# ---- regfile_writeback ----
### Wiring heat map, regfile_writeback

The die is cut into 27 by 27 equal tiles; black is low, pale yellow is high, scaled to the fullest tile. Values are wire area over tile area, all layers added.
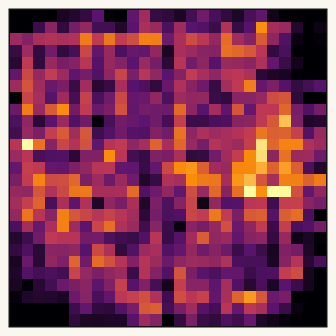

<file path="config.mk">
export PLATFORM = sky130hd
export DESIGN_NAME = regfile_writeback
export DESIGN_NICKNAME = d
export VERILOG_FILES = /design/src/rtl/regfile_writeback.sv
export SDC_FILE = /design/constraint.sdc
export NUM_CORES = 1
export LEC_CHECK = 0
export CELL_PAD_IN_SITES_DETAIL_PLACEMENT = 0
export CELL_PAD_IN_SITES_GLOBAL_PLACEMENT = 1
export CORE_UTILIZATION = 45
export DETAILED_ROUTE_END_ITERATION = 10
export PLACE_DENSITY_LB_ADDON = 0.1
export SYNTH_ARGS = -nofsm -noshare
export SYNTH_HDL_FRONTEND = slang
export SYNTH_SLANG_ARGS = --single-unit
</file>
<file path="constraint.sdc">
create_clock -name clock -period 4 [get_ports clock]
set_input_delay 0.8 -clock clock [delete_from_list [all_inputs] [get_ports clock]]
set_output_delay 0.8 -clock clock [all_outputs]
set_load 0.02 [all_outputs]
</file>
<file path="src/rtl/regfile_writeback.sv">
// Register-file write port arbiter: single-cycle ALU results take priority over a
// small FIFO of returning loads, with WAW squash of stale buffered loads.
module regfile_writeback #(
    parameter int DEPTH = 4
) (
    input  logic                       clock,
    input  logic                       reset,
    input  logic                       alu_valid,
    input  logic [5:0]                 alu_rd,
    input  logic [31:0]                alu_data,
    input  logic                       ld_valid,
    input  logic [5:0]                 ld_rd,
    input  logic [31:0]                ld_data,
    output logic                       ld_ready,
    output logic [5:0]                 RD,
    output logic [31:0]                WriteData,
    output logic                       RegWrite,
    input  logic [5:0]                 query_rd,
    output logic                       query_pending,
    output logic [$clog2(DEPTH):0]     ld_count
);

    localparam int PW = (DEPTH > 1) ? $clog2(DEPTH) : 1;
    localparam int CW = $clog2(DEPTH) + 1;

    logic [DEPTH-1:0] ent_valid;
    logic [4:0]       ent_rd   [DEPTH];
    logic [31:0]      ent_data [DEPTH];
    logic [PW-1:0]    head;
    logic [PW-1:0]    tail;
    logic [CW-1:0]    count;

    logic [4:0] alu_r;
    logic [4:0] ld_r;
    logic [4:0] q_r;
    logic       alu_write;
    logic       pop;
    logic       accept;
    logic       push;
    logic       unused_bits;

    assign alu_r       = alu_rd[4:0];
    assign ld_r        = ld_rd[4:0];
    assign q_r         = query_rd[4:0];
    assign unused_bits = ^{alu_rd[5], ld_rd[5], query_rd[5]};

    assign ld_ready  = !reset && (count < CW'(DEPTH));
    assign ld_count  = count;
    assign alu_write = !reset && alu_valid && (alu_r != 5'd0);
    assign pop       = !reset && !alu_write && (count != '0);
    assign accept    = ld_valid && ld_ready;
    // A load racing an ALU write to the same register is older, so it is dropped.
    assign push      = accept && (ld_r != 5'd0) && !(alu_write && (ld_r == alu_r));

    always_comb begin
        query_pending = 1'b0;
        for (int i = 0; i < DEPTH; i++) begin
            if ((q_r != 5'd0) && ent_valid[i] && (ent_rd[i] == q_r)) begin
                query_pending = 1'b1;
            end
        end
    end

    always_ff @(posedge clock) begin
        if (reset) begin
            ent_valid <= '0;
            head      <= '0;
            tail      <= '0;
            count     <= '0;
        end else begin
            // Squashed entries stay in the FIFO and retire silently when they reach the head.
            for (int i = 0; i < DEPTH; i++) begin
                if (alu_write && (ent_rd[i] == alu_r)) begin
                    ent_valid[i] <= 1'b0;
                end
            end
            if (pop) begin
                ent_valid[head] <= 1'b0;
                head            <= head + PW'(1);
            end
            if (push) begin
                ent_valid[tail] <= 1'b1;
                ent_rd[tail]    <= ld_r;
                ent_data[tail]  <= ld_data;
                tail            <= tail + PW'(1);
            end
            count <= count + CW'(push) - CW'(pop);
        end
    end

    always_ff @(posedge clock) begin
        if (reset) begin
            RegWrite  <= 1'b0;
            RD        <= '0;
            WriteData <= '0;
        end else if (alu_write) begin
            RegWrite  <= 1'b1;
            RD        <= {1'b0, alu_r};
            WriteData <= alu_data;
        end else if (pop && ent_valid[head]) begin
            RegWrite  <= 1'b1;
            RD        <= {1'b0, ent_rd[head]};
            WriteData <= ent_data[head];
        end else begin
            RegWrite  <= 1'b0;
            RD        <= '0;
            WriteData <= '0;
        end
    end

endmodule

</file>
# ---- i2s_ctrl ----
==> src/rtl/i2s_pkg.sv <==
// i2s_pkg: shared state type, widths and helpers for the I2S transmit
// controller (i2s_ctrl and its clock-enable dividers).
package i2s_pkg;

   typedef enum logic [1:0] {
      ST_IDLE,
      ST_WARMUP,
      ST_RUN,
      ST_DRAIN
   } i2s_ctrl_state_t;

   localparam int SAMPLE_W          = 48;
   localparam int SCLK_EN_PER_FRAME = 128;
   localparam int FRAME_W           = $clog2(SCLK_EN_PER_FRAME);
   localparam int UNDERRUN_W        = 16;

   function automatic logic [UNDERRUN_W-1:0] sat_inc(
      input logic [UNDERRUN_W-1:0] v
   );
      return (&v) ? v : v + 1'b1;
   endfunction

endpackage

==> src/rtl/i2s_ctrl_clk_en_div.sv <==
// clk_en_div: free-running divider producing a registered one-cycle
// strobe every DIV cycles while run is high.
// Ports: clk, rst (async, active-high), clr (restart count), run
//   (count enable), pulse (one-cycle strobe).
module clk_en_div #(
   parameter int DIV = 4
) (
   input  logic clk,
   input  logic rst,
   input  logic clr,
   input  logic run,
   output logic pulse
);

   localparam int CW = (DIV > 1) ? $clog2(DIV) : 1;

   logic [CW-1:0] cnt;

   // First strobe lands DIV cycles after the clearing edge.
   always_ff @(posedge clk or posedge rst) begin
      if (rst) begin
         cnt   <= '0;
         pulse <= 1'b0;
      end else if (clr) begin
         cnt   <= '0;
         pulse <= 1'b0;
      end else if (run) begin
         if (cnt == CW'(DIV - 1)) begin
            cnt   <= '0;
            pulse <= 1'b1;
         end else begin
            cnt   <= cnt + 1'b1;
            pulse <= 1'b0;
         end
      end else begin
         pulse <= 1'b0;
      end
   end

endmodule

==> src/rtl/i2s_ctrl.sv <==
// i2s_ctrl: I2S transmit sequencer. Generates mclk_en/sclk_en strobes,
// arbitrates two stereo sources into a 1-entry holding register and
// runs IDLE/WARMUP/RUN/DRAIN so playback stops on a frame boundary.
// Ports: clk, rst (async, active-high), enable, cnt_clr,
//   src0_*/src1_* (48-bit {left,right} sample with valid/ready),
//   mclk_en, sclk_en, out_data/out_valid/out_ready, active, grant,
//   underrun_cnt.
// Build option I2S_CTRL_HOLD_LAST_EN: on underrun resend the last
//   transferred sample instead of zero.
module i2s_ctrl
   import i2s_pkg::*;
#(
   parameter int MCLK_DIV    = 4,
   parameter int SCLK_DIV    = 16,
   parameter int WARMUP_MCLK = 256
) (
   input  logic                  clk,
   input  logic                  rst,
   input  logic                  enable,
   input  logic                  cnt_clr,
   input  logic [SAMPLE_W-1:0]   src0_data,
   input  logic                  src0_valid,
   output logic                  src0_ready,
   input  logic [SAMPLE_W-1:0]   src1_data,
   input  logic                  src1_valid,
   output logic                  src1_ready,
   output logic                  mclk_en,
   output logic                  sclk_en,
   output logic [SAMPLE_W-1:0]   out_data,
   output logic                  out_valid,
   input  logic                  out_ready,
   output logic                  active,
   output logic [1:0]            grant,
   output logic [UNDERRUN_W-1:0] underrun_cnt
);

   localparam int WARM_W = $clog2(WARMUP_MCLK + 1);

   i2s_ctrl_state_t state, next_state;

   logic                enter_warm;
   logic                enter_run;
   logic                enter_idle;
   logic                run_mclk;
   logic                run_sclk;
   logic                clr_sclk;
   logic                warm_last;
   logic                wrap;
   logic                loadable;
   logic                xfer;
   logic                pop;
   logic                underrun;
   logic                full;
   logic [SAMPLE_W-1:0] hold_data;
   logic [SAMPLE_W-1:0] fill_data;
   logic [FRAME_W-1:0]  frame_cnt;
   logic [WARM_W-1:0]   warm_cnt;

   assign warm_last = (warm_cnt == WARM_W'(WARMUP_MCLK - 1));
   assign wrap      = sclk_en &&
                      (frame_cnt == FRAME_W'(SCLK_EN_PER_FRAME - 1));

   always_ff @(posedge clk or posedge rst) begin
      if (rst) state <= ST_IDLE;
      else     state <= next_state;
   end

   always_comb begin
      next_state = state;
      active     = 1'b0;
      out_valid  = 1'b0;
      unique case (state)
         ST_IDLE: begin
            if (enable) next_state = ST_WARMUP;
         end
         ST_WARMUP: begin
            active = 1'b1;
            if (!enable)
               next_state = ST_IDLE;
            else if (mclk_en && warm_last)
               next_state = ST_RUN;
         end
         ST_RUN: begin
            active    = 1'b1;
            out_valid = 1'b1;
            if (!enable) next_state = ST_DRAIN;
         end
         ST_DRAIN: begin
            active    = 1'b1;
            out_valid = 1'b1;
            if (enable)
               next_state = ST_RUN;
            else if (wrap)
               next_state = ST_IDLE;
         end
         default: next_state = ST_IDLE;
      endcase
   end

   assign enter_warm = (state == ST_IDLE) && (next_state == ST_WARMUP);
   assign enter_run  = (state == ST_WARMUP) && (next_state == ST_RUN);
   assign enter_idle = (state != ST_IDLE) && (next_state == ST_IDLE);

   // Gate on the next state so no strobe is ever registered into IDLE.
   assign run_mclk = (next_state != ST_IDLE);
   assign run_sclk = (next_state == ST_RUN) || (next_state == ST_DRAIN);
   assign clr_sclk = enter_warm || enter_run;

   clk_en_div #(.DIV(MCLK_DIV)) u_mclk_div (
      .clk   (clk),
      .rst   (rst),
      .clr   (enter_warm),
      .run   (run_mclk),
      .pulse (mclk_en)
   );

   clk_en_div #(.DIV(SCLK_DIV)) u_sclk_div (
      .clk   (clk),
      .rst   (rst),
      .clr   (clr_sclk),
      .run   (run_sclk),
      .pulse (sclk_en)
   );

   always_ff @(posedge clk or posedge rst) begin
      if (rst)
         warm_cnt <= '0;
      else if (enter_warm)
         warm_cnt <= '0;
      else if ((state == ST_WARMUP) && mclk_en)
         warm_cnt <= warm_cnt + 1'b1;
   end

   always_ff @(posedge clk or posedge rst) begin
      if (rst)
         frame_cnt <= '0;
      else if (enter_idle)
         frame_cnt <= '0;
      else if (sclk_en)
         frame_cnt <= frame_cnt + 1'b1;
   end

   assign loadable   = (state != ST_IDLE) && !full;
   assign src0_ready = loadable;
   assign src1_ready = loadable && !src0_valid;

   assign xfer     = out_valid && out_ready;
   assign pop      = xfer && full;
   assign underrun = xfer && !full;

   // Load and pop never coincide: load needs empty, pop needs full.
   always_ff @(posedge clk or posedge rst) begin
      if (rst) begin
         full      <= 1'b0;
         hold_data <= '0;
         grant     <= 2'b00;
      end else if (enter_idle) begin
         full  <= 1'b0;
         grant <= 2'b00;
      end else if (loadable && src0_valid) begin
         full      <= 1'b1;
         hold_data <= src0_data;
         grant     <= 2'b01;
      end else if (loadable && src1_valid) begin
         full      <= 1'b1;
         hold_data <= src1_data;
         grant     <= 2'b10;
      end else if (pop) begin
         full  <= 1'b0;
         grant <= 2'b00;
      end
   end

`ifdef I2S_CTRL_HOLD_LAST_EN
   logic [SAMPLE_W-1:0] last_data;

   always_ff @(posedge clk or posedge rst) begin
      if (rst)
         last_data <= '0;
      else if (enter_idle)
         last_data <= '0;
      else if (xfer)
         last_data <= out_data;
   end

   assign fill_data = last_data;
`else
   assign fill_data = '0;
`endif

   assign out_data = full ? hold_data : fill_data;

   always_ff @(posedge clk or posedge rst) begin
      if (rst)
         underrun_cnt <= '0;
      else if (cnt_clr)
         underrun_cnt <= '0;
      else if (underrun)
         underrun_cnt <= sat_inc(underrun_cnt);
   end

endmodule

==> config.mk <==
export PLATFORM = sky130hd
export DESIGN_NAME = i2s_ctrl
export DESIGN_NICKNAME = d
export VERILOG_FILES = /design/src/rtl/i2s_pkg.sv /design/src/rtl/i2s_ctrl_clk_en_div.sv /design/src/rtl/i2s_ctrl.sv
export SDC_FILE = /design/constraint.sdc
export NUM_CORES = 1
export LEC_CHECK = 0
export ABC_CLOCK_PERIOD_IN_PS = 6700
export CAP_MARGIN = 20
export CORE_UTILIZATION = 25
export CTS_BUF_LIST = sky130_fd_sc_hd__clkbuf_4 sky130_fd_sc_hd__clkbuf_8 sky130_fd_sc_hd__clkbuf_16
export DETAILED_ROUTE_END_ITERATION = 10
export PLACE_DENSITY = 0.51
export SLEW_MARGIN = 40
export SYNTH_ARGS = -nofsm -noshare
export SYNTH_HDL_FRONTEND = slang
export SYNTH_SLANG_ARGS = --single-unit
==> constraint.sdc <==
create_clock -name clk -period 6.7 [get_ports clk]
set_input_delay 1.005 -clock clk [delete_from_list [all_inputs] [get_ports clk]]
set_output_delay 1.005 -clock clk [all_outputs]
set_load 0.05 [all_outputs]
# ---- gemm_result_streamer ----
**src/rtl/gemm_pkg.sv**
```systemverilog
// gemm_pkg: shared types, default sizes and index-width helper for the gemm blocks
package gemm_pkg;
  typedef enum logic {IDLE, STREAM} streamer_state_t;
  localparam int DEF_DATA_WIDTH = 64;
  localparam int DEF_MATRIX_WIDTH = 4;
  localparam int DEF_MATRIX_HEIGHT = 4;
  function automatic int clog2_min1(input int v);
    return (v > 1) ? $clog2(v) : 1;
  endfunction
endpackage

```
**src/rtl/gemm_rc_counter.sv**
```systemverilog
// gemm_rc_counter: row-major row/col counter with enable, sync clear and terminal flag
module gemm_rc_counter #(
  parameter int ROWS = 4,
  parameter int COLS = 4,
  parameter int RW = 2,
  parameter int CW = 2
) (
  input  logic          clk,
  input  logic          rst,
  input  logic          en_i,
  input  logic          clr_i,
  output logic [RW-1:0] row_o,
  output logic [CW-1:0] col_o,
  output logic          term_o
);
  logic [RW-1:0] row_q, row_d;
  logic [CW-1:0] col_q, col_d;
  logic col_end, row_end;
  // advance column, wrapping into the next row; the last element wraps back to [0][0]
  always_comb begin
    col_end = col_q == CW'(COLS - 1);
    row_end = row_q == RW'(ROWS - 1);
    col_d = !en_i ? col_q : col_end ? '0 : col_q + CW'(1);
    row_d = (!en_i || !col_end) ? row_q : row_end ? '0 : row_q + RW'(1);
  end
  // position register, cleared by reset or explicit clear
  always_ff @(posedge clk) begin
    if (rst || clr_i) begin
      row_q <= '0;
      col_q <= '0;
    end else begin
      row_q <= row_d;
      col_q <= col_d;
    end
  end
  assign row_o = row_q;
  assign col_o = col_q;
  assign term_o = col_end && row_end;
endmodule

```
**src/rtl/gemm_result_streamer.sv**
```systemverilog
// gemm_result_streamer: snapshots a result matrix on done and streams it row-major over valid/ready
module gemm_result_streamer
  import gemm_pkg::*;
#(
  parameter int DATA_WIDTH = DEF_DATA_WIDTH,
  parameter int MATRIX_WIDTH = DEF_MATRIX_WIDTH,
  parameter int MATRIX_HEIGHT = DEF_MATRIX_HEIGHT,
  localparam int RW = clog2_min1(MATRIX_HEIGHT),
  localparam int CW = clog2_min1(MATRIX_WIDTH)
) (
  input  logic                  iclk,
  input  logic                  irst,
  input  logic                  idone,
  input  logic [DATA_WIDTH-1:0] iresult_matrix [0:MATRIX_HEIGHT-1][0:MATRIX_WIDTH-1],
  output logic [DATA_WIDTH-1:0] ostream_data,
  output logic [RW-1:0]         ostream_row,
  output logic [CW-1:0]         ostream_col,
  output logic                  ostream_valid,
  input  logic                  istream_ready,
  output logic                  ostream_last,
  output logic                  obusy,
  output logic                  odone,
  output logic                  ooverrun
);
  streamer_state_t state_q, state_d;
  logic [DATA_WIDTH-1:0] buf_q [0:MATRIX_HEIGHT-1][0:MATRIX_WIDTH-1];
  logic odone_q, ovr_q;
  logic term, hs, fin, cap;
  assign hs = ostream_valid && istream_ready;
  assign fin = hs && term;
  assign cap = idone && (state_q == IDLE || fin);
  gemm_rc_counter #(
    .ROWS(MATRIX_HEIGHT),
    .COLS(MATRIX_WIDTH),
    .RW(RW),
    .CW(CW)
  ) u_rc (
    .clk(iclk),
    .rst(irst),
    .en_i(hs),
    .clr_i(state_q == IDLE),
    .row_o(ostream_row),
    .col_o(ostream_col),
    .term_o(term)
  );
  // state, done pulse and sticky overrun flag
  always_ff @(posedge iclk) begin
    if (irst) begin
      state_q <= IDLE;
      odone_q <= 1'b0;
      ovr_q <= 1'b0;
    end else begin
      state_q <= state_d;
      odone_q <= fin;
      ovr_q <= ovr_q || (idone && state_q == STREAM && !fin);
    end
  end
  // snapshot buffer; contents only matter once captured
  always_ff @(posedge iclk) begin
    if (cap) buf_q <= iresult_matrix;
  end
  // capture starts (or restarts) a stream; otherwise stay streaming until the final beat
  always_comb begin
    state_d = cap ? STREAM : (state_q == STREAM && !fin) ? STREAM : IDLE;
  end
  // stream outputs are zero whenever nothing is buffered
  always_comb begin
    ostream_valid = state_q == STREAM;
    obusy = ostream_valid;
    ostream_data = ostream_valid ? buf_q[ostream_row][ostream_col] : '0;
    ostream_last = ostream_valid && term;
  end
  assign odone = odone_q;
  assign ooverrun = ovr_q;
endmodule

```
**config.mk**
```make
export PLATFORM = sky130hd
export DESIGN_NAME = gemm_result_streamer
export DESIGN_NICKNAME = d
export VERILOG_FILES = /design/src/rtl/gemm_pkg.sv /design/src/rtl/gemm_rc_counter.sv /design/src/rtl/gemm_result_streamer.sv
export SDC_FILE = /design/constraint.sdc
export NUM_CORES = 1
export LEC_CHECK = 0
export CORE_AREA = 5 5 425 427
export CTS_CLUSTER_DIAMETER = 40
export DETAILED_ROUTE_END_ITERATION = 10
export DIE_AREA = 0 0 430 432
export GPL_ROUTABILITY_DRIVEN = 0
export PLACE_DENSITY = 0.54
export SYNTH_ARGS = -nofsm -noshare
export SYNTH_HDL_FRONTEND = slang
export SYNTH_SLANG_ARGS = --single-unit
```
**constraint.sdc**
```tcl
create_clock -name iclk -period 249.8 [get_ports iclk]
set_clock_uncertainty 0.15 [all_clocks]
set_input_delay 24.98 -clock iclk [delete_from_list [all_inputs] [get_ports iclk]]
set_output_delay 24.98 -clock iclk [all_outputs]
set_load 0.05 [all_outputs]
```
### Selected gate families, regfile_writeback

Scale bar: 50 um.
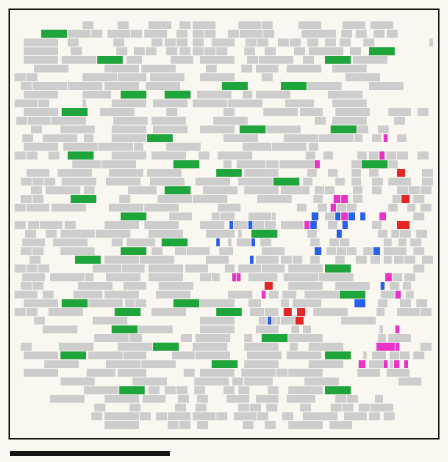
NOR gates: drawn in magenta, cells 21, most used nor2_1. NAND gates: drawn in blue, cells 17, most used nand2_1. AND and OR gates: drawn in red, cells 7, most used and2_2. multiplexers: drawn in green, cells 38, most used mux4_2, where widely spread.
Top cell excl fill/tap: edfxtp_1
multi-input combinational area share: 21.70%

Notes on 'Wiring heat map' of regfile_writeback above:
The mean over all tiles is 0.14. The fullest tile reaches 0.41. 7.4% of the tiles are nearly empty. 21% of the tiles are over half the peak. The densest ninth of the die: east.
WL/cell: 20.30 um
Total GRT Usage: 19.48%
via count: 4299
Routed WL: 16.14 mm

==> flow_summary_export.csv, regfile_writeback <==
group,metric,value,unit
pwr,switchingPower,1412,uW
job,drv_cap,0,
global_route,use_met1,24.83,%
final_layout,syn_to_final_growth,27.51,%
pwr,p_clk,1710,uW
pwr,swShare,26.90,%
drt,routed_via_density,5.408,
floorplan,fp.dieH,133.9,um
worst_setup_path,setup.worst_path.start,"query_rd[3]",
worst_hold_path,whs_path_depth,2,
final_timing,hold_viol,0,
worst_setup_path,cp.arrival,2840,ps
clock_network,cts_resized,0,
clock_network,cts.hold.buffers_added,0,
logic_synthesis,synth.distinct_cells,34,
logic_synthesis,syn_inst,432,
clock_network,cts_sinks,199,
final_layout,largest-register,"ent_data",
worst_setup_path,reg2reg_setup_slack,1950,ps
final_layout,mostFrequentLayoutCells,"edfxtp_1, clkdlybuf4s50_1, dfxtp_1, mux4_2, a32o_1",
pwr,power.group.top,"registers",
final_timing,whs,542.2,ps
final_layout,largestClassByArea,"sequential cells",
placement,place_ws,304.2,ps
logic_synthesis,edf_count,148,
clock_network,cts-root-buf,"clkbuf_16",
status,status,"complete, no violations",
placement,place_congestion,0.8526,
worst_setup_path,rr_worst_depth,11,
global_route,grtUsageMet3,4.384,%
final_layout,finalInstanceArea,0.009987,mm2
pwr,pwr-share-clk,32.6,%
logic_synthesis,ys_cells,432,
worst_setup_path,startpoint_type,"input pin",
final_layout,nMultiInputCombCells,193,
final_layout,logic_area,0.002167,mm2
worst_setup_path,crit_path_max_incr_delay,590,ps
logic_synthesis,common_cells,"edfxtp_1, dfxtp_1, mux4_2",
worst_setup_path,worstReg2RegStart,"ld_count[2]",
global_route,grt_overflow_total,0,
final_timing,tightest_slew,1062,ps
logic_synthesis,ys.flops,199,
-- regfile_writeback: cells by family (layout without fill, tap and decap cells) --
family | Yosys count | count (layout) | share of synthesized area [%]
buffers and inverters | 40 | 183 | 2.636
flip-flops | 199 | 199 | 69.78
AND-OR/OR-AND | 49 | 49 | 6.054
other | 1 | 1 | 0.04788
multiplexers | 38 | 38 | 10.93
XOR/XNOR | 49 | 49 | 5.479
AND/OR/NAND/NOR | 45 | 45 | 3.227
adder cells (fa/ha/maj) | 11 | 11 | 1.853
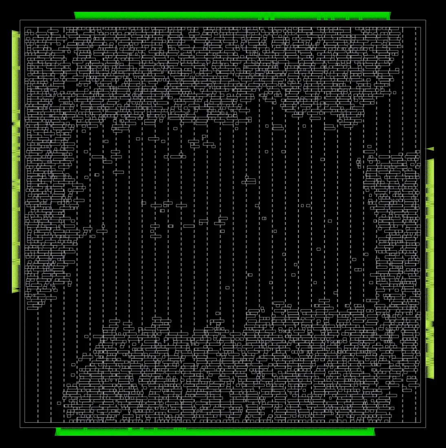
*Placed standard cells, gemm_result_streamer*
Tap Cells: 2340
fillcell total: 16965
num rows: 154

### Clock wires, drivers and flops, gemm_result_streamer

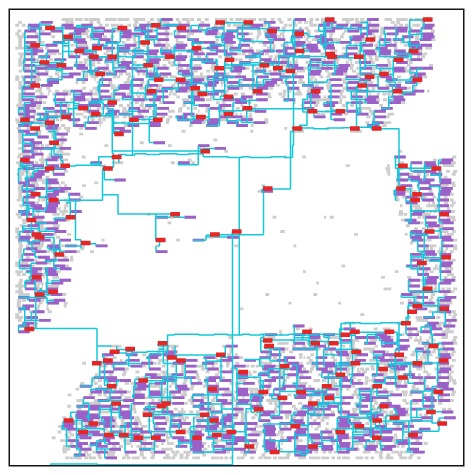
cells driving clock nets: drawn in red, count 174. flip-flops: drawn in purple, count 1031. clock wires: drawn in cyan, length 15500 um.
Position of the flops: widely spread. There are 175 routed clock nets.
clock group total power: 246 uW
clock network fraction of total power: 50.7%
clk latency late pin: 800 ps

==> flow_summary_export.csv, gemm_result_streamer <==
group,metric,value,unit
final_layout,diodes,50,
clock_network,htreeDepth,4,
global_route,use_met1,19.31,%
final_layout,flops,1031,
final_layout,nNonClkBuffers,1140,
logic_synthesis,muxShareOfSynthArea,12.98,%
drt,antenna_left,0,
final_layout,regArea,0.03089,mm2
status,status,"complete, no violations",
final_layout,syn_to_final_growth,49.90,%
clock_network,cts.hold.buffers_added,0,
floorplan,die_x,430,um
final_timing,tightest_slew,1127,ps
final_layout,clkbuf_count,195,
drt,met1Wirelength,60.61,mm
logic_synthesis,ys_seq_share,77.77,%
logic_synthesis,topCellsByArea,"edfxtp_1, mux2i_1, a22oi_1",
clock_network,cts-root-buf,"clkbuf_16",
placement,dpl.cell_count,5486,
final_timing,slew_violations,0,
final_layout,nMultiInputCombCells,973,
logic_synthesis,synth_top_cell_by_count,"edfxtp_1",
logic_synthesis,yosys-stat-area,0.03972,mm2
floorplan,fp.dieH,432,um
logic_synthesis,syn_inst,2131,
logic_synthesis,top_logic_kind,"multiplexers",
logic_synthesis,syn_nets,3161,
worst_setup_path,critPathCaptureType,"register",
## gemm_result_streamer: where the power goes
group	switching [uW]	total (uW)	internal, uW
combinational	15.7	33.9	18.3
clock	92.6	246	154
sequential	3.77	206	202
## gemm_result_streamer: path summary, 6_finish.rpt
kind           endpoint  slack [ps]  cells after the start
max          buf_q[524]      218410                      9
min            ooverrun         340                      2
max reg2reg  buf_q[524]      242180                      9
min reg2reg    ooverrun         340                      2
### Close-up of the layout, i2s_ctrl

Scale bar: 10 um. Window x 60 to 85, y 31 to 56 um. Cells in gray, sequential cells in the stronger gray; small squares are vias.
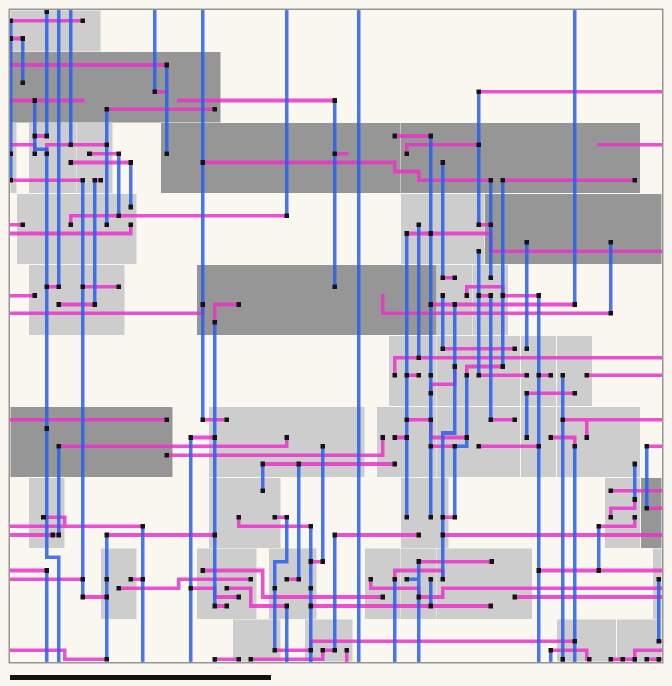
met1: drawn in magenta. met2: drawn in blue.
Netlist names of flops here include `frame_cnt` (3). Most frequent: nor2_1 (6), dfrtp_1 (6), nand2_1 (3). Sequential cells in the window: 6. 37 logic cells have their middle in the window.

==> flow_summary_export.csv, i2s_ctrl <==
group,metric,value,unit
status,status,"complete, no violations",
floorplan,fp-row-count,51,
final_timing,fin_setup_tns,0,ps
global_route,grt_overflow_total,0,
worst_hold_path,whs_path_depth,1,
final_timing,grt_setup_unrepaired,"no",
final_timing,tightest_slew,699.9,ps
final_layout,largest_reg_flops,48,
placement,place_congestion,0.7439,
pwr,power.group.top,"combinational cells",
global_route,gr-max-usage-layer,"met2",
global_route,track_usage,12.43,%
final_layout,syn_to_final_growth,46.15,%
pwr,switchingPower,1101,uW
drt,routed_via_density,4.510,
logic_synthesis,muxShareOfSynthArea,23.28,%
pwr,power_frac_seq,32.3,%
global_route,met2_usage,20.93,%
worst_setup_path,reg2reg_to,"hold_data[10]",
worst_setup_path,cp.depth,3,
worst_setup_path,crit_fanout,3,
final_timing,maxSlewHeadroom,53.25,%
global_route,grt_max_degree,61,
placement,place_ws,3121,ps
clock_network,cts-root-buf,"clkbuf_16",
final_layout,logic_area,0.002589,mm2
clock_network,numCtsBuffers,9,
global_route,grt_pass1_vias,4008,
pwr,ir_worst_vdd,164.0,uV
clock_network,cts_tree,"built",
worst_hold_path,hold_class,"reg2reg",
job,warning_count,26,
## i2s_ctrl: stage by stage
step	instance area, um2	power, uW	utilization [%]
2_1_floorplan	5051	1779	-
3_3_place_gp	7057	2189	35.91
3_5_place_dp	7063	2217	35.94
4_1_cts	7363	2750	37.46
5_1_grt	7382	2866	37.56
6_report	7382	2710	37.56
## i2s_ctrl: cell type report
type                    instances  area share, %
clock buffers                   9          3.051
clock inverters                 7          1.017
inverters                       9         0.4915
multi-input cells             333          35.07
flip-flops and latches         93          31.53
well taps                     265          4.492
repair buffers                180          24.36

# ---- compare_arbiter ----
### Placed standard cells, compare_arbiter

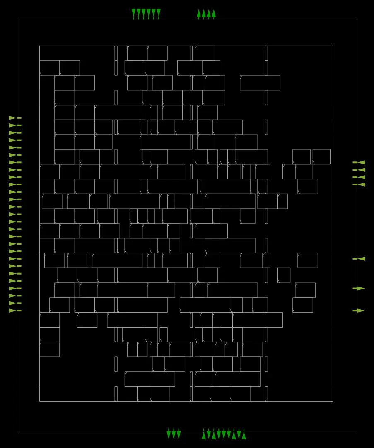

[src/rtl/cmp_pkg.sv]
// Shared types for the compare arbiter: FSM state encoding and the one-hot
// comparison result carried from the comparator core to the response port.
package cmp_pkg;

    localparam int RES_W = 3;

    typedef enum logic [1:0] {
        IDLE = 2'd0,
        CMP  = 2'd1,
        RESP = 2'd2
    } state_t;

    typedef struct packed {
        logic eq;
        logic gt;
        logic lt;
    } res_t;

endpackage

[src/rtl/compare_core.sv]
// Registered magnitude comparator producing a one-hot {eq, gt, lt} result.
// Build option CMP_SIGNED_EN: when defined, operands are treated as two's
// complement; otherwise they are compared as unsigned values.
import cmp_pkg::*;

module compare_core #(
    parameter int WIDTH = 4
) (
    input  logic             clk,
    input  logic             rst,
    input  logic             en,
    input  logic [WIDTH-1:0] a,
    input  logic [WIDTH-1:0] b,
    output res_t             res
);

    logic w_eq;
    logic w_gt;
    logic w_lt;
    res_t r_res;

`ifdef CMP_SIGNED_EN
    logic signed [WIDTH-1:0] w_sa;
    logic signed [WIDTH-1:0] w_sb;

    assign w_sa = $signed(a);
    assign w_sb = $signed(b);
    assign w_gt = (w_sa > w_sb);
    assign w_lt = (w_sa < w_sb);
`else
    assign w_gt = (a > b);
    assign w_lt = (a < b);
`endif

    assign w_eq = (a == b);

    // Capture the comparison only when enabled so the result holds through RESP
    always_ff @(posedge clk or posedge rst) begin
        if (rst) begin
            r_res <= '0;
        end else if (en) begin
            r_res <= '{eq: w_eq, gt: w_gt, lt: w_lt};
        end
    end

    assign res = r_res;

endmodule

[src/rtl/compare_arbiter.sv]
// Round-robin arbiter sharing one registered comparator among NUM_REQ
// requesters. A granted request has its operands latched, compared in the
// CMP state and the result is returned on the winner's response channel.
// Build option CMP_SIGNED_EN selects signed comparison inside compare_core.
import cmp_pkg::*;

module compare_arbiter #(
    parameter  int NUM_REQ = 4,
    parameter  int WIDTH   = 4,
    localparam int IDW     = $clog2(NUM_REQ)
) (
    input  logic                     clk,
    input  logic                     rst,
    input  logic [NUM_REQ-1:0]       req_valid,
    output logic [NUM_REQ-1:0]       req_ready,
    input  logic [NUM_REQ*WIDTH-1:0] req_a,
    input  logic [NUM_REQ*WIDTH-1:0] req_b,
    output logic [NUM_REQ-1:0]       rsp_valid,
    input  logic [NUM_REQ-1:0]       rsp_ready,
    output logic                     rsp_eq,
    output logic                     rsp_gt,
    output logic                     rsp_lt,
    output logic [IDW-1:0]           grant_id,
    output logic                     busy
);

    state_t             r_state;
    state_t             w_next;
    logic [IDW-1:0]     r_rr_ptr;
    logic [IDW-1:0]     r_grant;
    logic [IDW-1:0]     w_winner;
    logic               w_found;
    logic               w_hs;
    logic               w_core_en;
    logic [NUM_REQ-1:0] w_req_ready;
    logic [NUM_REQ-1:0] w_rsp_valid;
    logic [WIDTH-1:0]   r_a;
    logic [WIDTH-1:0]   r_b;
    logic [WIDTH-1:0]   w_a_arr [NUM_REQ];
    logic [WIDTH-1:0]   w_b_arr [NUM_REQ];
    res_t               w_res;

    // Requester index base+off, wrapping at NUM_REQ (also valid for non powers of 2)
    function automatic logic [IDW-1:0] wrap_idx(input int base, input int off);
        int s;
        s = (base + off) % NUM_REQ;
        return IDW'(s);
    endfunction

    for (genvar g = 0; g < NUM_REQ; g++) begin : g_unpack
        assign w_a_arr[g] = req_a[g*WIDTH +: WIDTH];
        assign w_b_arr[g] = req_b[g*WIDTH +: WIDTH];
    end

    // Round-robin search: first valid requester starting at the pointer
    always_comb begin
        logic [IDW-1:0] v_idx;
        v_idx    = '0;
        w_found  = 1'b0;
        w_winner = '0;
        for (int k = 0; k < NUM_REQ; k++) begin
            v_idx = wrap_idx(int'(r_rr_ptr), k);
            if (!w_found && req_valid[v_idx]) begin
                w_found  = 1'b1;
                w_winner = v_idx;
            end
        end
    end

    // FSM state register
    always_ff @(posedge clk or posedge rst) begin
        if (rst) begin
            r_state <= IDLE;
        end else begin
            r_state <= w_next;
        end
    end

    // FSM next state, request accept and comparator enable
    always_comb begin
        w_next      = r_state;
        w_req_ready = '0;
        w_hs        = 1'b0;
        w_core_en   = 1'b0;
        case (r_state)
            IDLE: begin
                // Held off during reset so every output reads 0 while rst is high
                if (w_found && !rst) begin
                    w_req_ready[w_winner] = 1'b1;
                    w_hs                  = 1'b1;
                    w_next                = CMP;
                end
            end
            CMP: begin
                w_core_en = 1'b1;
                w_next    = RESP;
            end
            RESP: begin
                // Only the granted requester can retire the response
                if (rsp_ready[r_grant]) begin
                    w_next = IDLE;
                end
            end
            default: begin
                w_next = IDLE;
            end
        endcase
    end

    // Grant bookkeeping and operand latch, updated only on the request handshake
    always_ff @(posedge clk or posedge rst) begin
        if (rst) begin
            r_rr_ptr <= '0;
            r_grant  <= '0;
            r_a      <= '0;
            r_b      <= '0;
        end else if (w_hs) begin
            r_rr_ptr <= wrap_idx(int'(w_winner), 1);
            r_grant  <= w_winner;
            r_a      <= w_a_arr[w_winner];
            r_b      <= w_b_arr[w_winner];
        end
    end

    compare_core #(
        .WIDTH(WIDTH)
    ) u_core (
        .clk (clk),
        .rst (rst),
        .en  (w_core_en),
        .a   (r_a),
        .b   (r_b),
        .res (w_res)
    );

    // Steer the response valid to the granted requester while in RESP
    always_comb begin
        w_rsp_valid = '0;
        if (r_state == RESP) begin
            w_rsp_valid[r_grant] = 1'b1;
        end
    end

    assign req_ready = w_req_ready;
    assign rsp_valid = w_rsp_valid;
    assign rsp_eq    = (r_state == RESP) && w_res.eq;
    assign rsp_gt    = (r_state == RESP) && w_res.gt;
    assign rsp_lt    = (r_state == RESP) && w_res.lt;
    assign grant_id  = r_grant;
    assign busy      = (r_state != IDLE);

endmodule

[config.mk]
export PLATFORM = sky130hd
export DESIGN_NAME = compare_arbiter
export DESIGN_NICKNAME = d
export VERILOG_FILES = /design/src/rtl/cmp_pkg.sv /design/src/rtl/compare_core.sv /design/src/rtl/compare_arbiter.sv
export SDC_FILE = /design/constraint.sdc
export NUM_CORES = 1
export LEC_CHECK = 0
export CORE_ASPECT_RATIO = 1.25
export CORE_MARGIN = 4
export CORE_UTILIZATION = 32
export CTS_CLUSTER_DIAMETER = 150
export DETAILED_ROUTE_END_ITERATION = 6
export GPL_ROUTABILITY_DRIVEN = 0
export GPL_TIMING_DRIVEN = 0
export MAX_ROUTING_LAYER = met4
export PLACE_DENSITY = 0.74
export SLEW_MARGIN = 30
export SYNTH_ARGS = -nofsm -noshare
export SYNTH_HDL_FRONTEND = slang
export SYNTH_SLANG_ARGS = --single-unit
[constraint.sdc]
create_clock -name clk -period 2.7 [get_ports clk]
set_clock_uncertainty 0.15 [all_clocks]
set_input_delay 0.27 -clock clk [delete_from_list [all_inputs] [get_ports clk]]
set_output_delay 0.27 -clock clk [all_outputs]
set_load 0.01 [all_outputs]
# ---- piso_tx ----
### src/rtl/piso_tx.sv
// ---------------------------------------------------------------------------
// piso_tx : parallel-in, serial-out transmitter
//
// Accepts a WIDTH-bit word through a valid/ready load handshake and sends it
// out LSB first on 'so'. The line moves one bit per slow tick. The tick comes
// from a free-running divider of TICK_DIV clk cycles. The matching SIPO
// receiver shifts in at its MSB at the same tick rate and rebuilds the word.
//
// Optional feature macro: PISO_PARITY_EN
//   defined   -> an even-parity bit (XOR of all pi bits) follows pi[WIDTH-1],
//                so a frame is WIDTH+1 bits long
//   undefined -> plain WIDTH-bit frames, no parity logic
//
// Parameters
//   WIDTH      data word width (>= 2)
//   TICK_DIV   clk cycles per shift tick (>= 2)
//
// Ports
//   clk         in   system clock, rising edge
//   rst         in   synchronous active-low reset
//   pi          in   parallel word, sampled only on an accepted load
//   load_valid  in   load request
//   load_ready  out  high while idle
//   en          in   shift enable; ticks seen while low are dropped
//   so          out  registered serial data
//   busy        out  high while a frame is on the line
//   done        out  one-cycle pulse when the last bit period ends
// ---------------------------------------------------------------------------
module piso_tx #(
  parameter int WIDTH    = 4,
  parameter int TICK_DIV = 100_000_000
) (
  input  logic             clk,
  input  logic             rst,
  input  logic [WIDTH-1:0] pi,
  input  logic             load_valid,
  output logic             load_ready,
  input  logic             en,
  output logic             so,
  output logic             busy,
  output logic             done
);

  localparam int            CW      = $clog2(TICK_DIV);
  localparam logic [CW-1:0] DIV_MAX = CW'(TICK_DIV - 1);

`ifdef PISO_PARITY_EN
  localparam int NBITS = WIDTH + 1;
`else
  localparam int NBITS = WIDTH;
`endif

  localparam int            BW       = $clog2(NBITS);
  localparam logic [BW-1:0] LAST_BIT = BW'(NBITS - 1);

  typedef enum logic {
    S_IDLE,
    S_SHIFT
  } state_t;

  state_t           r_state;
  logic [CW-1:0]    r_divCnt;
  logic             r_tick;
  // Holds only the bits still waiting behind the one currently on 'so'.
  logic [NBITS-2:0] r_shift;
  logic [BW-1:0]    r_bitCnt;
  logic             r_so;
  logic             r_busy;
  logic             r_loadReady;
  logic             r_done;

  logic [NBITS-1:0] w_frame;
  logic             w_shiftStep;

`ifdef PISO_PARITY_EN
  assign w_frame = {^pi, pi};
`else
  assign w_frame = pi;
`endif

  assign w_shiftStep = r_tick & en;

  // Free-running tick divider. It never restarts on a load, so the first
  // bit period of a frame can be shorter than TICK_DIV cycles.
  always_ff @(posedge clk) begin
    if (!rst) begin
      r_divCnt <= '0;
      r_tick   <= 1'b0;
    end else begin
      r_tick <= (r_divCnt == DIV_MAX);
      if (r_divCnt == DIV_MAX) begin
        r_divCnt <= '0;
      end else begin
        r_divCnt <= r_divCnt + 1'b1;
      end
    end
  end

  // Frame state machine. A load puts bit 0 straight onto 'so'. A tick that
  // lands on the load edge is ignored by the new frame, because the IDLE
  // branch never looks at the tick.
  always_ff @(posedge clk) begin
    if (!rst) begin
      r_state     <= S_IDLE;
      r_shift     <= '0;
      r_bitCnt    <= '0;
      r_so        <= 1'b0;
      r_busy      <= 1'b0;
      r_loadReady <= 1'b1;
      r_done      <= 1'b0;
    end else begin
      r_done <= 1'b0;
      case (r_state)
        S_IDLE: begin
          if (load_valid) begin
            r_state     <= S_SHIFT;
            r_shift     <= w_frame[NBITS-1:1];
            r_bitCnt    <= '0;
            r_so        <= w_frame[0];
            r_busy      <= 1'b1;
            r_loadReady <= 1'b0;
          end
        end
        S_SHIFT: begin
          if (w_shiftStep) begin
            if (r_bitCnt < LAST_BIT) begin
              r_so     <= r_shift[0];
              r_shift  <= r_shift >> 1;
              r_bitCnt <= r_bitCnt + 1'b1;
            end else begin
              r_state     <= S_IDLE;
              r_so        <= 1'b0;
              r_busy      <= 1'b0;
              r_loadReady <= 1'b1;
              r_done      <= 1'b1;
            end
          end
        end
        default: r_state <= S_IDLE;
      endcase
    end
  end

  assign so         = r_so;
  assign busy       = r_busy;
  assign load_ready = r_loadReady;
  assign done       = r_done;

endmodule

### config.mk
export PLATFORM = sky130hd
export DESIGN_NAME = piso_tx
export DESIGN_NICKNAME = d
export VERILOG_FILES = /design/src/rtl/piso_tx.sv
export SDC_FILE = /design/constraint.sdc
export NUM_CORES = 1
export LEC_CHECK = 0
export CORE_MARGIN = 5
export CORE_UTILIZATION = 44
export DETAILED_ROUTE_END_ITERATION = 16
export PLACE_DENSITY = 0.62
export SLEW_MARGIN = 20
export SYNTH_ARGS = -nofsm -noshare
export SYNTH_HDL_FRONTEND = slang
export SYNTH_SLANG_ARGS = --single-unit
### constraint.sdc
create_clock -name clk -period 1.9 [get_ports clk]
set_input_delay 0.285 -clock clk [delete_from_list [all_inputs] [get_ports clk]]
set_output_delay 0.285 -clock clk [all_outputs]
set_load 0.03 [all_outputs]
# ---- lsu_pipelined ----
<file path="src/rtl/lsu_pipelined.sv">
// lsu_pipelined: multi-cycle RV load/store unit with a valid/grant memory port,
// lane-aligned byte enables/store data and a registered writeback or exception.
module lsu_pipelined #(
   parameter int DATA_WIDTH = 32,
   parameter int ADDR_WIDTH = 32,
   localparam int OFF_W = $clog2(DATA_WIDTH/8)
) (
   input  logic                    clk_i,
   input  logic                    rst_n_i,
   input  logic                    req_valid_i,
   output logic                    req_ready_o,
   input  logic [31:0]             inst_i,
   input  logic [DATA_WIDTH-1:0]   op1_i,
   input  logic [DATA_WIDTH-1:0]   op2_i,
   input  logic                    flush_i,
   output logic                    mem_req_o,
   input  logic                    mem_gnt_i,
   output logic [ADDR_WIDTH-1:0]   mem_addr_o,
   output logic                    mem_we_o,
   output logic [DATA_WIDTH/8-1:0] mem_be_o,
   output logic [DATA_WIDTH-1:0]   mem_wdata_o,
   input  logic                    mem_rvalid_i,
   input  logic [DATA_WIDTH-1:0]   mem_rdata_i,
   input  logic                    mem_err_i,
   output logic                    wb_valid_o,
   output logic                    reg_we_o,
   output logic [DATA_WIDTH-1:0]   reg_wdata_o,
   output logic                    exc_o,
   output logic [3:0]              exc_cause_o
);
   localparam int BW = DATA_WIDTH/8;
   typedef enum logic [2:0] {IDLE, REQ, WAIT, DRAIN, DONE} state_t;
   state_t                  state_q;
   logic [ADDR_WIDTH-1:0]   addr_q;
   logic [BW-1:0]           be_q;
   logic [DATA_WIDTH-1:0]   wdata_q, rdata_q;
   logic                    we_q, uns_q, rwe_q, exc_q;
   logic [1:0]              size_q;
   logic [3:0]              cause_q;
   logic [2:0]              f3;
   logic                    is_ld, is_st, legal, misal, wb;
   logic [11:0]             imm;
   logic [ADDR_WIDTH-1:0]   addr_d;
   logic [OFF_W-1:0]        off;
   logic [7:0]              szm;
   logic [15:0]             be_d;
   logic [DATA_WIDTH-1:0]   wdata_d, sh, ld_d;
   always_comb begin
      f3      = inst_i[14:12];
      is_ld   = inst_i[6:0] == 7'h03;
      is_st   = inst_i[6:0] == 7'h23;
      legal   = (is_ld && f3 != 3'd7 && (DATA_WIDTH == 64 || (f3[1:0] != 2'd3 && f3 != 3'd6))) ||
                (is_st && !f3[2] && (DATA_WIDTH == 64 || f3[1:0] != 2'd3));
      imm     = is_st ? {inst_i[31:25], inst_i[11:7]} : inst_i[31:20];
      addr_d  = op1_i[ADDR_WIDTH-1:0] + ADDR_WIDTH'($signed(imm));
      off     = addr_d[OFF_W-1:0];
      misal   = (f3[1:0] == 2'd1 && addr_d[0]) || (f3[1:0] == 2'd2 && |addr_d[1:0]) ||
                (f3[1:0] == 2'd3 && |addr_d[2:0]);
      szm     = f3[1:0] == 2'd0 ? 8'h01 : f3[1:0] == 2'd1 ? 8'h03 : f3[1:0] == 2'd2 ? 8'h0F : 8'hFF;
      be_d    = {8'h00, szm} << off;
      wdata_d = op2_i << {off, 3'b000};
      // Unsigned loads clear the extension bit so the signed cast zero-fills.
      sh      = mem_rdata_i >> {addr_q[OFF_W-1:0], 3'b000};
      ld_d    = size_q == 2'd0 ? DATA_WIDTH'($signed({~uns_q & sh[7], sh[7:0]})) :
                size_q == 2'd1 ? DATA_WIDTH'($signed({~uns_q & sh[15], sh[15:0]})) :
                size_q == 2'd2 ? DATA_WIDTH'($signed({~uns_q & sh[31], sh[31:0]})) : sh;
      wb      = state_q == DONE && !flush_i;
   end
   assign req_ready_o = state_q == IDLE;
   assign mem_req_o   = state_q == REQ;
   assign mem_addr_o  = mem_req_o ? {addr_q[ADDR_WIDTH-1:OFF_W], {OFF_W{1'b0}}} : '0;
   assign mem_we_o    = mem_req_o && we_q;
   assign mem_be_o    = mem_req_o ? be_q : '0;
   assign mem_wdata_o = mem_req_o ? wdata_q : '0;
   assign wb_valid_o  = wb;
   assign reg_we_o    = wb && rwe_q;
   assign reg_wdata_o = wb ? rdata_q : '0;
   assign exc_o       = wb && exc_q;
   assign exc_cause_o = wb && exc_q ? cause_q : 4'd0;
   always_ff @(posedge clk_i or negedge rst_n_i) begin
      if (!rst_n_i) begin
         state_q <= IDLE;
         addr_q  <= '0;
         be_q    <= '0;
         wdata_q <= '0;
         we_q    <= 1'b0;
         uns_q   <= 1'b0;
         size_q  <= 2'd0;
         rwe_q   <= 1'b0;
         rdata_q <= '0;
         exc_q   <= 1'b0;
         cause_q <= 4'd0;
      end else begin
         case (state_q)
            IDLE: if (req_valid_i && !flush_i) begin
               addr_q  <= addr_d;
               be_q    <= be_d[BW-1:0];
               wdata_q <= wdata_d;
               we_q    <= is_st;
               size_q  <= f3[1:0];
               uns_q   <= f3[2];
               rwe_q   <= 1'b0;
               rdata_q <= '0;
               exc_q   <= !legal || misal;
               cause_q <= !legal ? 4'd2 : is_st ? 4'd6 : 4'd4;
               state_q <= (!legal || misal) ? DONE : REQ;
            end
            REQ: state_q <= flush_i ? IDLE : mem_gnt_i ? WAIT : REQ;
            WAIT: if (flush_i) state_q <= mem_rvalid_i ? IDLE : DRAIN;
               else if (mem_rvalid_i) begin
                  state_q <= DONE;
                  exc_q   <= mem_err_i;
                  cause_q <= we_q ? 4'd7 : 4'd5;
                  rwe_q   <= !we_q && !mem_err_i;
                  rdata_q <= (!we_q && !mem_err_i) ? ld_d : '0;
               end
            DRAIN: if (mem_rvalid_i) state_q <= IDLE;
            default: state_q <= IDLE;
         endcase
      end
   end
endmodule

</file>
<file path="config.mk">
export PLATFORM = sky130hd
export DESIGN_NAME = lsu_pipelined
export DESIGN_NICKNAME = d
export VERILOG_FILES = /design/src/rtl/lsu_pipelined.sv
export SDC_FILE = /design/constraint.sdc
export NUM_CORES = 1
export LEC_CHECK = 0
export ABC_AREA = 1
export CORE_MARGIN = 3
export CORE_UTILIZATION = 53
export CTS_CLUSTER_SIZE = 10
export DETAILED_ROUTE_END_ITERATION = 10
export PLACE_DENSITY = 0.88
export SLEW_MARGIN = 10
export SYNTH_ARGS = -nofsm -noshare
export SYNTH_HDL_FRONTEND = slang
export SYNTH_SLANG_ARGS = --single-unit
</file>
<file path="constraint.sdc">
create_clock -name clk_i -period 5.1 [get_ports clk_i]
set_input_delay 0.51 -clock clk_i [delete_from_list [all_inputs] [get_ports clk_i]]
set_output_delay 0.51 -clock clk_i [all_outputs]
set_load 0.01 [all_outputs]
</file>
# ---- q3_serial_sequencer_flat ----
$ cat config.mk
export PLATFORM = sky130hd
export DESIGN_NAME = q3_serial_sequencer_flat
export DESIGN_NICKNAME = d
export VERILOG_FILES = /design/src/rtl/q3_pkg.sv /design/src/rtl/q3_serial_sequencer_if.sv /design/src/rtl/q3_next_state.sv /design/src/rtl/q3_serial_sequencer.sv /design/src/flat_wrapper.sv
export SDC_FILE = /design/constraint.sdc
export NUM_CORES = 1
export LEC_CHECK = 0
export ABC_CLOCK_PERIOD_IN_PS = 4200
export CAP_MARGIN = 20
export CORE_MARGIN = 4
export CORE_UTILIZATION = 52
export DETAILED_ROUTE_END_ITERATION = 16
export PLACE_DENSITY = 0.83
export RECOVER_POWER = 100
export SKIP_LAST_GASP = 1
export SYNTH_ARGS = -nofsm -noshare
export SYNTH_HDL_FRONTEND = slang
export SYNTH_SLANG_ARGS = --single-unit
export TNS_END_PERCENT = 20
$ cat constraint.sdc
create_clock -name clk -period 4.2 [get_ports clk]
set_clock_uncertainty 0.05 [all_clocks]
set_input_delay 0.84 -clock clk [delete_from_list [all_inputs] [get_ports clk]]
set_output_delay 0.84 -clock clk [all_outputs]
set_load 0.005 [all_outputs]
$ cat src/rtl/q3_pkg.sv
// Shared encodings for the q3 serial sequencer: FSM state codes and
// controller phases.
package q3_pkg;

    localparam logic [2:0] S000 = 3'b000;
    localparam logic [2:0] S001 = 3'b001;
    localparam logic [2:0] S010 = 3'b010;
    localparam logic [2:0] S011 = 3'b011;
    localparam logic [2:0] S100 = 3'b100;

    typedef enum logic [1:0] {
        IDLE  = 2'd0,
        SHIFT = 2'd1,
        DONE  = 2'd2
    } ctl_t;

endpackage

$ cat src/rtl/q3_serial_sequencer_if.sv
// Word-in / result-out handshake bundle. The sequencer sits on the slave
// modport; the producer/consumer side uses master.
interface q3_serial_sequencer_if #(
    parameter int W = 8
);
    localparam int ZW = $clog2(W + 1);

    logic          in_valid;
    logic          in_ready;
    logic [W-1:0]  in_data;
    logic          out_valid;
    logic          out_ready;
    logic [ZW-1:0] out_zcount;
    logic [2:0]    out_state;

    modport slave (
        input  in_valid, in_data, out_ready,
        output in_ready, out_valid, out_zcount, out_state
    );

    modport master (
        output in_valid, in_data, out_ready,
        input  in_ready, out_valid, out_zcount, out_state
    );

endinterface

$ cat src/rtl/q3_next_state.sv
// Combinational next-state / Moore output of the 5-state q3 FSM.
// Unused codes 101..111 recover to 000 with z=0.
module q3_next_state
    import q3_pkg::*;
(
    input  logic [2:0] y_i,
    input  logic       x_i,
    output logic [2:0] y_o,
    output logic       z_o
);

    always_comb begin
        y_o = S000;
        z_o = 1'b0;
        case (y_i)
            S000: y_o = x_i ? S001 : S000;
            S001: y_o = x_i ? S100 : S001;
            S010: y_o = x_i ? S001 : S010;
            S011: begin
                y_o = x_i ? S010 : S001;
                z_o = 1'b1;
            end
            S100: begin
                y_o = x_i ? S100 : S011;
                z_o = 1'b1;
            end
            default: begin
                y_o = S000;
                z_o = 1'b0;
            end
        endcase
    end

endmodule

$ cat src/rtl/q3_serial_sequencer.sv
// Feeds a W-bit word LSB-first into the q3 FSM and returns {z count, final state}.
//   state | meaning
//   IDLE  | waiting for a word, in_ready=1
//   SHIFT | applying one bit per clock for W clocks
//   DONE  | result held on out_* until out_ready
module q3_serial_sequencer
    import q3_pkg::*;
#(
    parameter int W       = 8,
    parameter bit RESTART = 1'b1
) (
    input  logic                  clk,
    input  logic                  reset,
    q3_serial_sequencer_if.slave  bus,
    output logic [2:0]            fsm_state,
    output logic                  fsm_z
);

    localparam int CW = $clog2(W);
    localparam int ZW = $clog2(W + 1);

    ctl_t          ctl_q;
    logic [W-1:0]  shreg_q;
    logic [CW-1:0] bit_cnt_q;
    logic [ZW-1:0] zcount_q;
    logic [2:0]    fsm_q;
    logic [2:0]    fsm_d;
    logic          z;

    q3_next_state u_next_state (
        .y_i (fsm_q),
        .x_i (shreg_q[0]),
        .y_o (fsm_d),
        .z_o (z)
    );

    always_ff @(posedge clk) begin
        if (reset) begin
            ctl_q     <= IDLE;
            fsm_q     <= S000;
            shreg_q   <= '0;
            bit_cnt_q <= '0;
            zcount_q  <= '0;
        end else begin
            case (ctl_q)
                IDLE: begin
                    if (bus.in_valid) begin
                        shreg_q   <= bus.in_data;
                        bit_cnt_q <= '0;
                        zcount_q  <= '0;
                        if (RESTART) begin
                            fsm_q <= S000;
                        end
                        ctl_q     <= SHIFT;
                    end
                end
                SHIFT: begin
                    // z is taken from the state before this bit is applied
                    fsm_q     <= fsm_d;
                    zcount_q  <= zcount_q + ZW'(z);
                    shreg_q   <= shreg_q >> 1;
                    bit_cnt_q <= bit_cnt_q + CW'(1);
                    if (bit_cnt_q == CW'(W - 1)) begin
                        ctl_q <= DONE;
                    end
                end
                DONE: begin
                    if (bus.out_ready) begin
                        ctl_q <= IDLE;
                    end
                end
                default: ctl_q <= IDLE;
            endcase
        end
    end

    assign bus.in_ready   = (ctl_q == IDLE);
    assign bus.out_valid  = (ctl_q == DONE);
    assign bus.out_zcount = zcount_q;
    assign bus.out_state  = fsm_q;
    assign fsm_state      = fsm_q;
    assign fsm_z          = z;

endmodule

$ cat src/flat_wrapper.sv
// flat-port wrapper written by rule: the top's interface ports become plain ports
module q3_serial_sequencer_flat import q3_pkg::*;
#(
    parameter int W       = 8,
    parameter bit RESTART = 1'b1
)
  (clk, reset, fsm_state, fsm_z, bus_in_valid, bus_in_data, bus_out_ready, bus_in_ready, bus_out_valid, bus_out_zcount, bus_out_state);
  q3_serial_sequencer_if #(.W(W)) bus_i ();
  input  logic clk;
  input  logic reset;
  output logic [2:0] fsm_state;
  output logic fsm_z;
  input wire logic [$bits(bus_i.in_valid)-1:0] bus_in_valid;
  input wire logic [$bits(bus_i.in_data)-1:0] bus_in_data;
  input wire logic [$bits(bus_i.out_ready)-1:0] bus_out_ready;
  output wire logic [$bits(bus_i.in_ready)-1:0] bus_in_ready;
  output wire logic [$bits(bus_i.out_valid)-1:0] bus_out_valid;
  output wire logic [$bits(bus_i.out_zcount)-1:0] bus_out_zcount;
  output wire logic [$bits(bus_i.out_state)-1:0] bus_out_state;
  assign bus_i.in_valid = bus_in_valid;
  assign bus_i.in_data = bus_in_data;
  assign bus_i.out_ready = bus_out_ready;
  assign bus_in_ready = bus_i.in_ready;
  assign bus_out_valid = bus_i.out_valid;
  assign bus_out_zcount = bus_i.out_zcount;
  assign bus_out_state = bus_i.out_state;
  q3_serial_sequencer #(.W(W), .RESTART(RESTART)) u_core (.clk(clk), .reset(reset), .bus(bus_i), .fsm_state(fsm_state), .fsm_z(fsm_z));
endmodule
# ---- mem_arbiter ----
## config.mk

```make
export PLATFORM = sky130hd
export DESIGN_NAME = mem_arbiter
export DESIGN_NICKNAME = d
export VERILOG_FILES = /design/src/rtl/mem_arbiter.sv
export SDC_FILE = /design/constraint.sdc
export NUM_CORES = 1
export LEC_CHECK = 0
export CORE_UTILIZATION = 25
export CTS_CLUSTER_SIZE = 24
export DETAILED_ROUTE_END_ITERATION = 8
export GPL_ROUTABILITY_DRIVEN = 0
export HOLD_SLACK_MARGIN = 0.12
export PLACE_DENSITY = 0.91
export SLEW_MARGIN = 0
export SYNTH_ARGS = -nofsm -noshare
export SYNTH_HDL_FRONTEND = slang
export SYNTH_SLANG_ARGS = --single-unit
export TNS_END_PERCENT = 100
```

## constraint.sdc

```tcl
create_clock -name clk -period 3.9 [get_ports clk]
set_clock_uncertainty 0.15 [all_clocks]
set_input_delay 0.585 -clock clk [delete_from_list [all_inputs] [get_ports clk]]
set_output_delay 0.585 -clock clk [all_outputs]
set_load 0.01 [all_outputs]
```

## src/rtl/mem_arbiter.sv

```systemverilog
// Two-port memory arbiter: an instruction-fetch port and a data port share one memory bus.
// Define MEM_ARBITER_TIMEOUT_EN to add a watchdog that aborts a stalled transaction.
module mem_arbiter #(
    parameter int DATA_PRIORITY  = 1,
    parameter int TIMEOUT_CYCLES = 255
) (
    input  logic        clk,
    input  logic        rst_n,
    input  logic        i_read,
    input  logic [15:0] i_address,
    output logic        i_resp,
    output logic [15:0] i_rdata,
    input  logic        d_read,
    input  logic        d_write,
    input  logic [15:0] d_address,
    input  logic [15:0] d_wdata,
    input  logic [1:0]  d_byte_enable,
    output logic        d_resp,
    output logic [15:0] d_rdata,
    output logic        mem_read,
    output logic        mem_write,
    output logic [15:0] mem_address,
    output logic [15:0] mem_wdata,
    output logic [1:0]  mem_byte_enable,
    input  logic        mem_resp,
    input  logic [15:0] mem_rdata,
    output logic        timeout_err
);

    localparam logic [1:0] IDLE    = 2'd0;
    localparam logic [1:0] SERVE_I = 2'd1;
    localparam logic [1:0] SERVE_D = 2'd2;

    logic [1:0] state_q, state_d;
    logic       d_req;
    logic       timeout;

    assign d_req = d_read | d_write;

    if (TIMEOUT_CYCLES < 1 || TIMEOUT_CYCLES > 255) begin : g_bad_timeout
        $error("mem_arbiter: TIMEOUT_CYCLES must be within 1..255");
    end

`ifdef MEM_ARBITER_TIMEOUT_EN
    localparam logic [7:0] WDOG_LIMIT = 8'(TIMEOUT_CYCLES - 1);

    logic [7:0] wdog_q, wdog_d;
    logic       serving;

    // Counter holds the number of completed stall cycles, so the abort lands on the limit-th cycle.
    assign serving     = (state_q == SERVE_I) || (state_q == SERVE_D);
    assign timeout     = serving && !mem_resp && (wdog_q == WDOG_LIMIT);
    assign timeout_err = timeout;
    assign wdog_d      = (serving && !mem_resp && !timeout) ? wdog_q + 8'd1 : 8'd0;

    always_ff @(posedge clk or negedge rst_n) begin
        if (!rst_n) begin
            wdog_q <= 8'd0;
        end else begin
            wdog_q <= wdog_d;
        end
    end
`else
    assign timeout     = 1'b0;
    assign timeout_err = 1'b0;
`endif

    always_comb begin
        state_d = state_q;
        case (state_q)
            IDLE: begin
                if (d_req && i_read) begin
                    state_d = (DATA_PRIORITY != 0) ? SERVE_D : SERVE_I;
                end else if (d_req) begin
                    state_d = SERVE_D;
                end else if (i_read) begin
                    state_d = SERVE_I;
                end
            end
            SERVE_I, SERVE_D: begin
                if (mem_resp || timeout) begin
                    state_d = IDLE;
                end
            end
            default: state_d = IDLE;
        endcase
    end

    always_ff @(posedge clk or negedge rst_n) begin
        if (!rst_n) begin
            state_q <= IDLE;
        end else begin
            state_q <= state_d;
        end
    end

    // Strobes track the owner's live request, so a dropped request also drops the strobe.
    always_comb begin
        mem_read        = 1'b0;
        mem_write       = 1'b0;
        mem_address     = 16'h0000;
        mem_wdata       = 16'h0000;
        mem_byte_enable = 2'b00;
        i_resp          = 1'b0;
        d_resp          = 1'b0;
        case (state_q)
            SERVE_I: begin
                mem_read        = i_read;
                mem_address     = i_address;
                mem_byte_enable = 2'b11;
                i_resp          = mem_resp | timeout;
            end
            SERVE_D: begin
                mem_read        = d_read;
                mem_write       = d_write;
                mem_address     = d_address;
                mem_wdata       = d_wdata;
                mem_byte_enable = d_byte_enable;
                d_resp          = mem_resp | timeout;
            end
            default: ;
        endcase
    end

    assign i_rdata = timeout ? 16'h0000 : mem_rdata;
    assign d_rdata = timeout ? 16'h0000 : mem_rdata;

endmodule

```

### Wiring heat map, piso_tx

The die is cut into 15 by 15 equal tiles; black is low, pale yellow is high, scaled to the fullest tile. Values are wire area over tile area, all layers added.
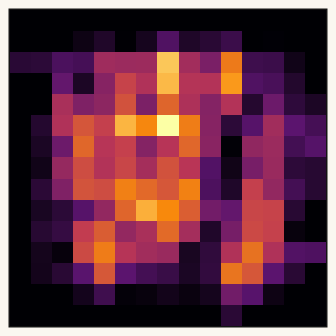
28% of the tiles are nearly empty. The emptiest ninth of the die: north-west. 19% of the tiles are over half the peak. The mean over all tiles is 0.13.
Total GRT Usage: 16.80%
via count: 1677

==> flow_summary_export.csv, piso_tx <==
group,metric,value,unit
final_layout,finalNonFillerCells,299,
final_timing,fin_crit,1880,ps
clock_network,cts_resized,2,
drt,drtIter0Drc,93,
logic_synthesis,syn_area,0.001794,mm2
worst_setup_path,critical_path_class,"reg2reg",
worst_setup_path,cp.required,2130,ps
logic_synthesis,simple_gate_area_share,29.08,%
floorplan,ios,12,
logic_synthesis,common_cells,"dfxtp_1, nor2_1, a21oi_1",
final_timing,slew_violations,0,
final_layout,largest-register,"r_divCnt",
pwr,power.leakage,0.0008563,uW
logic_synthesis,synth_area_per_cell,8.503,um2
worst_setup_path,rr_worst_depth,6,
logic_synthesis,yosys_warnings,0,
clock_network,cts_tree,"built",
final_layout,diodes,0,
worst_setup_path,endpoint,"r_divCnt[18]",
logic_synthesis,ys_cells,211,
global_route,grt_max_degree,17,
status,status,"complete, no violations",
final_layout,nNonClkBuffers,42,
drt,routed_wl,4.377,mm
final_timing,tightest_slew,418.3,ps
logic_synthesis,ys.flops,38,
placement,hpwl,3.016,mm
logic_synthesis,edf_count,0,
worst_hold_path,whs_path_depth,2,
logic_synthesis,aoi_share,15.41,%
clock_network,cts-root-buf,"clkbuf_8",
final_layout,largestClassByArea,"combinational gates",
drt,drcViolationCount,0,
logic_synthesis,syn_nets,221,
## piso_tx: layer usage
| metal | global-route usage, % | part of all wire [%] | vias to the layer above |
|---|---|---|---|
| li1 | - | - | 846 |
| met1 | 19.92 | 44 | 796 |
| met2 | 29.04 | 51 | 27 |
| met3 | 4.788 | 4.2 | 8 |
| met4 | 5.231 | 1.4 | 0 |
| met5 | 0 | 0 | - |
## piso_tx: where the power goes
part | switching [uW] | internal (uW)
Combinational | 57.9 | 62.4
Clock | 291 | 386
Sequential | 16.9 | 814
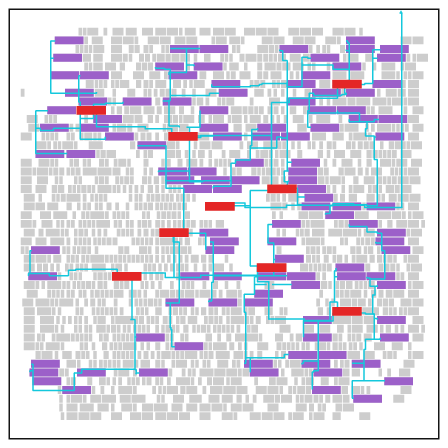
*Clock wires, drivers and flops, lsu_pipelined*
flip-flops: drawn in purple, count 112. clock wires: drawn in cyan, length 1500 um. cells driving clock nets: drawn in red, count 9.
Position of the flops: widely spread. There are 10 routed clock nets.
clock group total power: 712 uW
clk latency late pin: 370 ps

==> flow_summary_export.csv, lsu_pipelined <==
group,metric,value,unit
floorplan,die_x,133.2,um
pwr,combinationalPowerShare,41.0,%
logic_synthesis,common_cells,"nand2_1, inv_1, nor2_1",
clock_network,cts_setup_buffers,0,
final_layout,finalNonFillerCells,1752,
status,status,"complete, no violations",
global_route,track_usage,29.32,%
logic_synthesis,topCellsByArea,"dfrtp_1, nand2_1, inv_1",
worst_setup_path,critical_path_class,"in2reg",
placement,postPlaceCellArea,0.01103,mm2
clock_network,numCtsBuffers,9,
logic_synthesis,ys_cells,1332,
logic_synthesis,synth.distinct_cells,45,
final_timing,tightest_slew,1059,ps
floorplan,fp.dieH,133.2,um
worst_setup_path,worstPathCellList,"clkdlybuf4s50_1 > nand2_1 > nor3_1 > nand2_1 > mux2_2 > ha_1 > buf_4 > inv_1 > o21ai_0 > o211ai_1 > nand2_1 > nor2_1 > o21bai_1 > nand2_1",
pwr,power.leakage,0.005722,uW
placement,place_ws,1152,ps
drt,met1Wirelength,10.77,mm
final_timing,finalSetupViolCount,0,
worst_setup_path,worstReg2RegStart,"addr_q[1]",
worst_hold_path,hold_class,"in2async",
global_route,grt_pass1_vias,8798,
worst_setup_path,crit_path_max_incr_delay,450,ps
pwr,swShare,41.43,%
clock_network,htreeDepth,3,
logic_synthesis,top_logic_kind,"simple AND/OR/NAND/NOR gates",
final_layout,syn_to_final_growth,32.11,%
logic_synthesis,async_reset_ff_share,100.0,%
logic_synthesis,aoi_share,17.22,%
logic_synthesis,muxShareOfSynthArea,1.342,%
drt,routed-wl-met3,1.967,mm
clock_network,clk_path_buf_depth,2,
logic_synthesis,top_cell_area_share,32.68,%
job,drv_cap,0,
logic_synthesis,yosys_warnings,0,
global_route,gr-max-usage-layer,"met2",
pwr,power_frac_seq,38.7,%
pwr,powerSeq,1360,uW
final_timing,fin_crit_sh,69.65,%
pwr,switchingPower,1454,uW
clock_network,cts_resized,0,
floorplan,ios,245,
lsu_pipelined: layout make-up:
class | count | area (um2) | area share (%)
Sequential cell | 112 | 2803 | 24.74
Clock inverter | 6 | 67.56 | 0.5964
Inverter | 271 | 1017 | 8.979
Timing Repair Buffer | 243 | 2412 | 21.29
Multi-Input combinational cell | 899 | 4537 | 40.04
Tap cell | 211 | 264.0 | 2.330
Clock buffer | 10 | 229.0 | 2.021
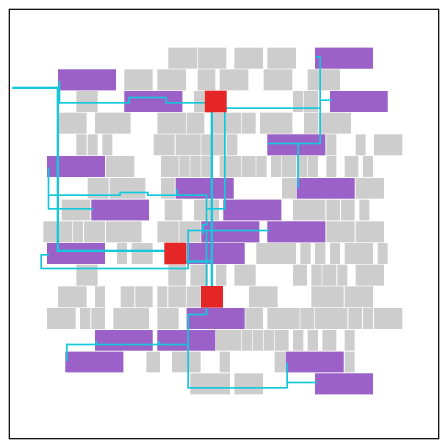
*Clock wires, drivers and flops, q3_serial_sequencer_flat*
clock wires: drawn in cyan, length 283 um. flip-flops: drawn in purple, count 20. cells driving clock nets: drawn in red, count 3.
Position of the flops: widely spread. There are 4 routed clock nets.
clock network fraction of total power: 30.7%
clk latency late pin: 310 ps

==> flow_summary_export.csv, q3_serial_sequencer_flat <==
group,metric,value,unit
clock_network,cts_setup_buffers,0,
floorplan,chipArea,0.002875,mm2
placement,postPlaceCellArea,0.001271,mm2
final_timing,fin_ws,1391,ps
final_layout,largest-register,"u_core.shreg_q",
placement,numPortBuffers,24,
logic_synthesis,synth.distinct_cells,33,
placement,dpl.cell_count,170,
final_layout,clockNetworkAreaShare,2.775,%
logic_synthesis,fa_ha_area_share,4.624,%
global_route,grt_max_degree,23,
floorplan,ios,25,
floorplan,taps,27,
job,drv_cap,0,
drt,drtPass1Iterations,4,
pwr,powerSeq,209,uW
final_layout,regArea,400.4,um2
logic_synthesis,synth_area_per_cell,8.077,um2
global_route,grt_overflow_total,0,
drt,drtIter0Drc,13,
worst_setup_path,setup.worst_path.start,"u_core.ctl_q[0]",
final_timing,whs,456.3,ps
clock_network,cts_sinks,20,
drt,met1Wirelength,1.087,mm
worst_setup_path,reg2reg_setup_slack,2360,ps
drt,dr_total_vias,972,
final_timing,hold_viol,0,
floorplan,initial_core_util,55.17,%
logic_synthesis,ys_cells,134,
final_layout,largestClassByArea,"combinational gates",
global_route,grt_pass1_wl,3.788,mm
placement,place_congestion,0.7281,
worst_setup_path,startpoint_type,"register",
final_layout,utilization,66.65,%
final_timing,slew_violations,0,
clock_network,clk_pin_slew,120,ps
logic_synthesis,ys_seq_share,36.99,%
clock_network,cts_tree,"built",
logic_synthesis,topCellsByArea,"dfxtp_1, nor2_1, a21oi_1",
status,status,"complete, no violations",
global_route,antenna_found_initial,0,
-- q3_serial_sequencer_flat: routing by layer --
metal,vias up,track usage (%)
met3,5,3.047
met1,456,22.43
met5,-,0
met2,19,28.98
li1,492,-
met4,0,8.936
-- q3_serial_sequencer_flat: critical path, stage by stage, from the launching register on --
cell	delay (ps)
dfxtp_1	760
and2b_1	270
dlygate4sd3_1	580
-- q3_serial_sequencer_flat: path summary, 6_finish.rpt --
path	to
setup / recovery	bus_out_valid
hold / removal	u_core.bus.out_zcount[3]
setup reg to reg	u_core.bus.out_zcount[2]
hold reg to reg	u_core.bus.out_zcount[3]
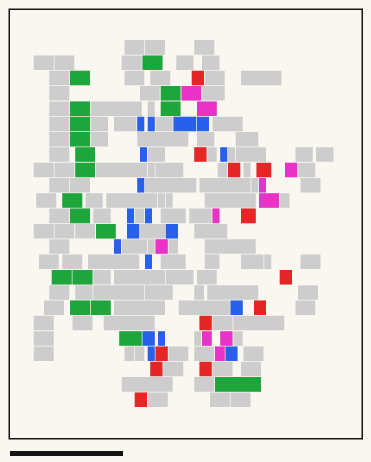
*Selected gate families, compare_arbiter*
Scale bar: 20 um.
NOR gates: drawn in magenta, cells 10, most used nor3_2. NAND gates: drawn in blue, cells 18, most used nand2_1. AND and OR gates: drawn in red, cells 12, most used and3_1. multiplexers: drawn in green, cells 18, most used mux2i_1.
Top cell excl fill/tap: clkdlybuf4s50_1
multi-input combinational area share: 36.66%

About 'Placed standard cells' of compare_arbiter:
fraction of area in registers: 23.26%
registers: 17
fin cells: 214

==> flow_summary_export.csv, compare_arbiter <==
group,metric,value,unit
worst_setup_path,reg2reg_setup_slack,970,ps
final_timing,fin_crit,2585,ps
final_layout,mostFrequentLayoutCells,"clkdlybuf4s50_1, dfrtp_1, mux2i_1, nand2_1, inv_1",
worst_setup_path,critPathCaptureType,"output pin",
drt,met1Wirelength,1.130,mm
status,status,"complete, no violations",
logic_synthesis,synth_area_per_cell,10.20,um2
logic_synthesis,yosys_warnings,0,
final_layout,utilization,52.07,%
global_route,antenna_found_initial,0,
clock_network,cts_setup_buffers,0,
clock_network,cts-root-buf,"clkbuf_8",
final_timing,whs,286.1,ps
global_route,grt_max_degree,18,
worst_setup_path,cp.depth,7,
pwr,comb_power,856,uW
global_route,track_usage,12.49,%
clock_network,cts_sinks,17,
compare_arbiter: worst min path at each step:
| stage | end | startpoint | cells past startpoint | slack (ps) |
|---|---|---|---|---|
| after floorplan | grant_id[0] | rst | 1 | 50 |
| after global placement | u_core.res[1] | u_core.res[1] | 2 | 310 |
| after detailed placement | u_core.res[1] | u_core.res[1] | 2 | 320 |
| after CTS | r_state[1] | rst | 2 | 310 |
| after global routing | grant_id[0] | rst | 2 | 350 |
| final | grant_id[0] | rst | 2 | 290 |
### Close-up of the layout, mem_arbiter

Scale bar: 10 um. Window x 19 to 44, y 6 to 31 um. Cells in gray, sequential cells in the stronger gray; small squares are vias.
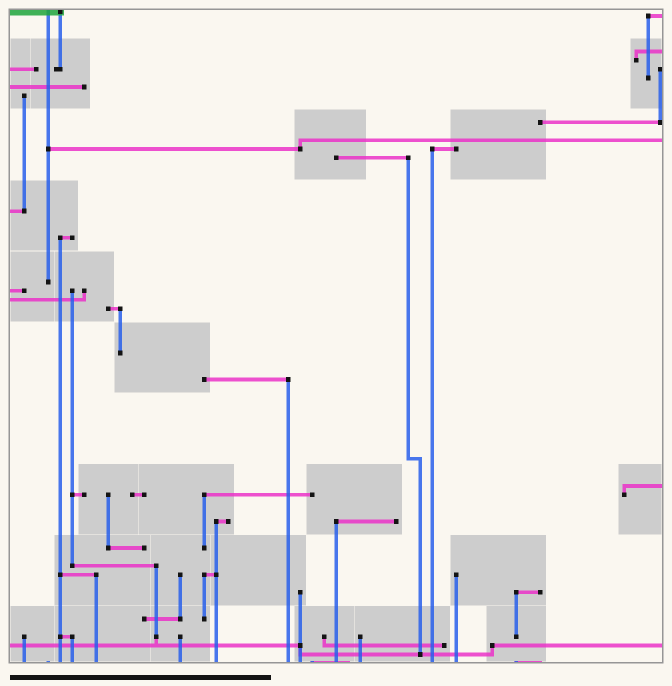
met1: drawn in magenta. met3: drawn in green. met2: drawn in blue.
19 logic cells have their middle in the window. Most frequent: clkdlybuf4s50_1 (10), and2_1 (7). Sequential cells in the window: 0.

==> flow_summary_export.csv, mem_arbiter <==
group,metric,value,unit
status,status,"complete, no violations",
worst_setup_path,worstReg2RegStart,"state_q[1]",
pwr,pwr_density_cell,576.5,mW/mm2
final_layout,lay_top_count,"clkdlybuf4s50_1",
worst_setup_path,reg2reg_setup_slack,2180,ps
worst_setup_path,endpoint,"mem_address[11]",
final_timing,fin_ws,817.8,ps
final_timing,finalSetupViolCount,0,
global_route,use_met1,12.69,%
logic_synthesis,edf_count,0,
drt,routed_via_density,4.372,
drt,drcViolationCount,0,
pwr,internal_power,562.8,uW
final_layout,mostFrequentLayoutCells,"clkdlybuf4s50_1, and2_1, a22oi_2, nor2b_1, nor2b_2",
floorplan,die_x,62.36,um
logic_synthesis,synth.distinct_cells,20,
clock_network,cts_sinks,2,
floorplan,initial_core_util,26.67,%
pwr,swShare,39.98,%
placement,postPlaceCellArea,0.001604,mm2
pwr,comb_power,852,uW
drt,post_drt_wl_per_cell,11.96,um
logic_synthesis,ys_seq_share,5.495,%
clock_network,cts_setup_buffers,0,
final_layout,layout.nets,249,
clock_network,clk_path_buf_depth,2,
drt,antenna_left,0,
final_timing,grt_setup_unrepaired,"no",
logic_synthesis,async_reset_ff_share,100.0,%
final_layout,syn_to_final_growth,78.57,%
drt,routed-wl-met3,314,um
logic_synthesis,yosys_warnings,0,
drt,drtPass1Iterations,4,
placement,hpwl,2.097,mm
global_route,antenna_found_initial,0,
logic_synthesis,ys_cells,114,
pwr,pwr-share-clk,5.0,%
clock_network,clock.latency.late_pin,230,ps
worst_setup_path,startpoint_type,"register",
placement,place_ws,1039,ps
worst_setup_path,critPathTopFamily,"buffers and inverters",
pwr,combinationalPowerShare,90.9,%
mem_arbiter: layout make-up:
| cell class | count | area [um2] |
|---|---|---|
| inverters | 2 | 7.507 |
| fillers | 336 | 1789 |
| multi-input cells | 69 | 535.5 |
| flip-flops and latches | 2 | 50.05 |
| repair buffers | 96 | 953.4 |
| well taps | 46 | 57.56 |
| clock buffers | 3 | 22.52 |
mem_arbiter: cell families after synthesis:
kind of cell | count (synthesis) | synth area share (%)
simple gates | 43 | 31.73
compound gates | 22 | 22.53
flops | 2 | 5.495
buf+inv | 43 | 35.71
fa+ha+maj | 3 | 4.121
other cells | 1 | 0.4117

==> gallery <==
Placed standard cells.
image #1
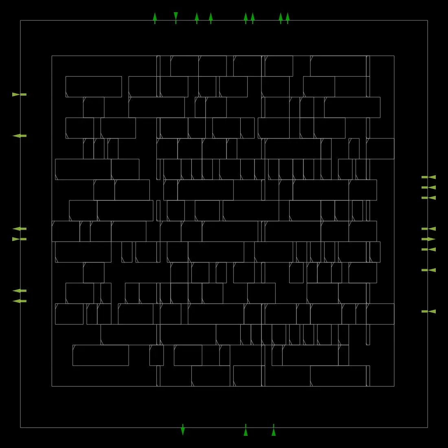
image #2
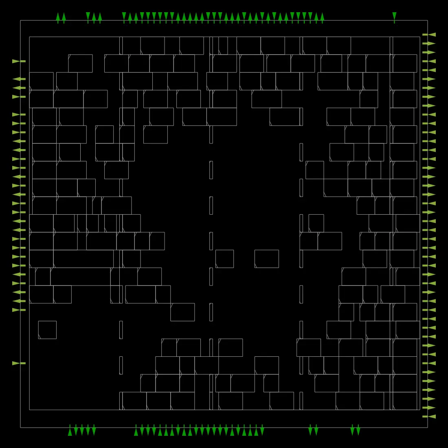
image #3
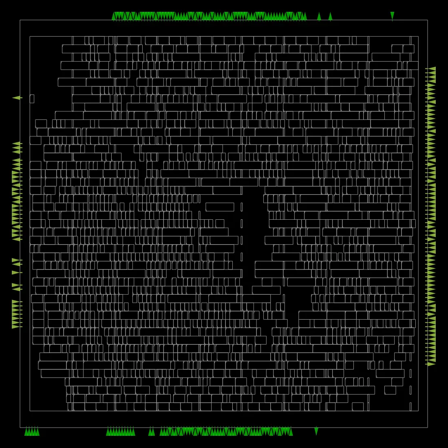
Image #2 is mem_arbiter.
Image #3 is lsu_pipelined.
Image #1 is q3_serial_sequencer_flat.
The one with the most cells is image #3.


# ---- attn_token_streamer ----
### Selected gate families, attn_token_streamer

Scale bar: 100 um.
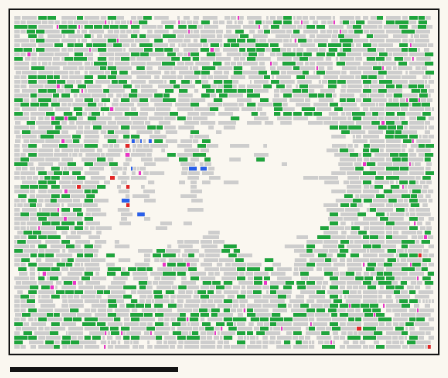

### src/rtl/attn_token_streamer.sv
// rtl/attn_token_streamer.sv - serializes the attention token_out bus into a one-token-per-beat stream
// Define ATTN_STREAM_DROP_CNT_EN to add the saturating drop_count output.
module attn_token_streamer #(
  parameter int DATA_WIDTH   = 16,
  parameter int TOKEN_DIM    = 4,
  parameter int TOKEN_NUM    = 8,
  parameter int PIPE_LATENCY = 4,
  localparam int TOK_W = DATA_WIDTH * TOKEN_DIM,
  localparam int BUS_W = TOK_W * TOKEN_NUM,
  localparam int IDX_W = (TOKEN_NUM > 1) ? $clog2(TOKEN_NUM) : 1
) (
  input  logic               clk,
  input  logic               rst_n,
  input  logic               frame_start,
  output logic               frame_ready,
  input  logic [BUS_W-1:0]   token_bus,
  output logic               tok_valid,
  input  logic               tok_ready,
  output logic [TOK_W-1:0]   tok_data,
  output logic [IDX_W-1:0]   tok_idx,
  output logic               tok_last,
  output logic               frame_drop
`ifdef ATTN_STREAM_DROP_CNT_EN
  ,
  output logic [15:0]        drop_count
`endif
);

  typedef enum logic {IDLE, STREAM} state_t;

  localparam logic [IDX_W-1:0] IDX_LAST = IDX_W'(TOKEN_NUM - 1);

  state_t                  state_q, state_d;
  logic [PIPE_LATENCY-1:0] pipe_q, pipe_d;
  logic [BUS_W-1:0]        buf_q, buf_d;
  logic [IDX_W-1:0]        idx_q, idx_d;
  logic                    drop_q, drop_d;
  logic                    tail, hs, last_hs;

  assign tail = pipe_q[PIPE_LATENCY-1];

  always_comb begin
    pipe_d  = {pipe_q[PIPE_LATENCY-2:0], frame_start};
    state_d = state_q;
    buf_d   = buf_q;
    idx_d   = idx_q;
    drop_d  = 1'b0;
    hs      = (state_q == STREAM) && tok_ready;
    last_hs = hs && (idx_q == IDX_LAST);
    case (state_q)
      IDLE: begin
        if (tail) begin
          buf_d   = token_bus;
          idx_d   = '0;
          state_d = STREAM;
        end
      end
      STREAM: begin
        if (last_hs) begin
          // A frame arriving on the final beat chains straight on without a bubble.
          idx_d = '0;
          if (tail) buf_d = token_bus;
          else      state_d = IDLE;
        end else begin
          if (hs)   idx_d = idx_q + IDX_W'(1);
          if (tail) drop_d = 1'b1;
        end
      end
      default: state_d = IDLE;
    endcase
  end

  always_ff @(posedge clk or negedge rst_n) begin
    if (!rst_n) begin
      state_q <= IDLE;
      pipe_q  <= '0;
      buf_q   <= '0;
      idx_q   <= '0;
      drop_q  <= 1'b0;
    end else begin
      state_q <= state_d;
      pipe_q  <= pipe_d;
      buf_q   <= buf_d;
      idx_q   <= idx_d;
      drop_q  <= drop_d;
    end
  end

  assign tok_valid   = (state_q == STREAM);
  assign tok_idx     = tok_valid ? idx_q : '0;
  assign tok_data    = tok_valid ? buf_q[idx_q*TOK_W +: TOK_W] : '0;
  assign tok_last    = tok_valid && (idx_q == IDX_LAST);
  assign frame_drop  = drop_q;
  assign frame_ready = (state_q == IDLE) && (pipe_q == '0);

`ifdef ATTN_STREAM_DROP_CNT_EN
  logic [15:0] drop_cnt_q, drop_cnt_d;

  always_comb begin
    drop_cnt_d = drop_cnt_q;
    if (drop_d && (drop_cnt_q != 16'hFFFF)) drop_cnt_d = drop_cnt_q + 16'd1;
  end

  always_ff @(posedge clk or negedge rst_n) begin
    if (!rst_n) drop_cnt_q <= '0;
    else        drop_cnt_q <= drop_cnt_d;
  end

  assign drop_count = drop_cnt_q;
`endif

endmodule

### config.mk
export PLATFORM = sky130hd
export DESIGN_NAME = attn_token_streamer
export DESIGN_NICKNAME = d
export VERILOG_FILES = /design/src/rtl/attn_token_streamer.sv
export SDC_FILE = /design/constraint.sdc
export NUM_CORES = 1
export LEC_CHECK = 0
export CORE_ASPECT_RATIO = 0.8
export CORE_MARGIN = 2
export CORE_UTILIZATION = 51
export CTS_CLUSTER_DIAMETER = 200
export DETAILED_ROUTE_END_ITERATION = 6
export PLACE_DENSITY = 0.93
export REMOVE_ABC_BUFFERS = 1
export SLEW_MARGIN = 20
export SYNTH_ARGS = -nofsm -noshare
export SYNTH_HDL_FRONTEND = slang
export SYNTH_SLANG_ARGS = --single-unit
export TNS_END_PERCENT = 100
### constraint.sdc
create_clock -name clk -period 2.4 [get_ports clk]
set_input_delay 0.48 -clock clk [delete_from_list [all_inputs] [get_ports clk]]
set_output_delay 0.48 -clock clk [all_outputs]
set_load 0.02 [all_outputs]
# ---- irq_arbiter ----
[config.mk]
export PLATFORM = sky130hd
export DESIGN_NAME = irq_arbiter
export DESIGN_NICKNAME = d
export VERILOG_FILES = /design/src/rtl/irq_arbiter.sv
export SDC_FILE = /design/constraint.sdc
export NUM_CORES = 1
export LEC_CHECK = 0
export CORE_AREA = 2 2 93 59
export DETAILED_ROUTE_END_ITERATION = 12
export DIE_AREA = 0 0 95 61
export PLACE_DENSITY = 0.86
export SYNTH_ARGS = -nofsm -noshare
export SYNTH_HDL_FRONTEND = slang
export SYNTH_SLANG_ARGS = --single-unit
[constraint.sdc]
create_clock -name CLK -period 2 [get_ports CLK]
set_input_delay 0.4 -clock CLK [delete_from_list [all_inputs] [get_ports CLK]]
set_output_delay 0.4 -clock CLK [all_outputs]
set_load 0.02 [all_outputs]
[src/rtl/irq_arbiter.sv]
// Interrupt arbiter: masks and prioritises device IRQ lines and presents one request plus
// a source ID to CP0, holding it until INTACK and blocking new requests until IRET.
module irq_arbiter #(
  parameter int N_SRC = 6
) (
  input  logic             CLK,
  input  logic             RST,
  input  logic [1:0]       ADDR,
  input  logic             WE,
  input  logic [31:0]      WD,
  output logic [31:0]      RD,
  input  logic [N_SRC-1:0] SRC,
  input  logic             INTACK,
  input  logic             IRET,
  output logic             IRQ,
  output logic [2:0]       IRQ_ID
);

  typedef enum logic [1:0] {
    IDLE    = 2'd0,
    REQ     = 2'd1,
    SERVICE = 2'd2
  } state_e;

  state_e           state_q, state_d;
  logic [N_SRC-1:0] mask_q, mask_d;
  logic [N_SRC-1:0] edge_q, edge_d;
  logic [N_SRC-1:0] pend_q, pend_d;
  logic [N_SRC-1:0] src_d_q;
  logic             irq_q, irq_d;
  logic [2:0]       irq_id_q, irq_id_d;

  logic [N_SRC-1:0] pend_view, active, rise, wr_clr, ack_clr, edge_pend;
  logic [2:0]       winner;
  logic             cur_active;
  logic             wr_mask, wr_pend, wr_edge, ack_ok;
  logic             unused_wd;

  assign wr_mask   = WE && (ADDR == 2'd0);
  assign wr_pend   = WE && (ADDR == 2'd1);
  assign wr_edge   = WE && (ADDR == 2'd2);
  assign ack_ok    = INTACK && (state_q == REQ);
  assign unused_wd = ^WD[31:N_SRC];

  // Level sources bypass the latch so they request one cycle after SRC rises.
  assign pend_view = (pend_q & edge_q) | (SRC & ~edge_q);
  assign active    = pend_view & mask_q;
  assign rise      = SRC & ~src_d_q;
  assign wr_clr    = wr_pend ? WD[N_SRC-1:0] : '0;

  always_comb begin
    winner     = '0;
    cur_active = 1'b0;
    ack_clr    = '0;
    for (int i = N_SRC - 1; i >= 0; i--) begin
      if (active[i]) winner = 3'(i);
    end
    for (int i = 0; i < N_SRC; i++) begin
      if (irq_id_q == 3'(i)) begin
        cur_active = active[i];
        ack_clr[i] = ack_ok;
      end
    end
  end

  // A new rising edge wins over a same-cycle clear.
  assign edge_pend = rise | (pend_q & ~(wr_clr | ack_clr));

  always_comb begin
    pend_d = (edge_pend & edge_q) | (SRC & ~edge_q);
    mask_d = wr_mask ? WD[N_SRC-1:0] : mask_q;
    edge_d = wr_edge ? WD[N_SRC-1:0] : edge_q;
  end

  always_comb begin
    state_d  = state_q;
    irq_d    = irq_q;
    irq_id_d = irq_id_q;
    case (state_q)
      IDLE: begin
        if (|active) begin
          irq_id_d = winner;
          irq_d    = 1'b1;
          state_d  = REQ;
        end
      end
      REQ: begin
        if (INTACK) begin
          irq_d   = 1'b0;
          state_d = SERVICE;
        end else if (!cur_active) begin
          irq_d   = 1'b0;
          state_d = IDLE;
        end
      end
      SERVICE: begin
        irq_d = 1'b0;
        if (IRET) state_d = IDLE;
      end
      default: begin
        irq_d   = 1'b0;
        state_d = IDLE;
      end
    endcase
  end

  always_ff @(posedge CLK) begin
    if (RST) begin
      state_q  <= IDLE;
      mask_q   <= '0;
      edge_q   <= '0;
      pend_q   <= '0;
      src_d_q  <= '0;
      irq_q    <= 1'b0;
      irq_id_q <= '0;
    end else begin
      state_q  <= state_d;
      mask_q   <= mask_d;
      edge_q   <= edge_d;
      pend_q   <= pend_d;
      src_d_q  <= SRC;
      irq_q    <= irq_d;
      irq_id_q <= irq_id_d;
    end
  end

  always_comb begin
    RD = '0;
    case (ADDR)
      2'd0:    RD = {{(32 - N_SRC){1'b0}}, mask_q};
      2'd1:    RD = {{(32 - N_SRC){1'b0}}, pend_view};
      2'd2:    RD = {{(32 - N_SRC){1'b0}}, edge_q};
      default: RD = {24'b0, state_q, 3'b0, irq_id_q};
    endcase
  end

  assign IRQ    = irq_q;
  assign IRQ_ID = irq_id_q;

endmodule

# ---- seg7_scan_ctrl ----
==> src/rtl/seg7_pkg.sv <==
// Shared constants for the seg7 scan controller: segment font, blank pattern
// and a width helper used to size the slot and digit counters.
package seg7_pkg;

   localparam logic [6:0] SEG_BLANK = 7'h7F;

   // Active-low {g,f,e,d,c,b,a}; entry 0 is the lowest slice.
   localparam logic [15:0][6:0] FONT = {
      7'h0E, 7'h06, 7'h21, 7'h46, 7'h03, 7'h08, 7'h10, 7'h00,
      7'h58, 7'h02, 7'h12, 7'h19, 7'h30, 7'h24, 7'h79, 7'h40
   };

   function automatic int unsigned clog2(input int unsigned v);
      int unsigned r;
      r = 0;
      for (int unsigned w = v - 1; w > 0; w = w >> 1)
         r = r + 1;
      return (r == 0) ? 1 : r;
   endfunction

endpackage

==> src/rtl/seg7_font.sv <==
// Combinational hex nibble to active-low 7-segment pattern lookup.
module seg7_font
   import seg7_pkg::*;
(
   input  logic [3:0] nib,
   output logic [6:0] seg
);

   always_comb seg = FONT[nib];

endmodule

==> src/rtl/seg7_scan_ctrl.sv <==
// Multiplexed common-anode 7-segment scan controller with frame-aligned
// double-buffered loads. Define SEG7_DIM_EN to build BRIGHT PWM dimming.
module seg7_scan_ctrl
   import seg7_pkg::*;
#(
   parameter int unsigned DIGITS       = 8,
   parameter int unsigned DIGIT_CYCLES = 12500
) (
   input  logic                  CLK,
   input  logic                  RST,
   input  logic [4*DIGITS-1:0]   DATA_IN,
   input  logic [DIGITS-1:0]     DP_IN,
   input  logic [DIGITS-1:0]     BLANK_IN,
   input  logic                  LOAD_VALID,
   output logic                  LOAD_READY,
   input  logic                  LZS,
   input  logic [3:0]            BRIGHT,
   output logic [6:0]            SEG,
   output logic                  DP,
   output logic [DIGITS-1:0]     SEG_AN,
   output logic                  FRAME_DONE
);

   localparam int unsigned CW = clog2(DIGIT_CYCLES);
   localparam int unsigned IW = clog2(DIGITS);

   logic [CW-1:0]         cnt;
   logic [IW-1:0]         idx;
   logic [4*DIGITS-1:0]   act_data, pend_data;
   logic [DIGITS-1:0]     act_dp, act_blank, pend_dp, pend_blank;
   logic                  act_lzs, pend_full, ready_q;
   logic                  cnt_end, frame_end, xfer;
   logic [DIGITS-1:0]     lead_zero;
   logic [3:0]            nib;
   logic [6:0]            font_seg;
   logic                  dark, an_on;

   always_comb begin
      cnt_end   = (cnt == CW'(DIGIT_CYCLES - 1));
      frame_end = cnt_end && (idx == IW'(DIGITS - 1));
      xfer      = LOAD_VALID && ready_q;
   end

   assign LOAD_READY = ready_q;

   always_ff @(posedge CLK) begin
      if (RST) begin
         cnt        <= '0;
         idx        <= '0;
         act_data   <= '0;
         act_dp     <= '0;
         act_blank  <= '1;
         act_lzs    <= 1'b0;
         pend_data  <= '0;
         pend_dp    <= '0;
         pend_blank <= '0;
         pend_full  <= 1'b0;
         ready_q    <= 1'b0;
      end else begin
         cnt <= cnt_end ? '0 : cnt + CW'(1);
         if (cnt_end)
            idx <= (idx == IW'(DIGITS - 1)) ? '0 : idx + IW'(1);
         // A load landing on the boundary bypasses pending entirely.
         if (frame_end) begin
            pend_full <= 1'b0;
            ready_q   <= 1'b1;
            act_lzs   <= LZS;
            if (xfer) begin
               act_data  <= DATA_IN;
               act_dp    <= DP_IN;
               act_blank <= BLANK_IN;
            end else if (pend_full) begin
               act_data  <= pend_data;
               act_dp    <= pend_dp;
               act_blank <= pend_blank;
            end
         end else if (xfer) begin
            pend_data  <= DATA_IN;
            pend_dp    <= DP_IN;
            pend_blank <= BLANK_IN;
            pend_full  <= 1'b1;
            ready_q    <= 1'b0;
         end else begin
            ready_q <= ~pend_full;
         end
      end
   end

   // lead_zero[i]: nibbles i..DIGITS-1 are all zero with DP clear.
   always_comb begin
      logic run;
      run       = 1'b1;
      lead_zero = '0;
      for (int unsigned k = 0; k < DIGITS; k++) begin
         run = run & (act_data[4*(DIGITS-1-k) +: 4] == 4'h0) & ~act_dp[DIGITS-1-k];
         lead_zero[DIGITS-1-k] = run;
      end
   end

   always_comb begin
      nib  = act_data[{idx, 2'b00} +: 4];
      dark = act_blank[idx] | (act_lzs & (idx != '0) & lead_zero[idx]);
   end

   seg7_font u_font (
      .nib (nib),
      .seg (font_seg)
   );

`ifdef SEG7_DIM_EN
   localparam int unsigned SUB_LEN = DIGIT_CYCLES / 16;

   logic [3:0]    bright_q;
   logic [CW-1:0] sub_w;
   logic [3:0]    sub;

   always_ff @(posedge CLK) begin
      if (RST)
         bright_q <= '1;
      else if (cnt == '0)
         bright_q <= BRIGHT;
   end

   always_comb begin
      sub_w = cnt / CW'(SUB_LEN);
      sub   = (sub_w > CW'(15)) ? 4'hF : sub_w[3:0];
      an_on = (sub <= bright_q);
   end
`else
   logic unused_bright;
   assign unused_bright = ^BRIGHT;
   always_comb an_on = 1'b1;
`endif

   always_ff @(posedge CLK) begin
      if (RST) begin
         SEG        <= SEG_BLANK;
         DP         <= 1'b1;
         SEG_AN     <= '1;
         FRAME_DONE <= 1'b0;
      end else begin
         SEG        <= dark ? SEG_BLANK : font_seg;
         DP         <= dark | ~act_dp[idx];
         SEG_AN     <= an_on ? ~({{(DIGITS-1){1'b0}}, 1'b1} << idx) : '1;
         FRAME_DONE <= frame_end;
      end
   end

endmodule

==> config.mk <==
export PLATFORM = sky130hd
export DESIGN_NAME = seg7_scan_ctrl
export DESIGN_NICKNAME = d
export VERILOG_FILES = /design/src/rtl/seg7_pkg.sv /design/src/rtl/seg7_font.sv /design/src/rtl/seg7_scan_ctrl.sv
export SDC_FILE = /design/constraint.sdc
export NUM_CORES = 1
export LEC_CHECK = 0
export ABC_AREA = 1
export CORE_ASPECT_RATIO = 0.5
export CORE_MARGIN = 5
export CORE_UTILIZATION = 30
export DETAILED_ROUTE_END_ITERATION = 7
export PLACE_DENSITY_LB_ADDON = 0.3
export SLEW_MARGIN = 20
export SYNTH_ARGS = -nofsm -noshare
export SYNTH_HDL_FRONTEND = slang
export SYNTH_SLANG_ARGS = --single-unit
==> constraint.sdc <==
create_clock -name CLK -period 3.4 [get_ports CLK]
set_clock_uncertainty 0.05 [all_clocks]
set_input_delay 1.02 -clock CLK [delete_from_list [all_inputs] [get_ports CLK]]
set_output_delay 1.02 -clock CLK [all_outputs]
set_load 0.01 [all_outputs]
# ---- clkdiv ----
## src/rtl/clkdiv_pkg.sv

```systemverilog
// Shared types and helpers for the programmable clock divider.
//   state_t   : divider run state (IDLE / RUN / STOP_PEND)
//   MIN_DIV   : smallest legal divide ratio
//   high_len  : number of high cycles in a period of ratio n (ceil(n/2))
package clkdiv_pkg;

  typedef enum logic [1:0] {
    IDLE      = 2'd0,
    RUN       = 2'd1,
    STOP_PEND = 2'd2
  } state_t;

  localparam int MIN_DIV = 2;

  function automatic int unsigned high_len(input int unsigned n);
    return n - n / 2;
  endfunction

endpackage

```

## src/rtl/clkdiv.sv

```systemverilog
// Programmable clock divider / clock-enable generator.
// Produces a registered divided clock and a one-cycle tick at the start of
// every divided period. The ratio can be reloaded at run time; a reload
// while running waits for the period boundary and is acknowledged there.
//
// Ports:
//   clk, rst_n        input clock, synchronous active-low reset
//   en                level-sensitive run request
//   div_val/div_load  requested ratio and its one-cycle load strobe
//   div_ack           pulse when a new ratio takes effect
//   div_err           pulse when a requested ratio (0 or 1) is rejected
//   div_pend          a legal load is waiting for a period boundary
//   div_cur           ratio currently in force
//   clk_out, tick     divided clock and period-start strobe
//   running           divider is in RUN or STOP_PEND
//   tick_cnt          number of ticks issued, wrapping
module clkdiv
  import clkdiv_pkg::*;
#(
  parameter int CNT_W   = 8,
  parameter int DEF_DIV = 2,
  parameter int TICK_W  = 16
) (
  input  logic              clk,
  input  logic              rst_n,
  input  logic              en,
  input  logic [CNT_W-1:0]  div_val,
  input  logic              div_load,
  output logic              div_ack,
  output logic              div_err,
  output logic              div_pend,
  output logic [CNT_W-1:0]  div_cur,
  output logic              clk_out,
  output logic              tick,
  output logic              running,
  output logic [TICK_W-1:0] tick_cnt
);

  state_t           state, state_nx;
  logic [CNT_W-1:0] cnt, cnt_nx;
  logic [CNT_W-1:0] div_nx;
  logic [CNT_W-1:0] pend_val, pend_val_nx;
  logic             pend_nx;
  logic             ack_nx, err_nx;
  logic             wrap;
  logic             active_nx, tick_nx, clk_nx;
  logic [31:0]      hl_nx;

  always_comb begin
    state_nx    = state;
    cnt_nx      = cnt;
    div_nx      = div_cur;
    pend_nx     = div_pend;
    pend_val_nx = pend_val;
    ack_nx      = 1'b0;
    err_nx      = 1'b0;

    // Last cycle of the current period (only meaningful while active).
    wrap = (state != IDLE) && (cnt == div_cur - CNT_W'(1));

    if (state == IDLE) begin
      cnt_nx = '0;
      // A load accepted on the very boundary that stopped the divider is
      // left pending; there is no further boundary in IDLE, so apply it now.
      if (div_pend) begin
        div_nx  = pend_val;
        pend_nx = 1'b0;
        ack_nx  = 1'b1;
      end
      if (en) state_nx = RUN;
    end else if (wrap) begin
      cnt_nx   = '0;
      state_nx = en ? RUN : IDLE;
      if (div_pend) begin
        div_nx  = pend_val;
        pend_nx = 1'b0;
        ack_nx  = 1'b1;
      end
    end else begin
      cnt_nx   = cnt + CNT_W'(1);
      state_nx = en ? RUN : STOP_PEND;
    end

    // Load handling comes after the boundary logic so a load arriving on a
    // wrap is held for the following boundary.
    if (div_load) begin
      if (div_val < CNT_W'(MIN_DIV)) begin
        err_nx = 1'b1;
      end else if (state == IDLE) begin
        div_nx  = div_val;
        pend_nx = 1'b0;
        ack_nx  = 1'b1;
      end else begin
        pend_nx     = 1'b1;
        pend_val_nx = div_val;
      end
    end

    // Outputs are registered from next-state values so they line up with cnt.
    active_nx = (state_nx != IDLE);
    hl_nx     = high_len(32'(div_nx));
    tick_nx   = active_nx && (cnt_nx == '0);
    clk_nx    = active_nx && (32'(cnt_nx) < hl_nx);
  end

  always_ff @(posedge clk) begin
    if (!rst_n) begin
      state    <= IDLE;
      cnt      <= '0;
      div_cur  <= CNT_W'(DEF_DIV);
      pend_val <= '0;
      div_pend <= 1'b0;
      div_ack  <= 1'b0;
      div_err  <= 1'b0;
      clk_out  <= 1'b0;
      tick     <= 1'b0;
      running  <= 1'b0;
      tick_cnt <= '0;
    end else begin
      state    <= state_nx;
      cnt      <= cnt_nx;
      div_cur  <= div_nx;
      pend_val <= pend_val_nx;
      div_pend <= pend_nx;
      div_ack  <= ack_nx;
      div_err  <= err_nx;
      clk_out  <= clk_nx;
      tick     <= tick_nx;
      running  <= active_nx;
      if (tick_nx) tick_cnt <= tick_cnt + TICK_W'(1);
    end
  end

endmodule

```

## config.mk

```make
export PLATFORM = sky130hd
export DESIGN_NAME = clkdiv
export DESIGN_NICKNAME = d
export VERILOG_FILES = /design/src/rtl/clkdiv_pkg.sv /design/src/rtl/clkdiv.sv
export SDC_FILE = /design/constraint.sdc
export NUM_CORES = 1
export LEC_CHECK = 0
export ABC_AREA = 0
export CAP_MARGIN = 20
export CORE_ASPECT_RATIO = 0.8
export CORE_MARGIN = 1.5
export CORE_UTILIZATION = 55
export CTS_CLUSTER_DIAMETER = 60
export CTS_CLUSTER_SIZE = 12
export DETAILED_ROUTE_END_ITERATION = 10
export GPL_TIMING_DRIVEN = 0
export HOLD_SLACK_MARGIN = 0.08
export PLACE_DENSITY = 0.8
export RECOVER_POWER = 25
export SETUP_SLACK_MARGIN = 0.15
export SLEW_MARGIN = 20
export SYNTH_ARGS = -nofsm -noshare
export SYNTH_HDL_FRONTEND = slang
export SYNTH_SLANG_ARGS = --single-unit
```

## constraint.sdc

```tcl
create_clock -name clk -period 6.8 [get_ports clk]
set_input_delay 2.04 -clock clk [delete_from_list [all_inputs] [get_ports clk]]
set_output_delay 2.04 -clock clk [all_outputs]
set_load 0.02 [all_outputs]
```

### Selected gate families, clkdiv

Scale bar: 20 um.
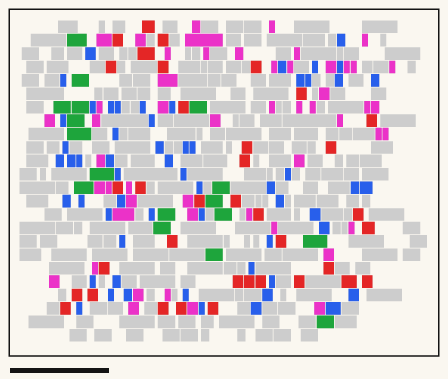
AND and OR gates: drawn in red, cells 36, most used and2_1. multiplexers: drawn in green, cells 17, most used mux2i_1. NOR gates: drawn in magenta, cells 51, most used nor2_1, where widely spread. NAND gates: drawn in blue, cells 58, most used nand2_1, where widely spread.
Top cell excl fill/tap: dfxtp_1
fin cells: 494
multi-input combinational area share: 53.51%

### Close-up of the layout, clkdiv

Scale bar: 10 um. Window x 31 to 56, y 9 to 34 um. Cells in gray, sequential cells in the stronger gray; small squares are vias.
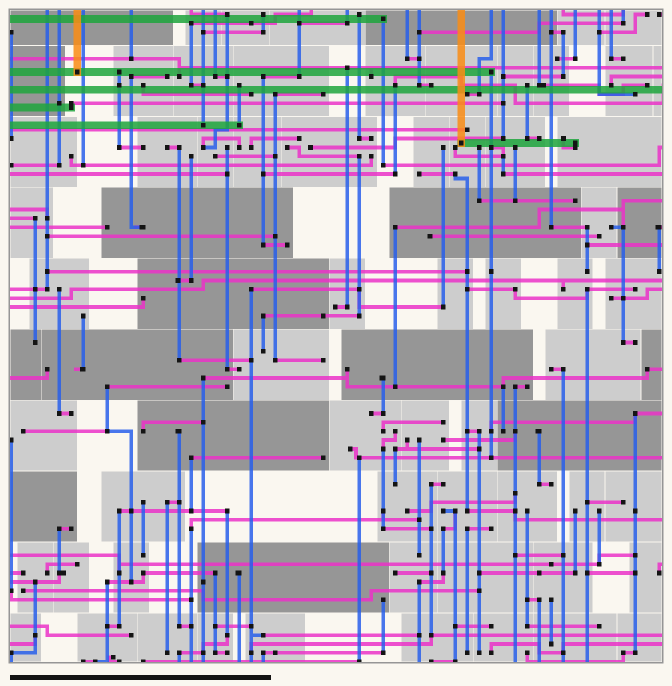
met1: drawn in magenta. met2: drawn in blue. met4: drawn in orange. met3: drawn in green.
Sequential cells in the window: 8. Most frequent: dfxtp_1 (8), clkbuf_1 (6), nand2_1 (6). Netlist names of flops here include `tick_cnt` (5), `pend_val` (2). 59 logic cells have their middle in the window.

==> flow_summary_export.csv, clkdiv <==
group,metric,value,unit
status,status,"complete, no violations",
logic_synthesis,top_cell_area_share,31.11,%
pwr,pwr_density_cell,213.1,mW/mm2
logic_synthesis,topCellsByArea,"dfxtp_1, ha_1, xnor2_1",
global_route,use_met1,36.60,%
final_layout,utilization,69.91,%
pwr,power.group.top,"registers",
job,warning_count,28,
final_timing,grt_setup_unrepaired,"no",
logic_synthesis,async_reset_ff_share,0,%
logic_synthesis,syn_inst,367,
worst_setup_path,crit_path_max_incr_delay,500,ps
placement,place_ws,-606.5,ps
pwr,switchingPower,253.1,uW
logic_synthesis,synth_area_per_cell,8.417,um2
global_route,met2_usage,38.85,%
pwr,pwr-share-clk,29.7,%
worst_setup_path,endpoint,"clk_out",
worst_setup_path,worst_path_most_repeated_cell,"a21oi_1",
final_layout,mostFrequentLayoutCells,"dfxtp_1, nand2_1, clkdlybuf4s50_1, nor2_1, ha_1",
clock_network,cts_resized,8,
clock_network,htreeDepth,2,
pwr,power.leakage,0.001583,uW
drt,dr_total_vias,2784,
pwr,combinationalPowerShare,32.5,%
drt,drcViolationCount,0,
placement,hpwl,5.421,mm
clock_network,clk_path_buf_depth,2,
final_timing,finClkSkew,2.340,ps
final_layout,buffer_area_share,13.57,%
clock_network,numCtsBuffers,5,
drt,antenna_left,0,
final_timing,fin_crit_sh,94.50,%
final_layout,sh_seq_area,25.29,%
clock_network,clk_pin_slew,90,ps
final_layout,diodes,0,
drt,drtPass1Iterations,5,
global_route,grt_max_degree,15,
logic_synthesis,synthFlopType,"dfxtp_1",
global_route,gr-max-usage-layer,"met2",
final_layout,largest-register,"tick_cnt",
## clkdiv: worst register-to-register path: cells and delay by family (launching register included)
family	cells	cell delay, ps
xor gates and xnor gates	1	190
buffers and inverters	4	410
adders and majority gates	3	640
AOI/OAI and AO/OA	16	2820
DFF	1	460
and+or+nand+nor	5	1090
## clkdiv: cells by family (layout without fill, tap and decap cells)
group           after synthesis  after routing  share of synthesized area, %
flops                        48             48                         31.11
mux                          17             17                         5.832
simple gates                145            145                         24.91
compound gates               71             71                         16.28
buf+inv                      35             84                         4.820
xor+xnor                     31             31                         8.789
fa+ha+maj                    20             20                         8.263
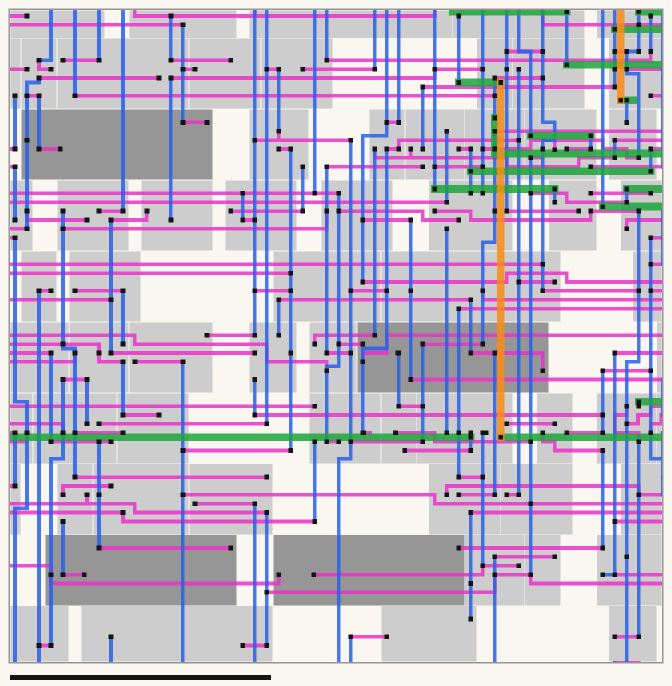
*Close-up of the layout, irq_arbiter*
Scale bar: 10 um. Window x 35 to 60, y 6 to 31 um. Cells in gray, sequential cells in the stronger gray; small squares are vias.
met3: drawn in green. met2: drawn in blue. met1: drawn in magenta. met4: drawn in orange.
Netlist names of flops here include `mask_q` (2). Most frequent: buf_4 (10), nand2_1 (4), dfxtp_1 (4). Sequential cells in the window: 4. 53 logic cells have their middle in the window.

==> flow_summary_export.csv, irq_arbiter <==
group,metric,value,unit
worst_setup_path,cp.arrival,1570,ps
logic_synthesis,ys_seq_share,31.89,%
clock_network,cts-root-buf,"clkbuf_8",
drt,antenna_left,0,
clock_network,cts_resized,43,
floorplan,ios,81,
final_layout,largestClassByArea,"combinational gates",
worst_hold_path,whs_path_depth,3,
final_timing,finalSetupViolCount,0,
logic_synthesis,yosys_warnings,0,
final_layout,logic_area,0.001091,mm2
final_timing,slew_violations,0,
drt,routed_wl,4.792,mm
logic_synthesis,ys_cells,213,
logic_synthesis,synthXorXnorAreaFrac,0,%
worst_hold_path,hold_class,"reg2reg",
floorplan,taps,66,
floorplan,fp.dieH,61,um
drt,drcViolationCount,0,
logic_synthesis,fa_ha_area_share,0,%
drt,dr_total_vias,1676,
drt,routed_via_density,5.033,
status,status,"complete, no violations",
logic_synthesis,simple_gate_area_share,22.86,%
logic_synthesis,common_cells,"nand2_1, dfxtp_1, buf_4",
clock_network,clock.latency.late_pin,290,ps
global_route,track_usage,17.90,%
final_layout,utilization,48.76,%
final_layout,sh_seq_area,25.20,%
pwr,power.leakage,0.001025,uW
logic_synthesis,async_reset_ff_share,0,%
worst_setup_path,setup.worst_path.start,"edge_q[2]",
floorplan,fp-row-count,20,
worst_hold_path,whs_endpoint,"pend_q[0]",
final_layout,non_clock_inverter_count,6,
final_layout,fillers,493,
final_layout,regArea,605.6,um2
clock_network,cts.hold.buffers_added,0,
==> irq_arbiter: routing by layer <==
layer	up-vias	routed length, um	GRT usage, %
li1	804	-	-
met2	83	2085	26.55
met4	0	72	6.418
met1	778	2234	25.51
met5	-	0	0
met3	11	400	4.348
==> irq_arbiter: critical path, delay by kind of cell, from the launching register on <==
kind,cells,cell delay (ps)
mux,2,770
flops,1,370
buf+inv,1,150
==> irq_arbiter: where the power goes <==
part / total, uW / switching [uW] / internal (uW)
Combinational: 325 / 179 / 146
Sequential: 646 / 21.8 / 625
Clock: 523 / 246 / 277
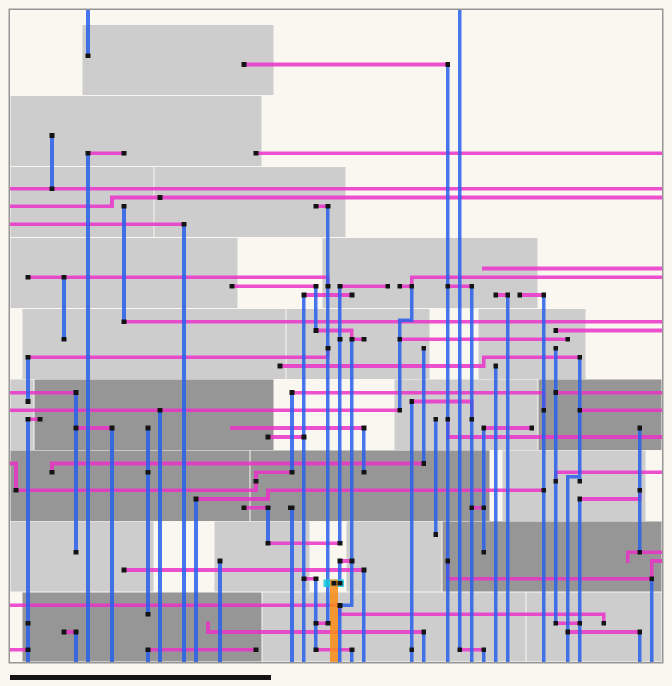
*Close-up of the layout, attn_token_streamer*
Scale bar: 10 um. Window x 115 to 140, y 49 to 74 um. Cells in gray, sequential cells in the stronger gray; small squares are vias.
met1: drawn in magenta. met3: drawn in cyan. met4: drawn in orange. met2: drawn in blue.
Netlist names of flops here include `buf_q` (6). Most frequent: dfrtp_1 (6). 22 logic cells have their middle in the window. Sequential cells in the window: 6.

## Picture notes: 'Selected gate families' of attn_token_streamer
NAND gates: drawn in blue, cells 8, most used nand2b_4. multiplexers: drawn in green, cells 705, most used mux2_4, where widely spread. AND and OR gates: drawn in red, cells 8, most used and2_1. NOR gates: drawn in magenta, cells 67, most used nor2_1, where widely spread.
Top cell excl fill/tap: dfrtp_1
fin cells: 3066
multi-input combinational area share: 32.15%

==> flow_summary_export.csv, attn_token_streamer <==
group,metric,value,unit
status,status,"complete, but fails checks",
status,violations,"setup timing",
worst_hold_path,hold_start,"frame_start",
job,warning_count,27,
global_route,grt_pass1_wl,130.2,mm
logic_synthesis,common_cells,"dfrtp_1, mux2_4, mux2_2",
logic_synthesis,yosys-stat-area,0.02564,mm2
pwr,switchingPower,18180,uW
worst_setup_path,crit_path_max_incr_delay,520,ps
floorplan,chipArea,0.05210,mm2
drt,post_drt_wl_per_cell,32.77,um
clock_network,clock.latency.late_pin,610,ps
worst_setup_path,cp.depth,7,
pwr,pwr_density_cell,1353,mW/mm2
floorplan,ios,587,
drt,met1Wirelength,34.98,mm
final_timing,fin_ws,-530.2,ps
job,drv_cap,0,
worst_setup_path,cp.arrival,2450,ps
drt,dr_total_vias,18819,
logic_synthesis,yosys_warnings,0,
global_route,track_usage,33.77,%
clock_network,cts.hold.buffers_added,1,
worst_hold_path,whs_endpoint,"pipe_q[0]",
worst_setup_path,setup.worst_path.start,"idx_q[1]",
final_timing,maxSlewHeadroom,60.75,%
drt,routed_wl,100.5,mm
logic_synthesis,ys_cells,1561,
drt,drtIter0Drc,1582,
final_timing,finalSetupViolCount,577,
pwr,p_clk,8710,uW
final_timing,fmax,341.3,MHz
drt,routed_via_density,6.138,
logic_synthesis,synth.distinct_cells,26,
==> attn_token_streamer: cell type report <==
cell class	instances	area [um2]
tap	675	844.6
multi-input combinational	924	12200
fill	2536	11740
antenna	14	35.03
clock inverter	20	282.8
inverter	1	3.754
timing repair buffer	840	10070
sequential	521	13050
clock buffer	71	1464
==> attn_token_streamer: cell families after synthesis <==
family,Yosys count
compound gates,134
fa+ha+maj,2
buf+inv,117
flops,521
mux,705
simple gates,82
==> attn_token_streamer: sequential cells by signal, summed over array words and instances, names as in the netlist <==
name and flops:
pipe_q 4, idx_q 3, frame_drop 1, buf_q 512, tok_valid 1
### Clock wires, drivers and flops, seg7_scan_ctrl

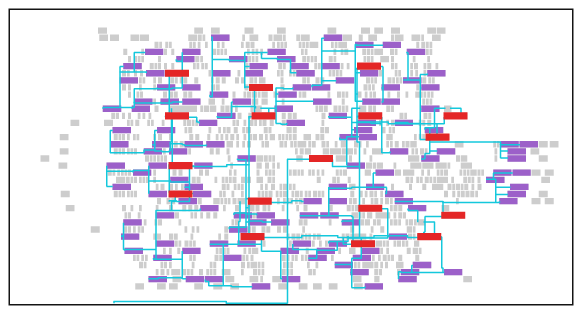
flip-flops: drawn in purple, count 133. clock wires: drawn in cyan, length 1880 um. cells driving clock nets: drawn in red, count 17.
There are 18 routed clock nets.
clk latency late pin: 420 ps
clock network fraction of total power: 47.7%
clock group total power: 1740 uW

==> flow_summary_export.csv, seg7_scan_ctrl <==
group,metric,value,unit
final_layout,regArea,0.002663,mm2
global_route,grt_pass1_vias,5710,
logic_synthesis,syn_nets,1028,
final_layout,clockNetworkAreaShare,7.190,%
final_layout,mostFrequentLayoutCells,"nand2_1, dfxtp_1, nor2_1, o21ai_0, clkdlybuf4s50_1",
drt,drtIter0Drc,452,
worst_setup_path,critPathSlowestCell,"clkdlybuf4s50_1",
logic_synthesis,common_cells,"nand2_1, dfxtp_1, nor2_1",
worst_hold_path,hold_start,"cnt[0]",
pwr,ir_worst_vdd,254.2,uV
clock_network,cts_tree,"built",
worst_hold_path,whs_path_depth,1,
drt,drtPass1Iterations,5,
final_layout,drive_gt1_share,6.268,%
clock_network,numCtsBuffers,17,
floorplan,fp-row-count,37,
final_layout,flops,133,
final_layout,fillers,2157,
logic_synthesis,ys.flops,133,
worst_setup_path,cp.required,2330,ps
logic_synthesis,synthFlopType,"dfxtp_1",
final_layout,non_clock_inverter_count,56,
logic_synthesis,synth_top_cell_by_count,"nand2_1",
status,status,"complete, no violations",
worst_setup_path,cp.arrival,1300,ps
final_layout,sh_seq_area,34.31,%
worst_setup_path,crit_buf_inv,1,
worst_setup_path,crit_path_max_incr_delay,540,ps
drt,routed_via_density,4.733,
worst_hold_path,whs_endpoint,"cnt[0]",
-- seg7_scan_ctrl: cell families (layout without fill, tap and decap cells) --
logic type               after synthesis  after routing  share of synthesized area, %
AND-OR/OR-AND                        171            171                         14.02
adder cells (fa/ha/maj)               13             13                         2.574
buffers and inverters                111            173                         7.543
XOR/XNOR                               1              1                        0.1386
AND/OR/NAND/NOR                      530            530                         33.60
flip-flops                           133            133                         42.13
-- seg7_scan_ctrl: per-layer routing --
layer | wire [um] | up-vias
met1 | 8335 | 2829
met5 | 0 | -
met2 | 7352 | 131
met4 | 200 | 0
li1 | - | 3146
met3 | 989 | 18

==> screenshots <==
Placed standard cells.
shot_01.png
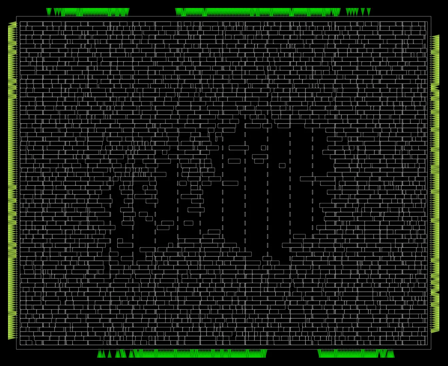
shot_02.png
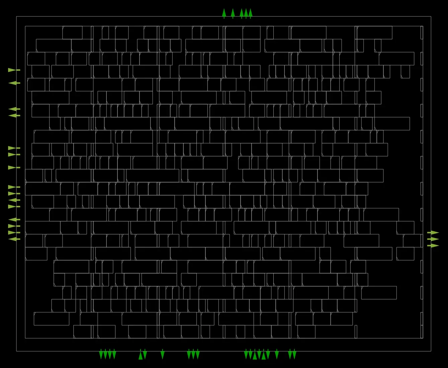
shot_03.png
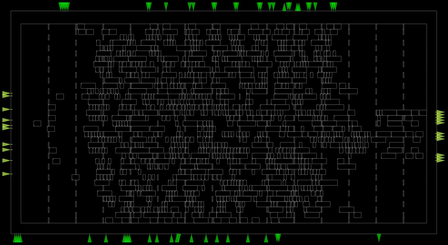
shot_04.png
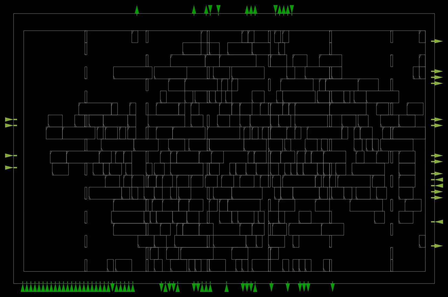
| picture | from |
|---|---|
| shot_04.png | irq_arbiter |
| shot_01.png | attn_token_streamer |
| shot_03.png | seg7_scan_ctrl |
| shot_02.png | clkdiv |



==> screenshots <==
Selected gate families.
(a)
Scale bar: 20 um.
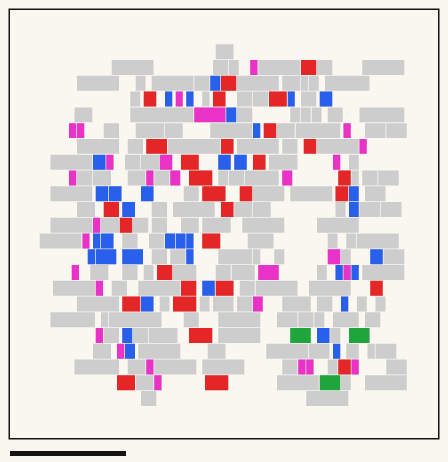
(b)
Scale bar: 20 um.
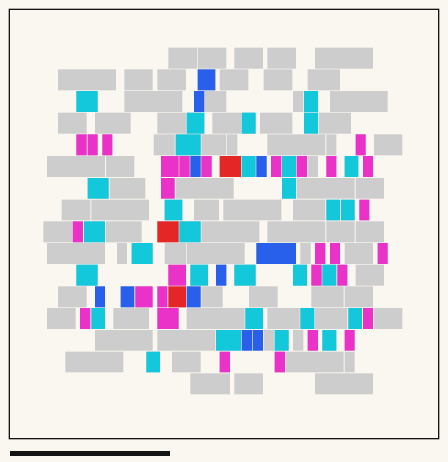
(c)
Scale bar: 50 um.
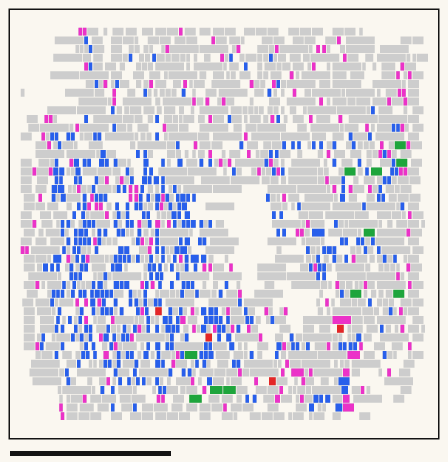
(d)
Scale bar: 50 um.
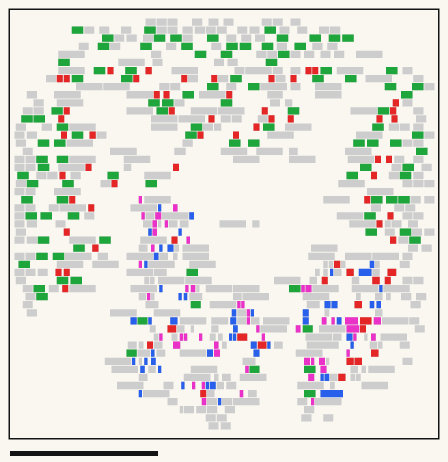
(e)
Scale bar: 50 um.
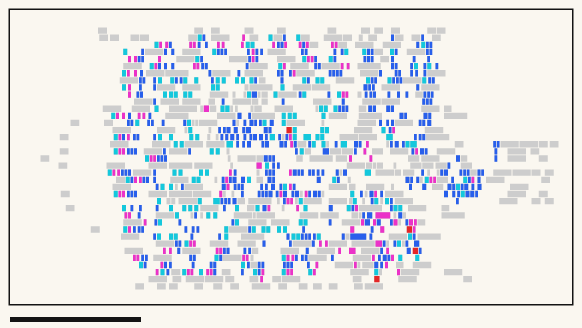
(f)
Scale bar: 20 um.
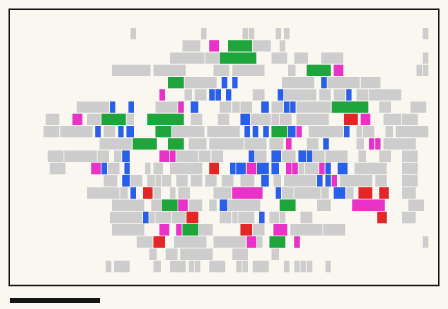
- largest die: (e)
- irq_arbiter = (f)
- q3_serial_sequencer_flat = (b)
- piso_tx = (a)
- seg7_scan_ctrl = (e)
- lsu_pipelined = (c)
- i2s_ctrl = (d)


==> layout pictures side by side <==
Clock wires, drivers and flops.
picture 1
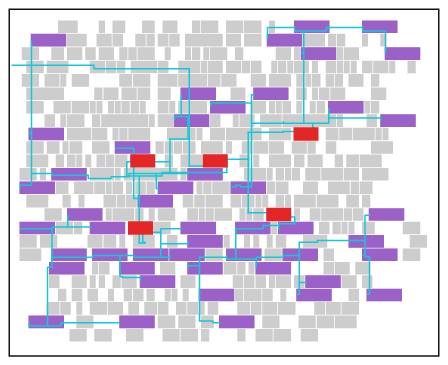
picture 2
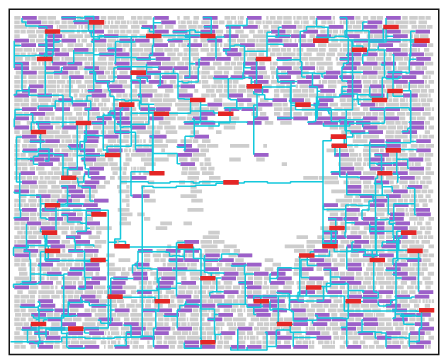
picture 3
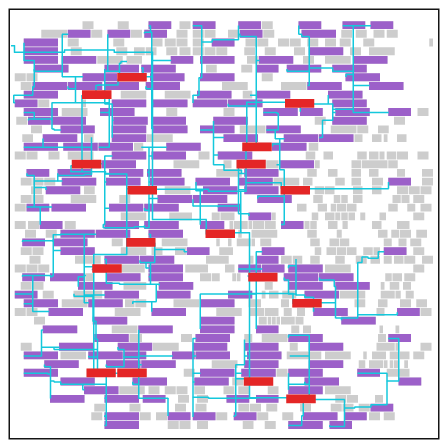
picture 4
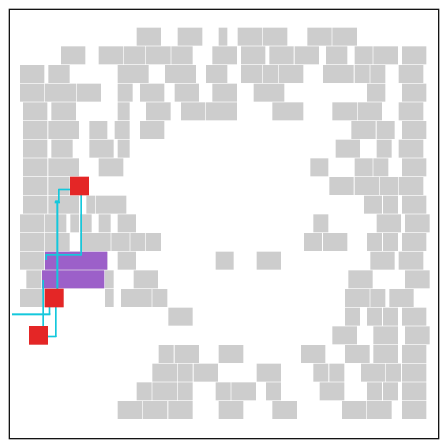
picture 5
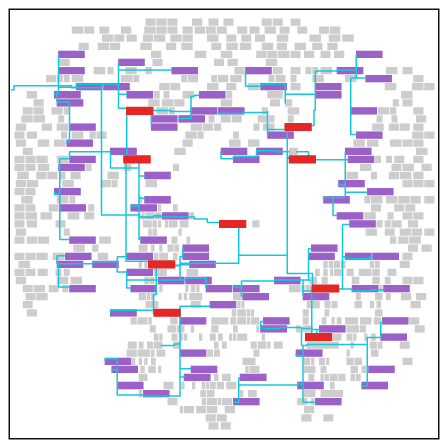
picture 6
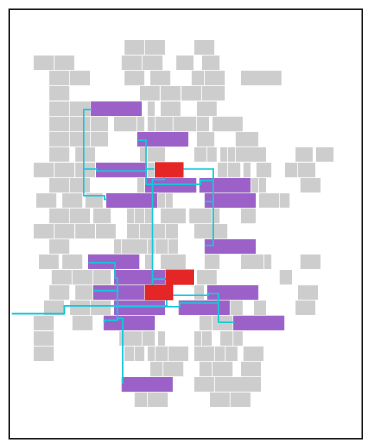
Picture 4 is mem_arbiter.
Picture 2 is attn_token_streamer.
Picture 3 is regfile_writeback.
Picture 5 is i2s_ctrl.
Picture 6 is compare_arbiter.
Picture 1 is clkdiv.
The one with the fewest sequential cells is picture 4.
The one with the most sequential cells is picture 2.

Power is estimated from default activity; no workload was simulated.
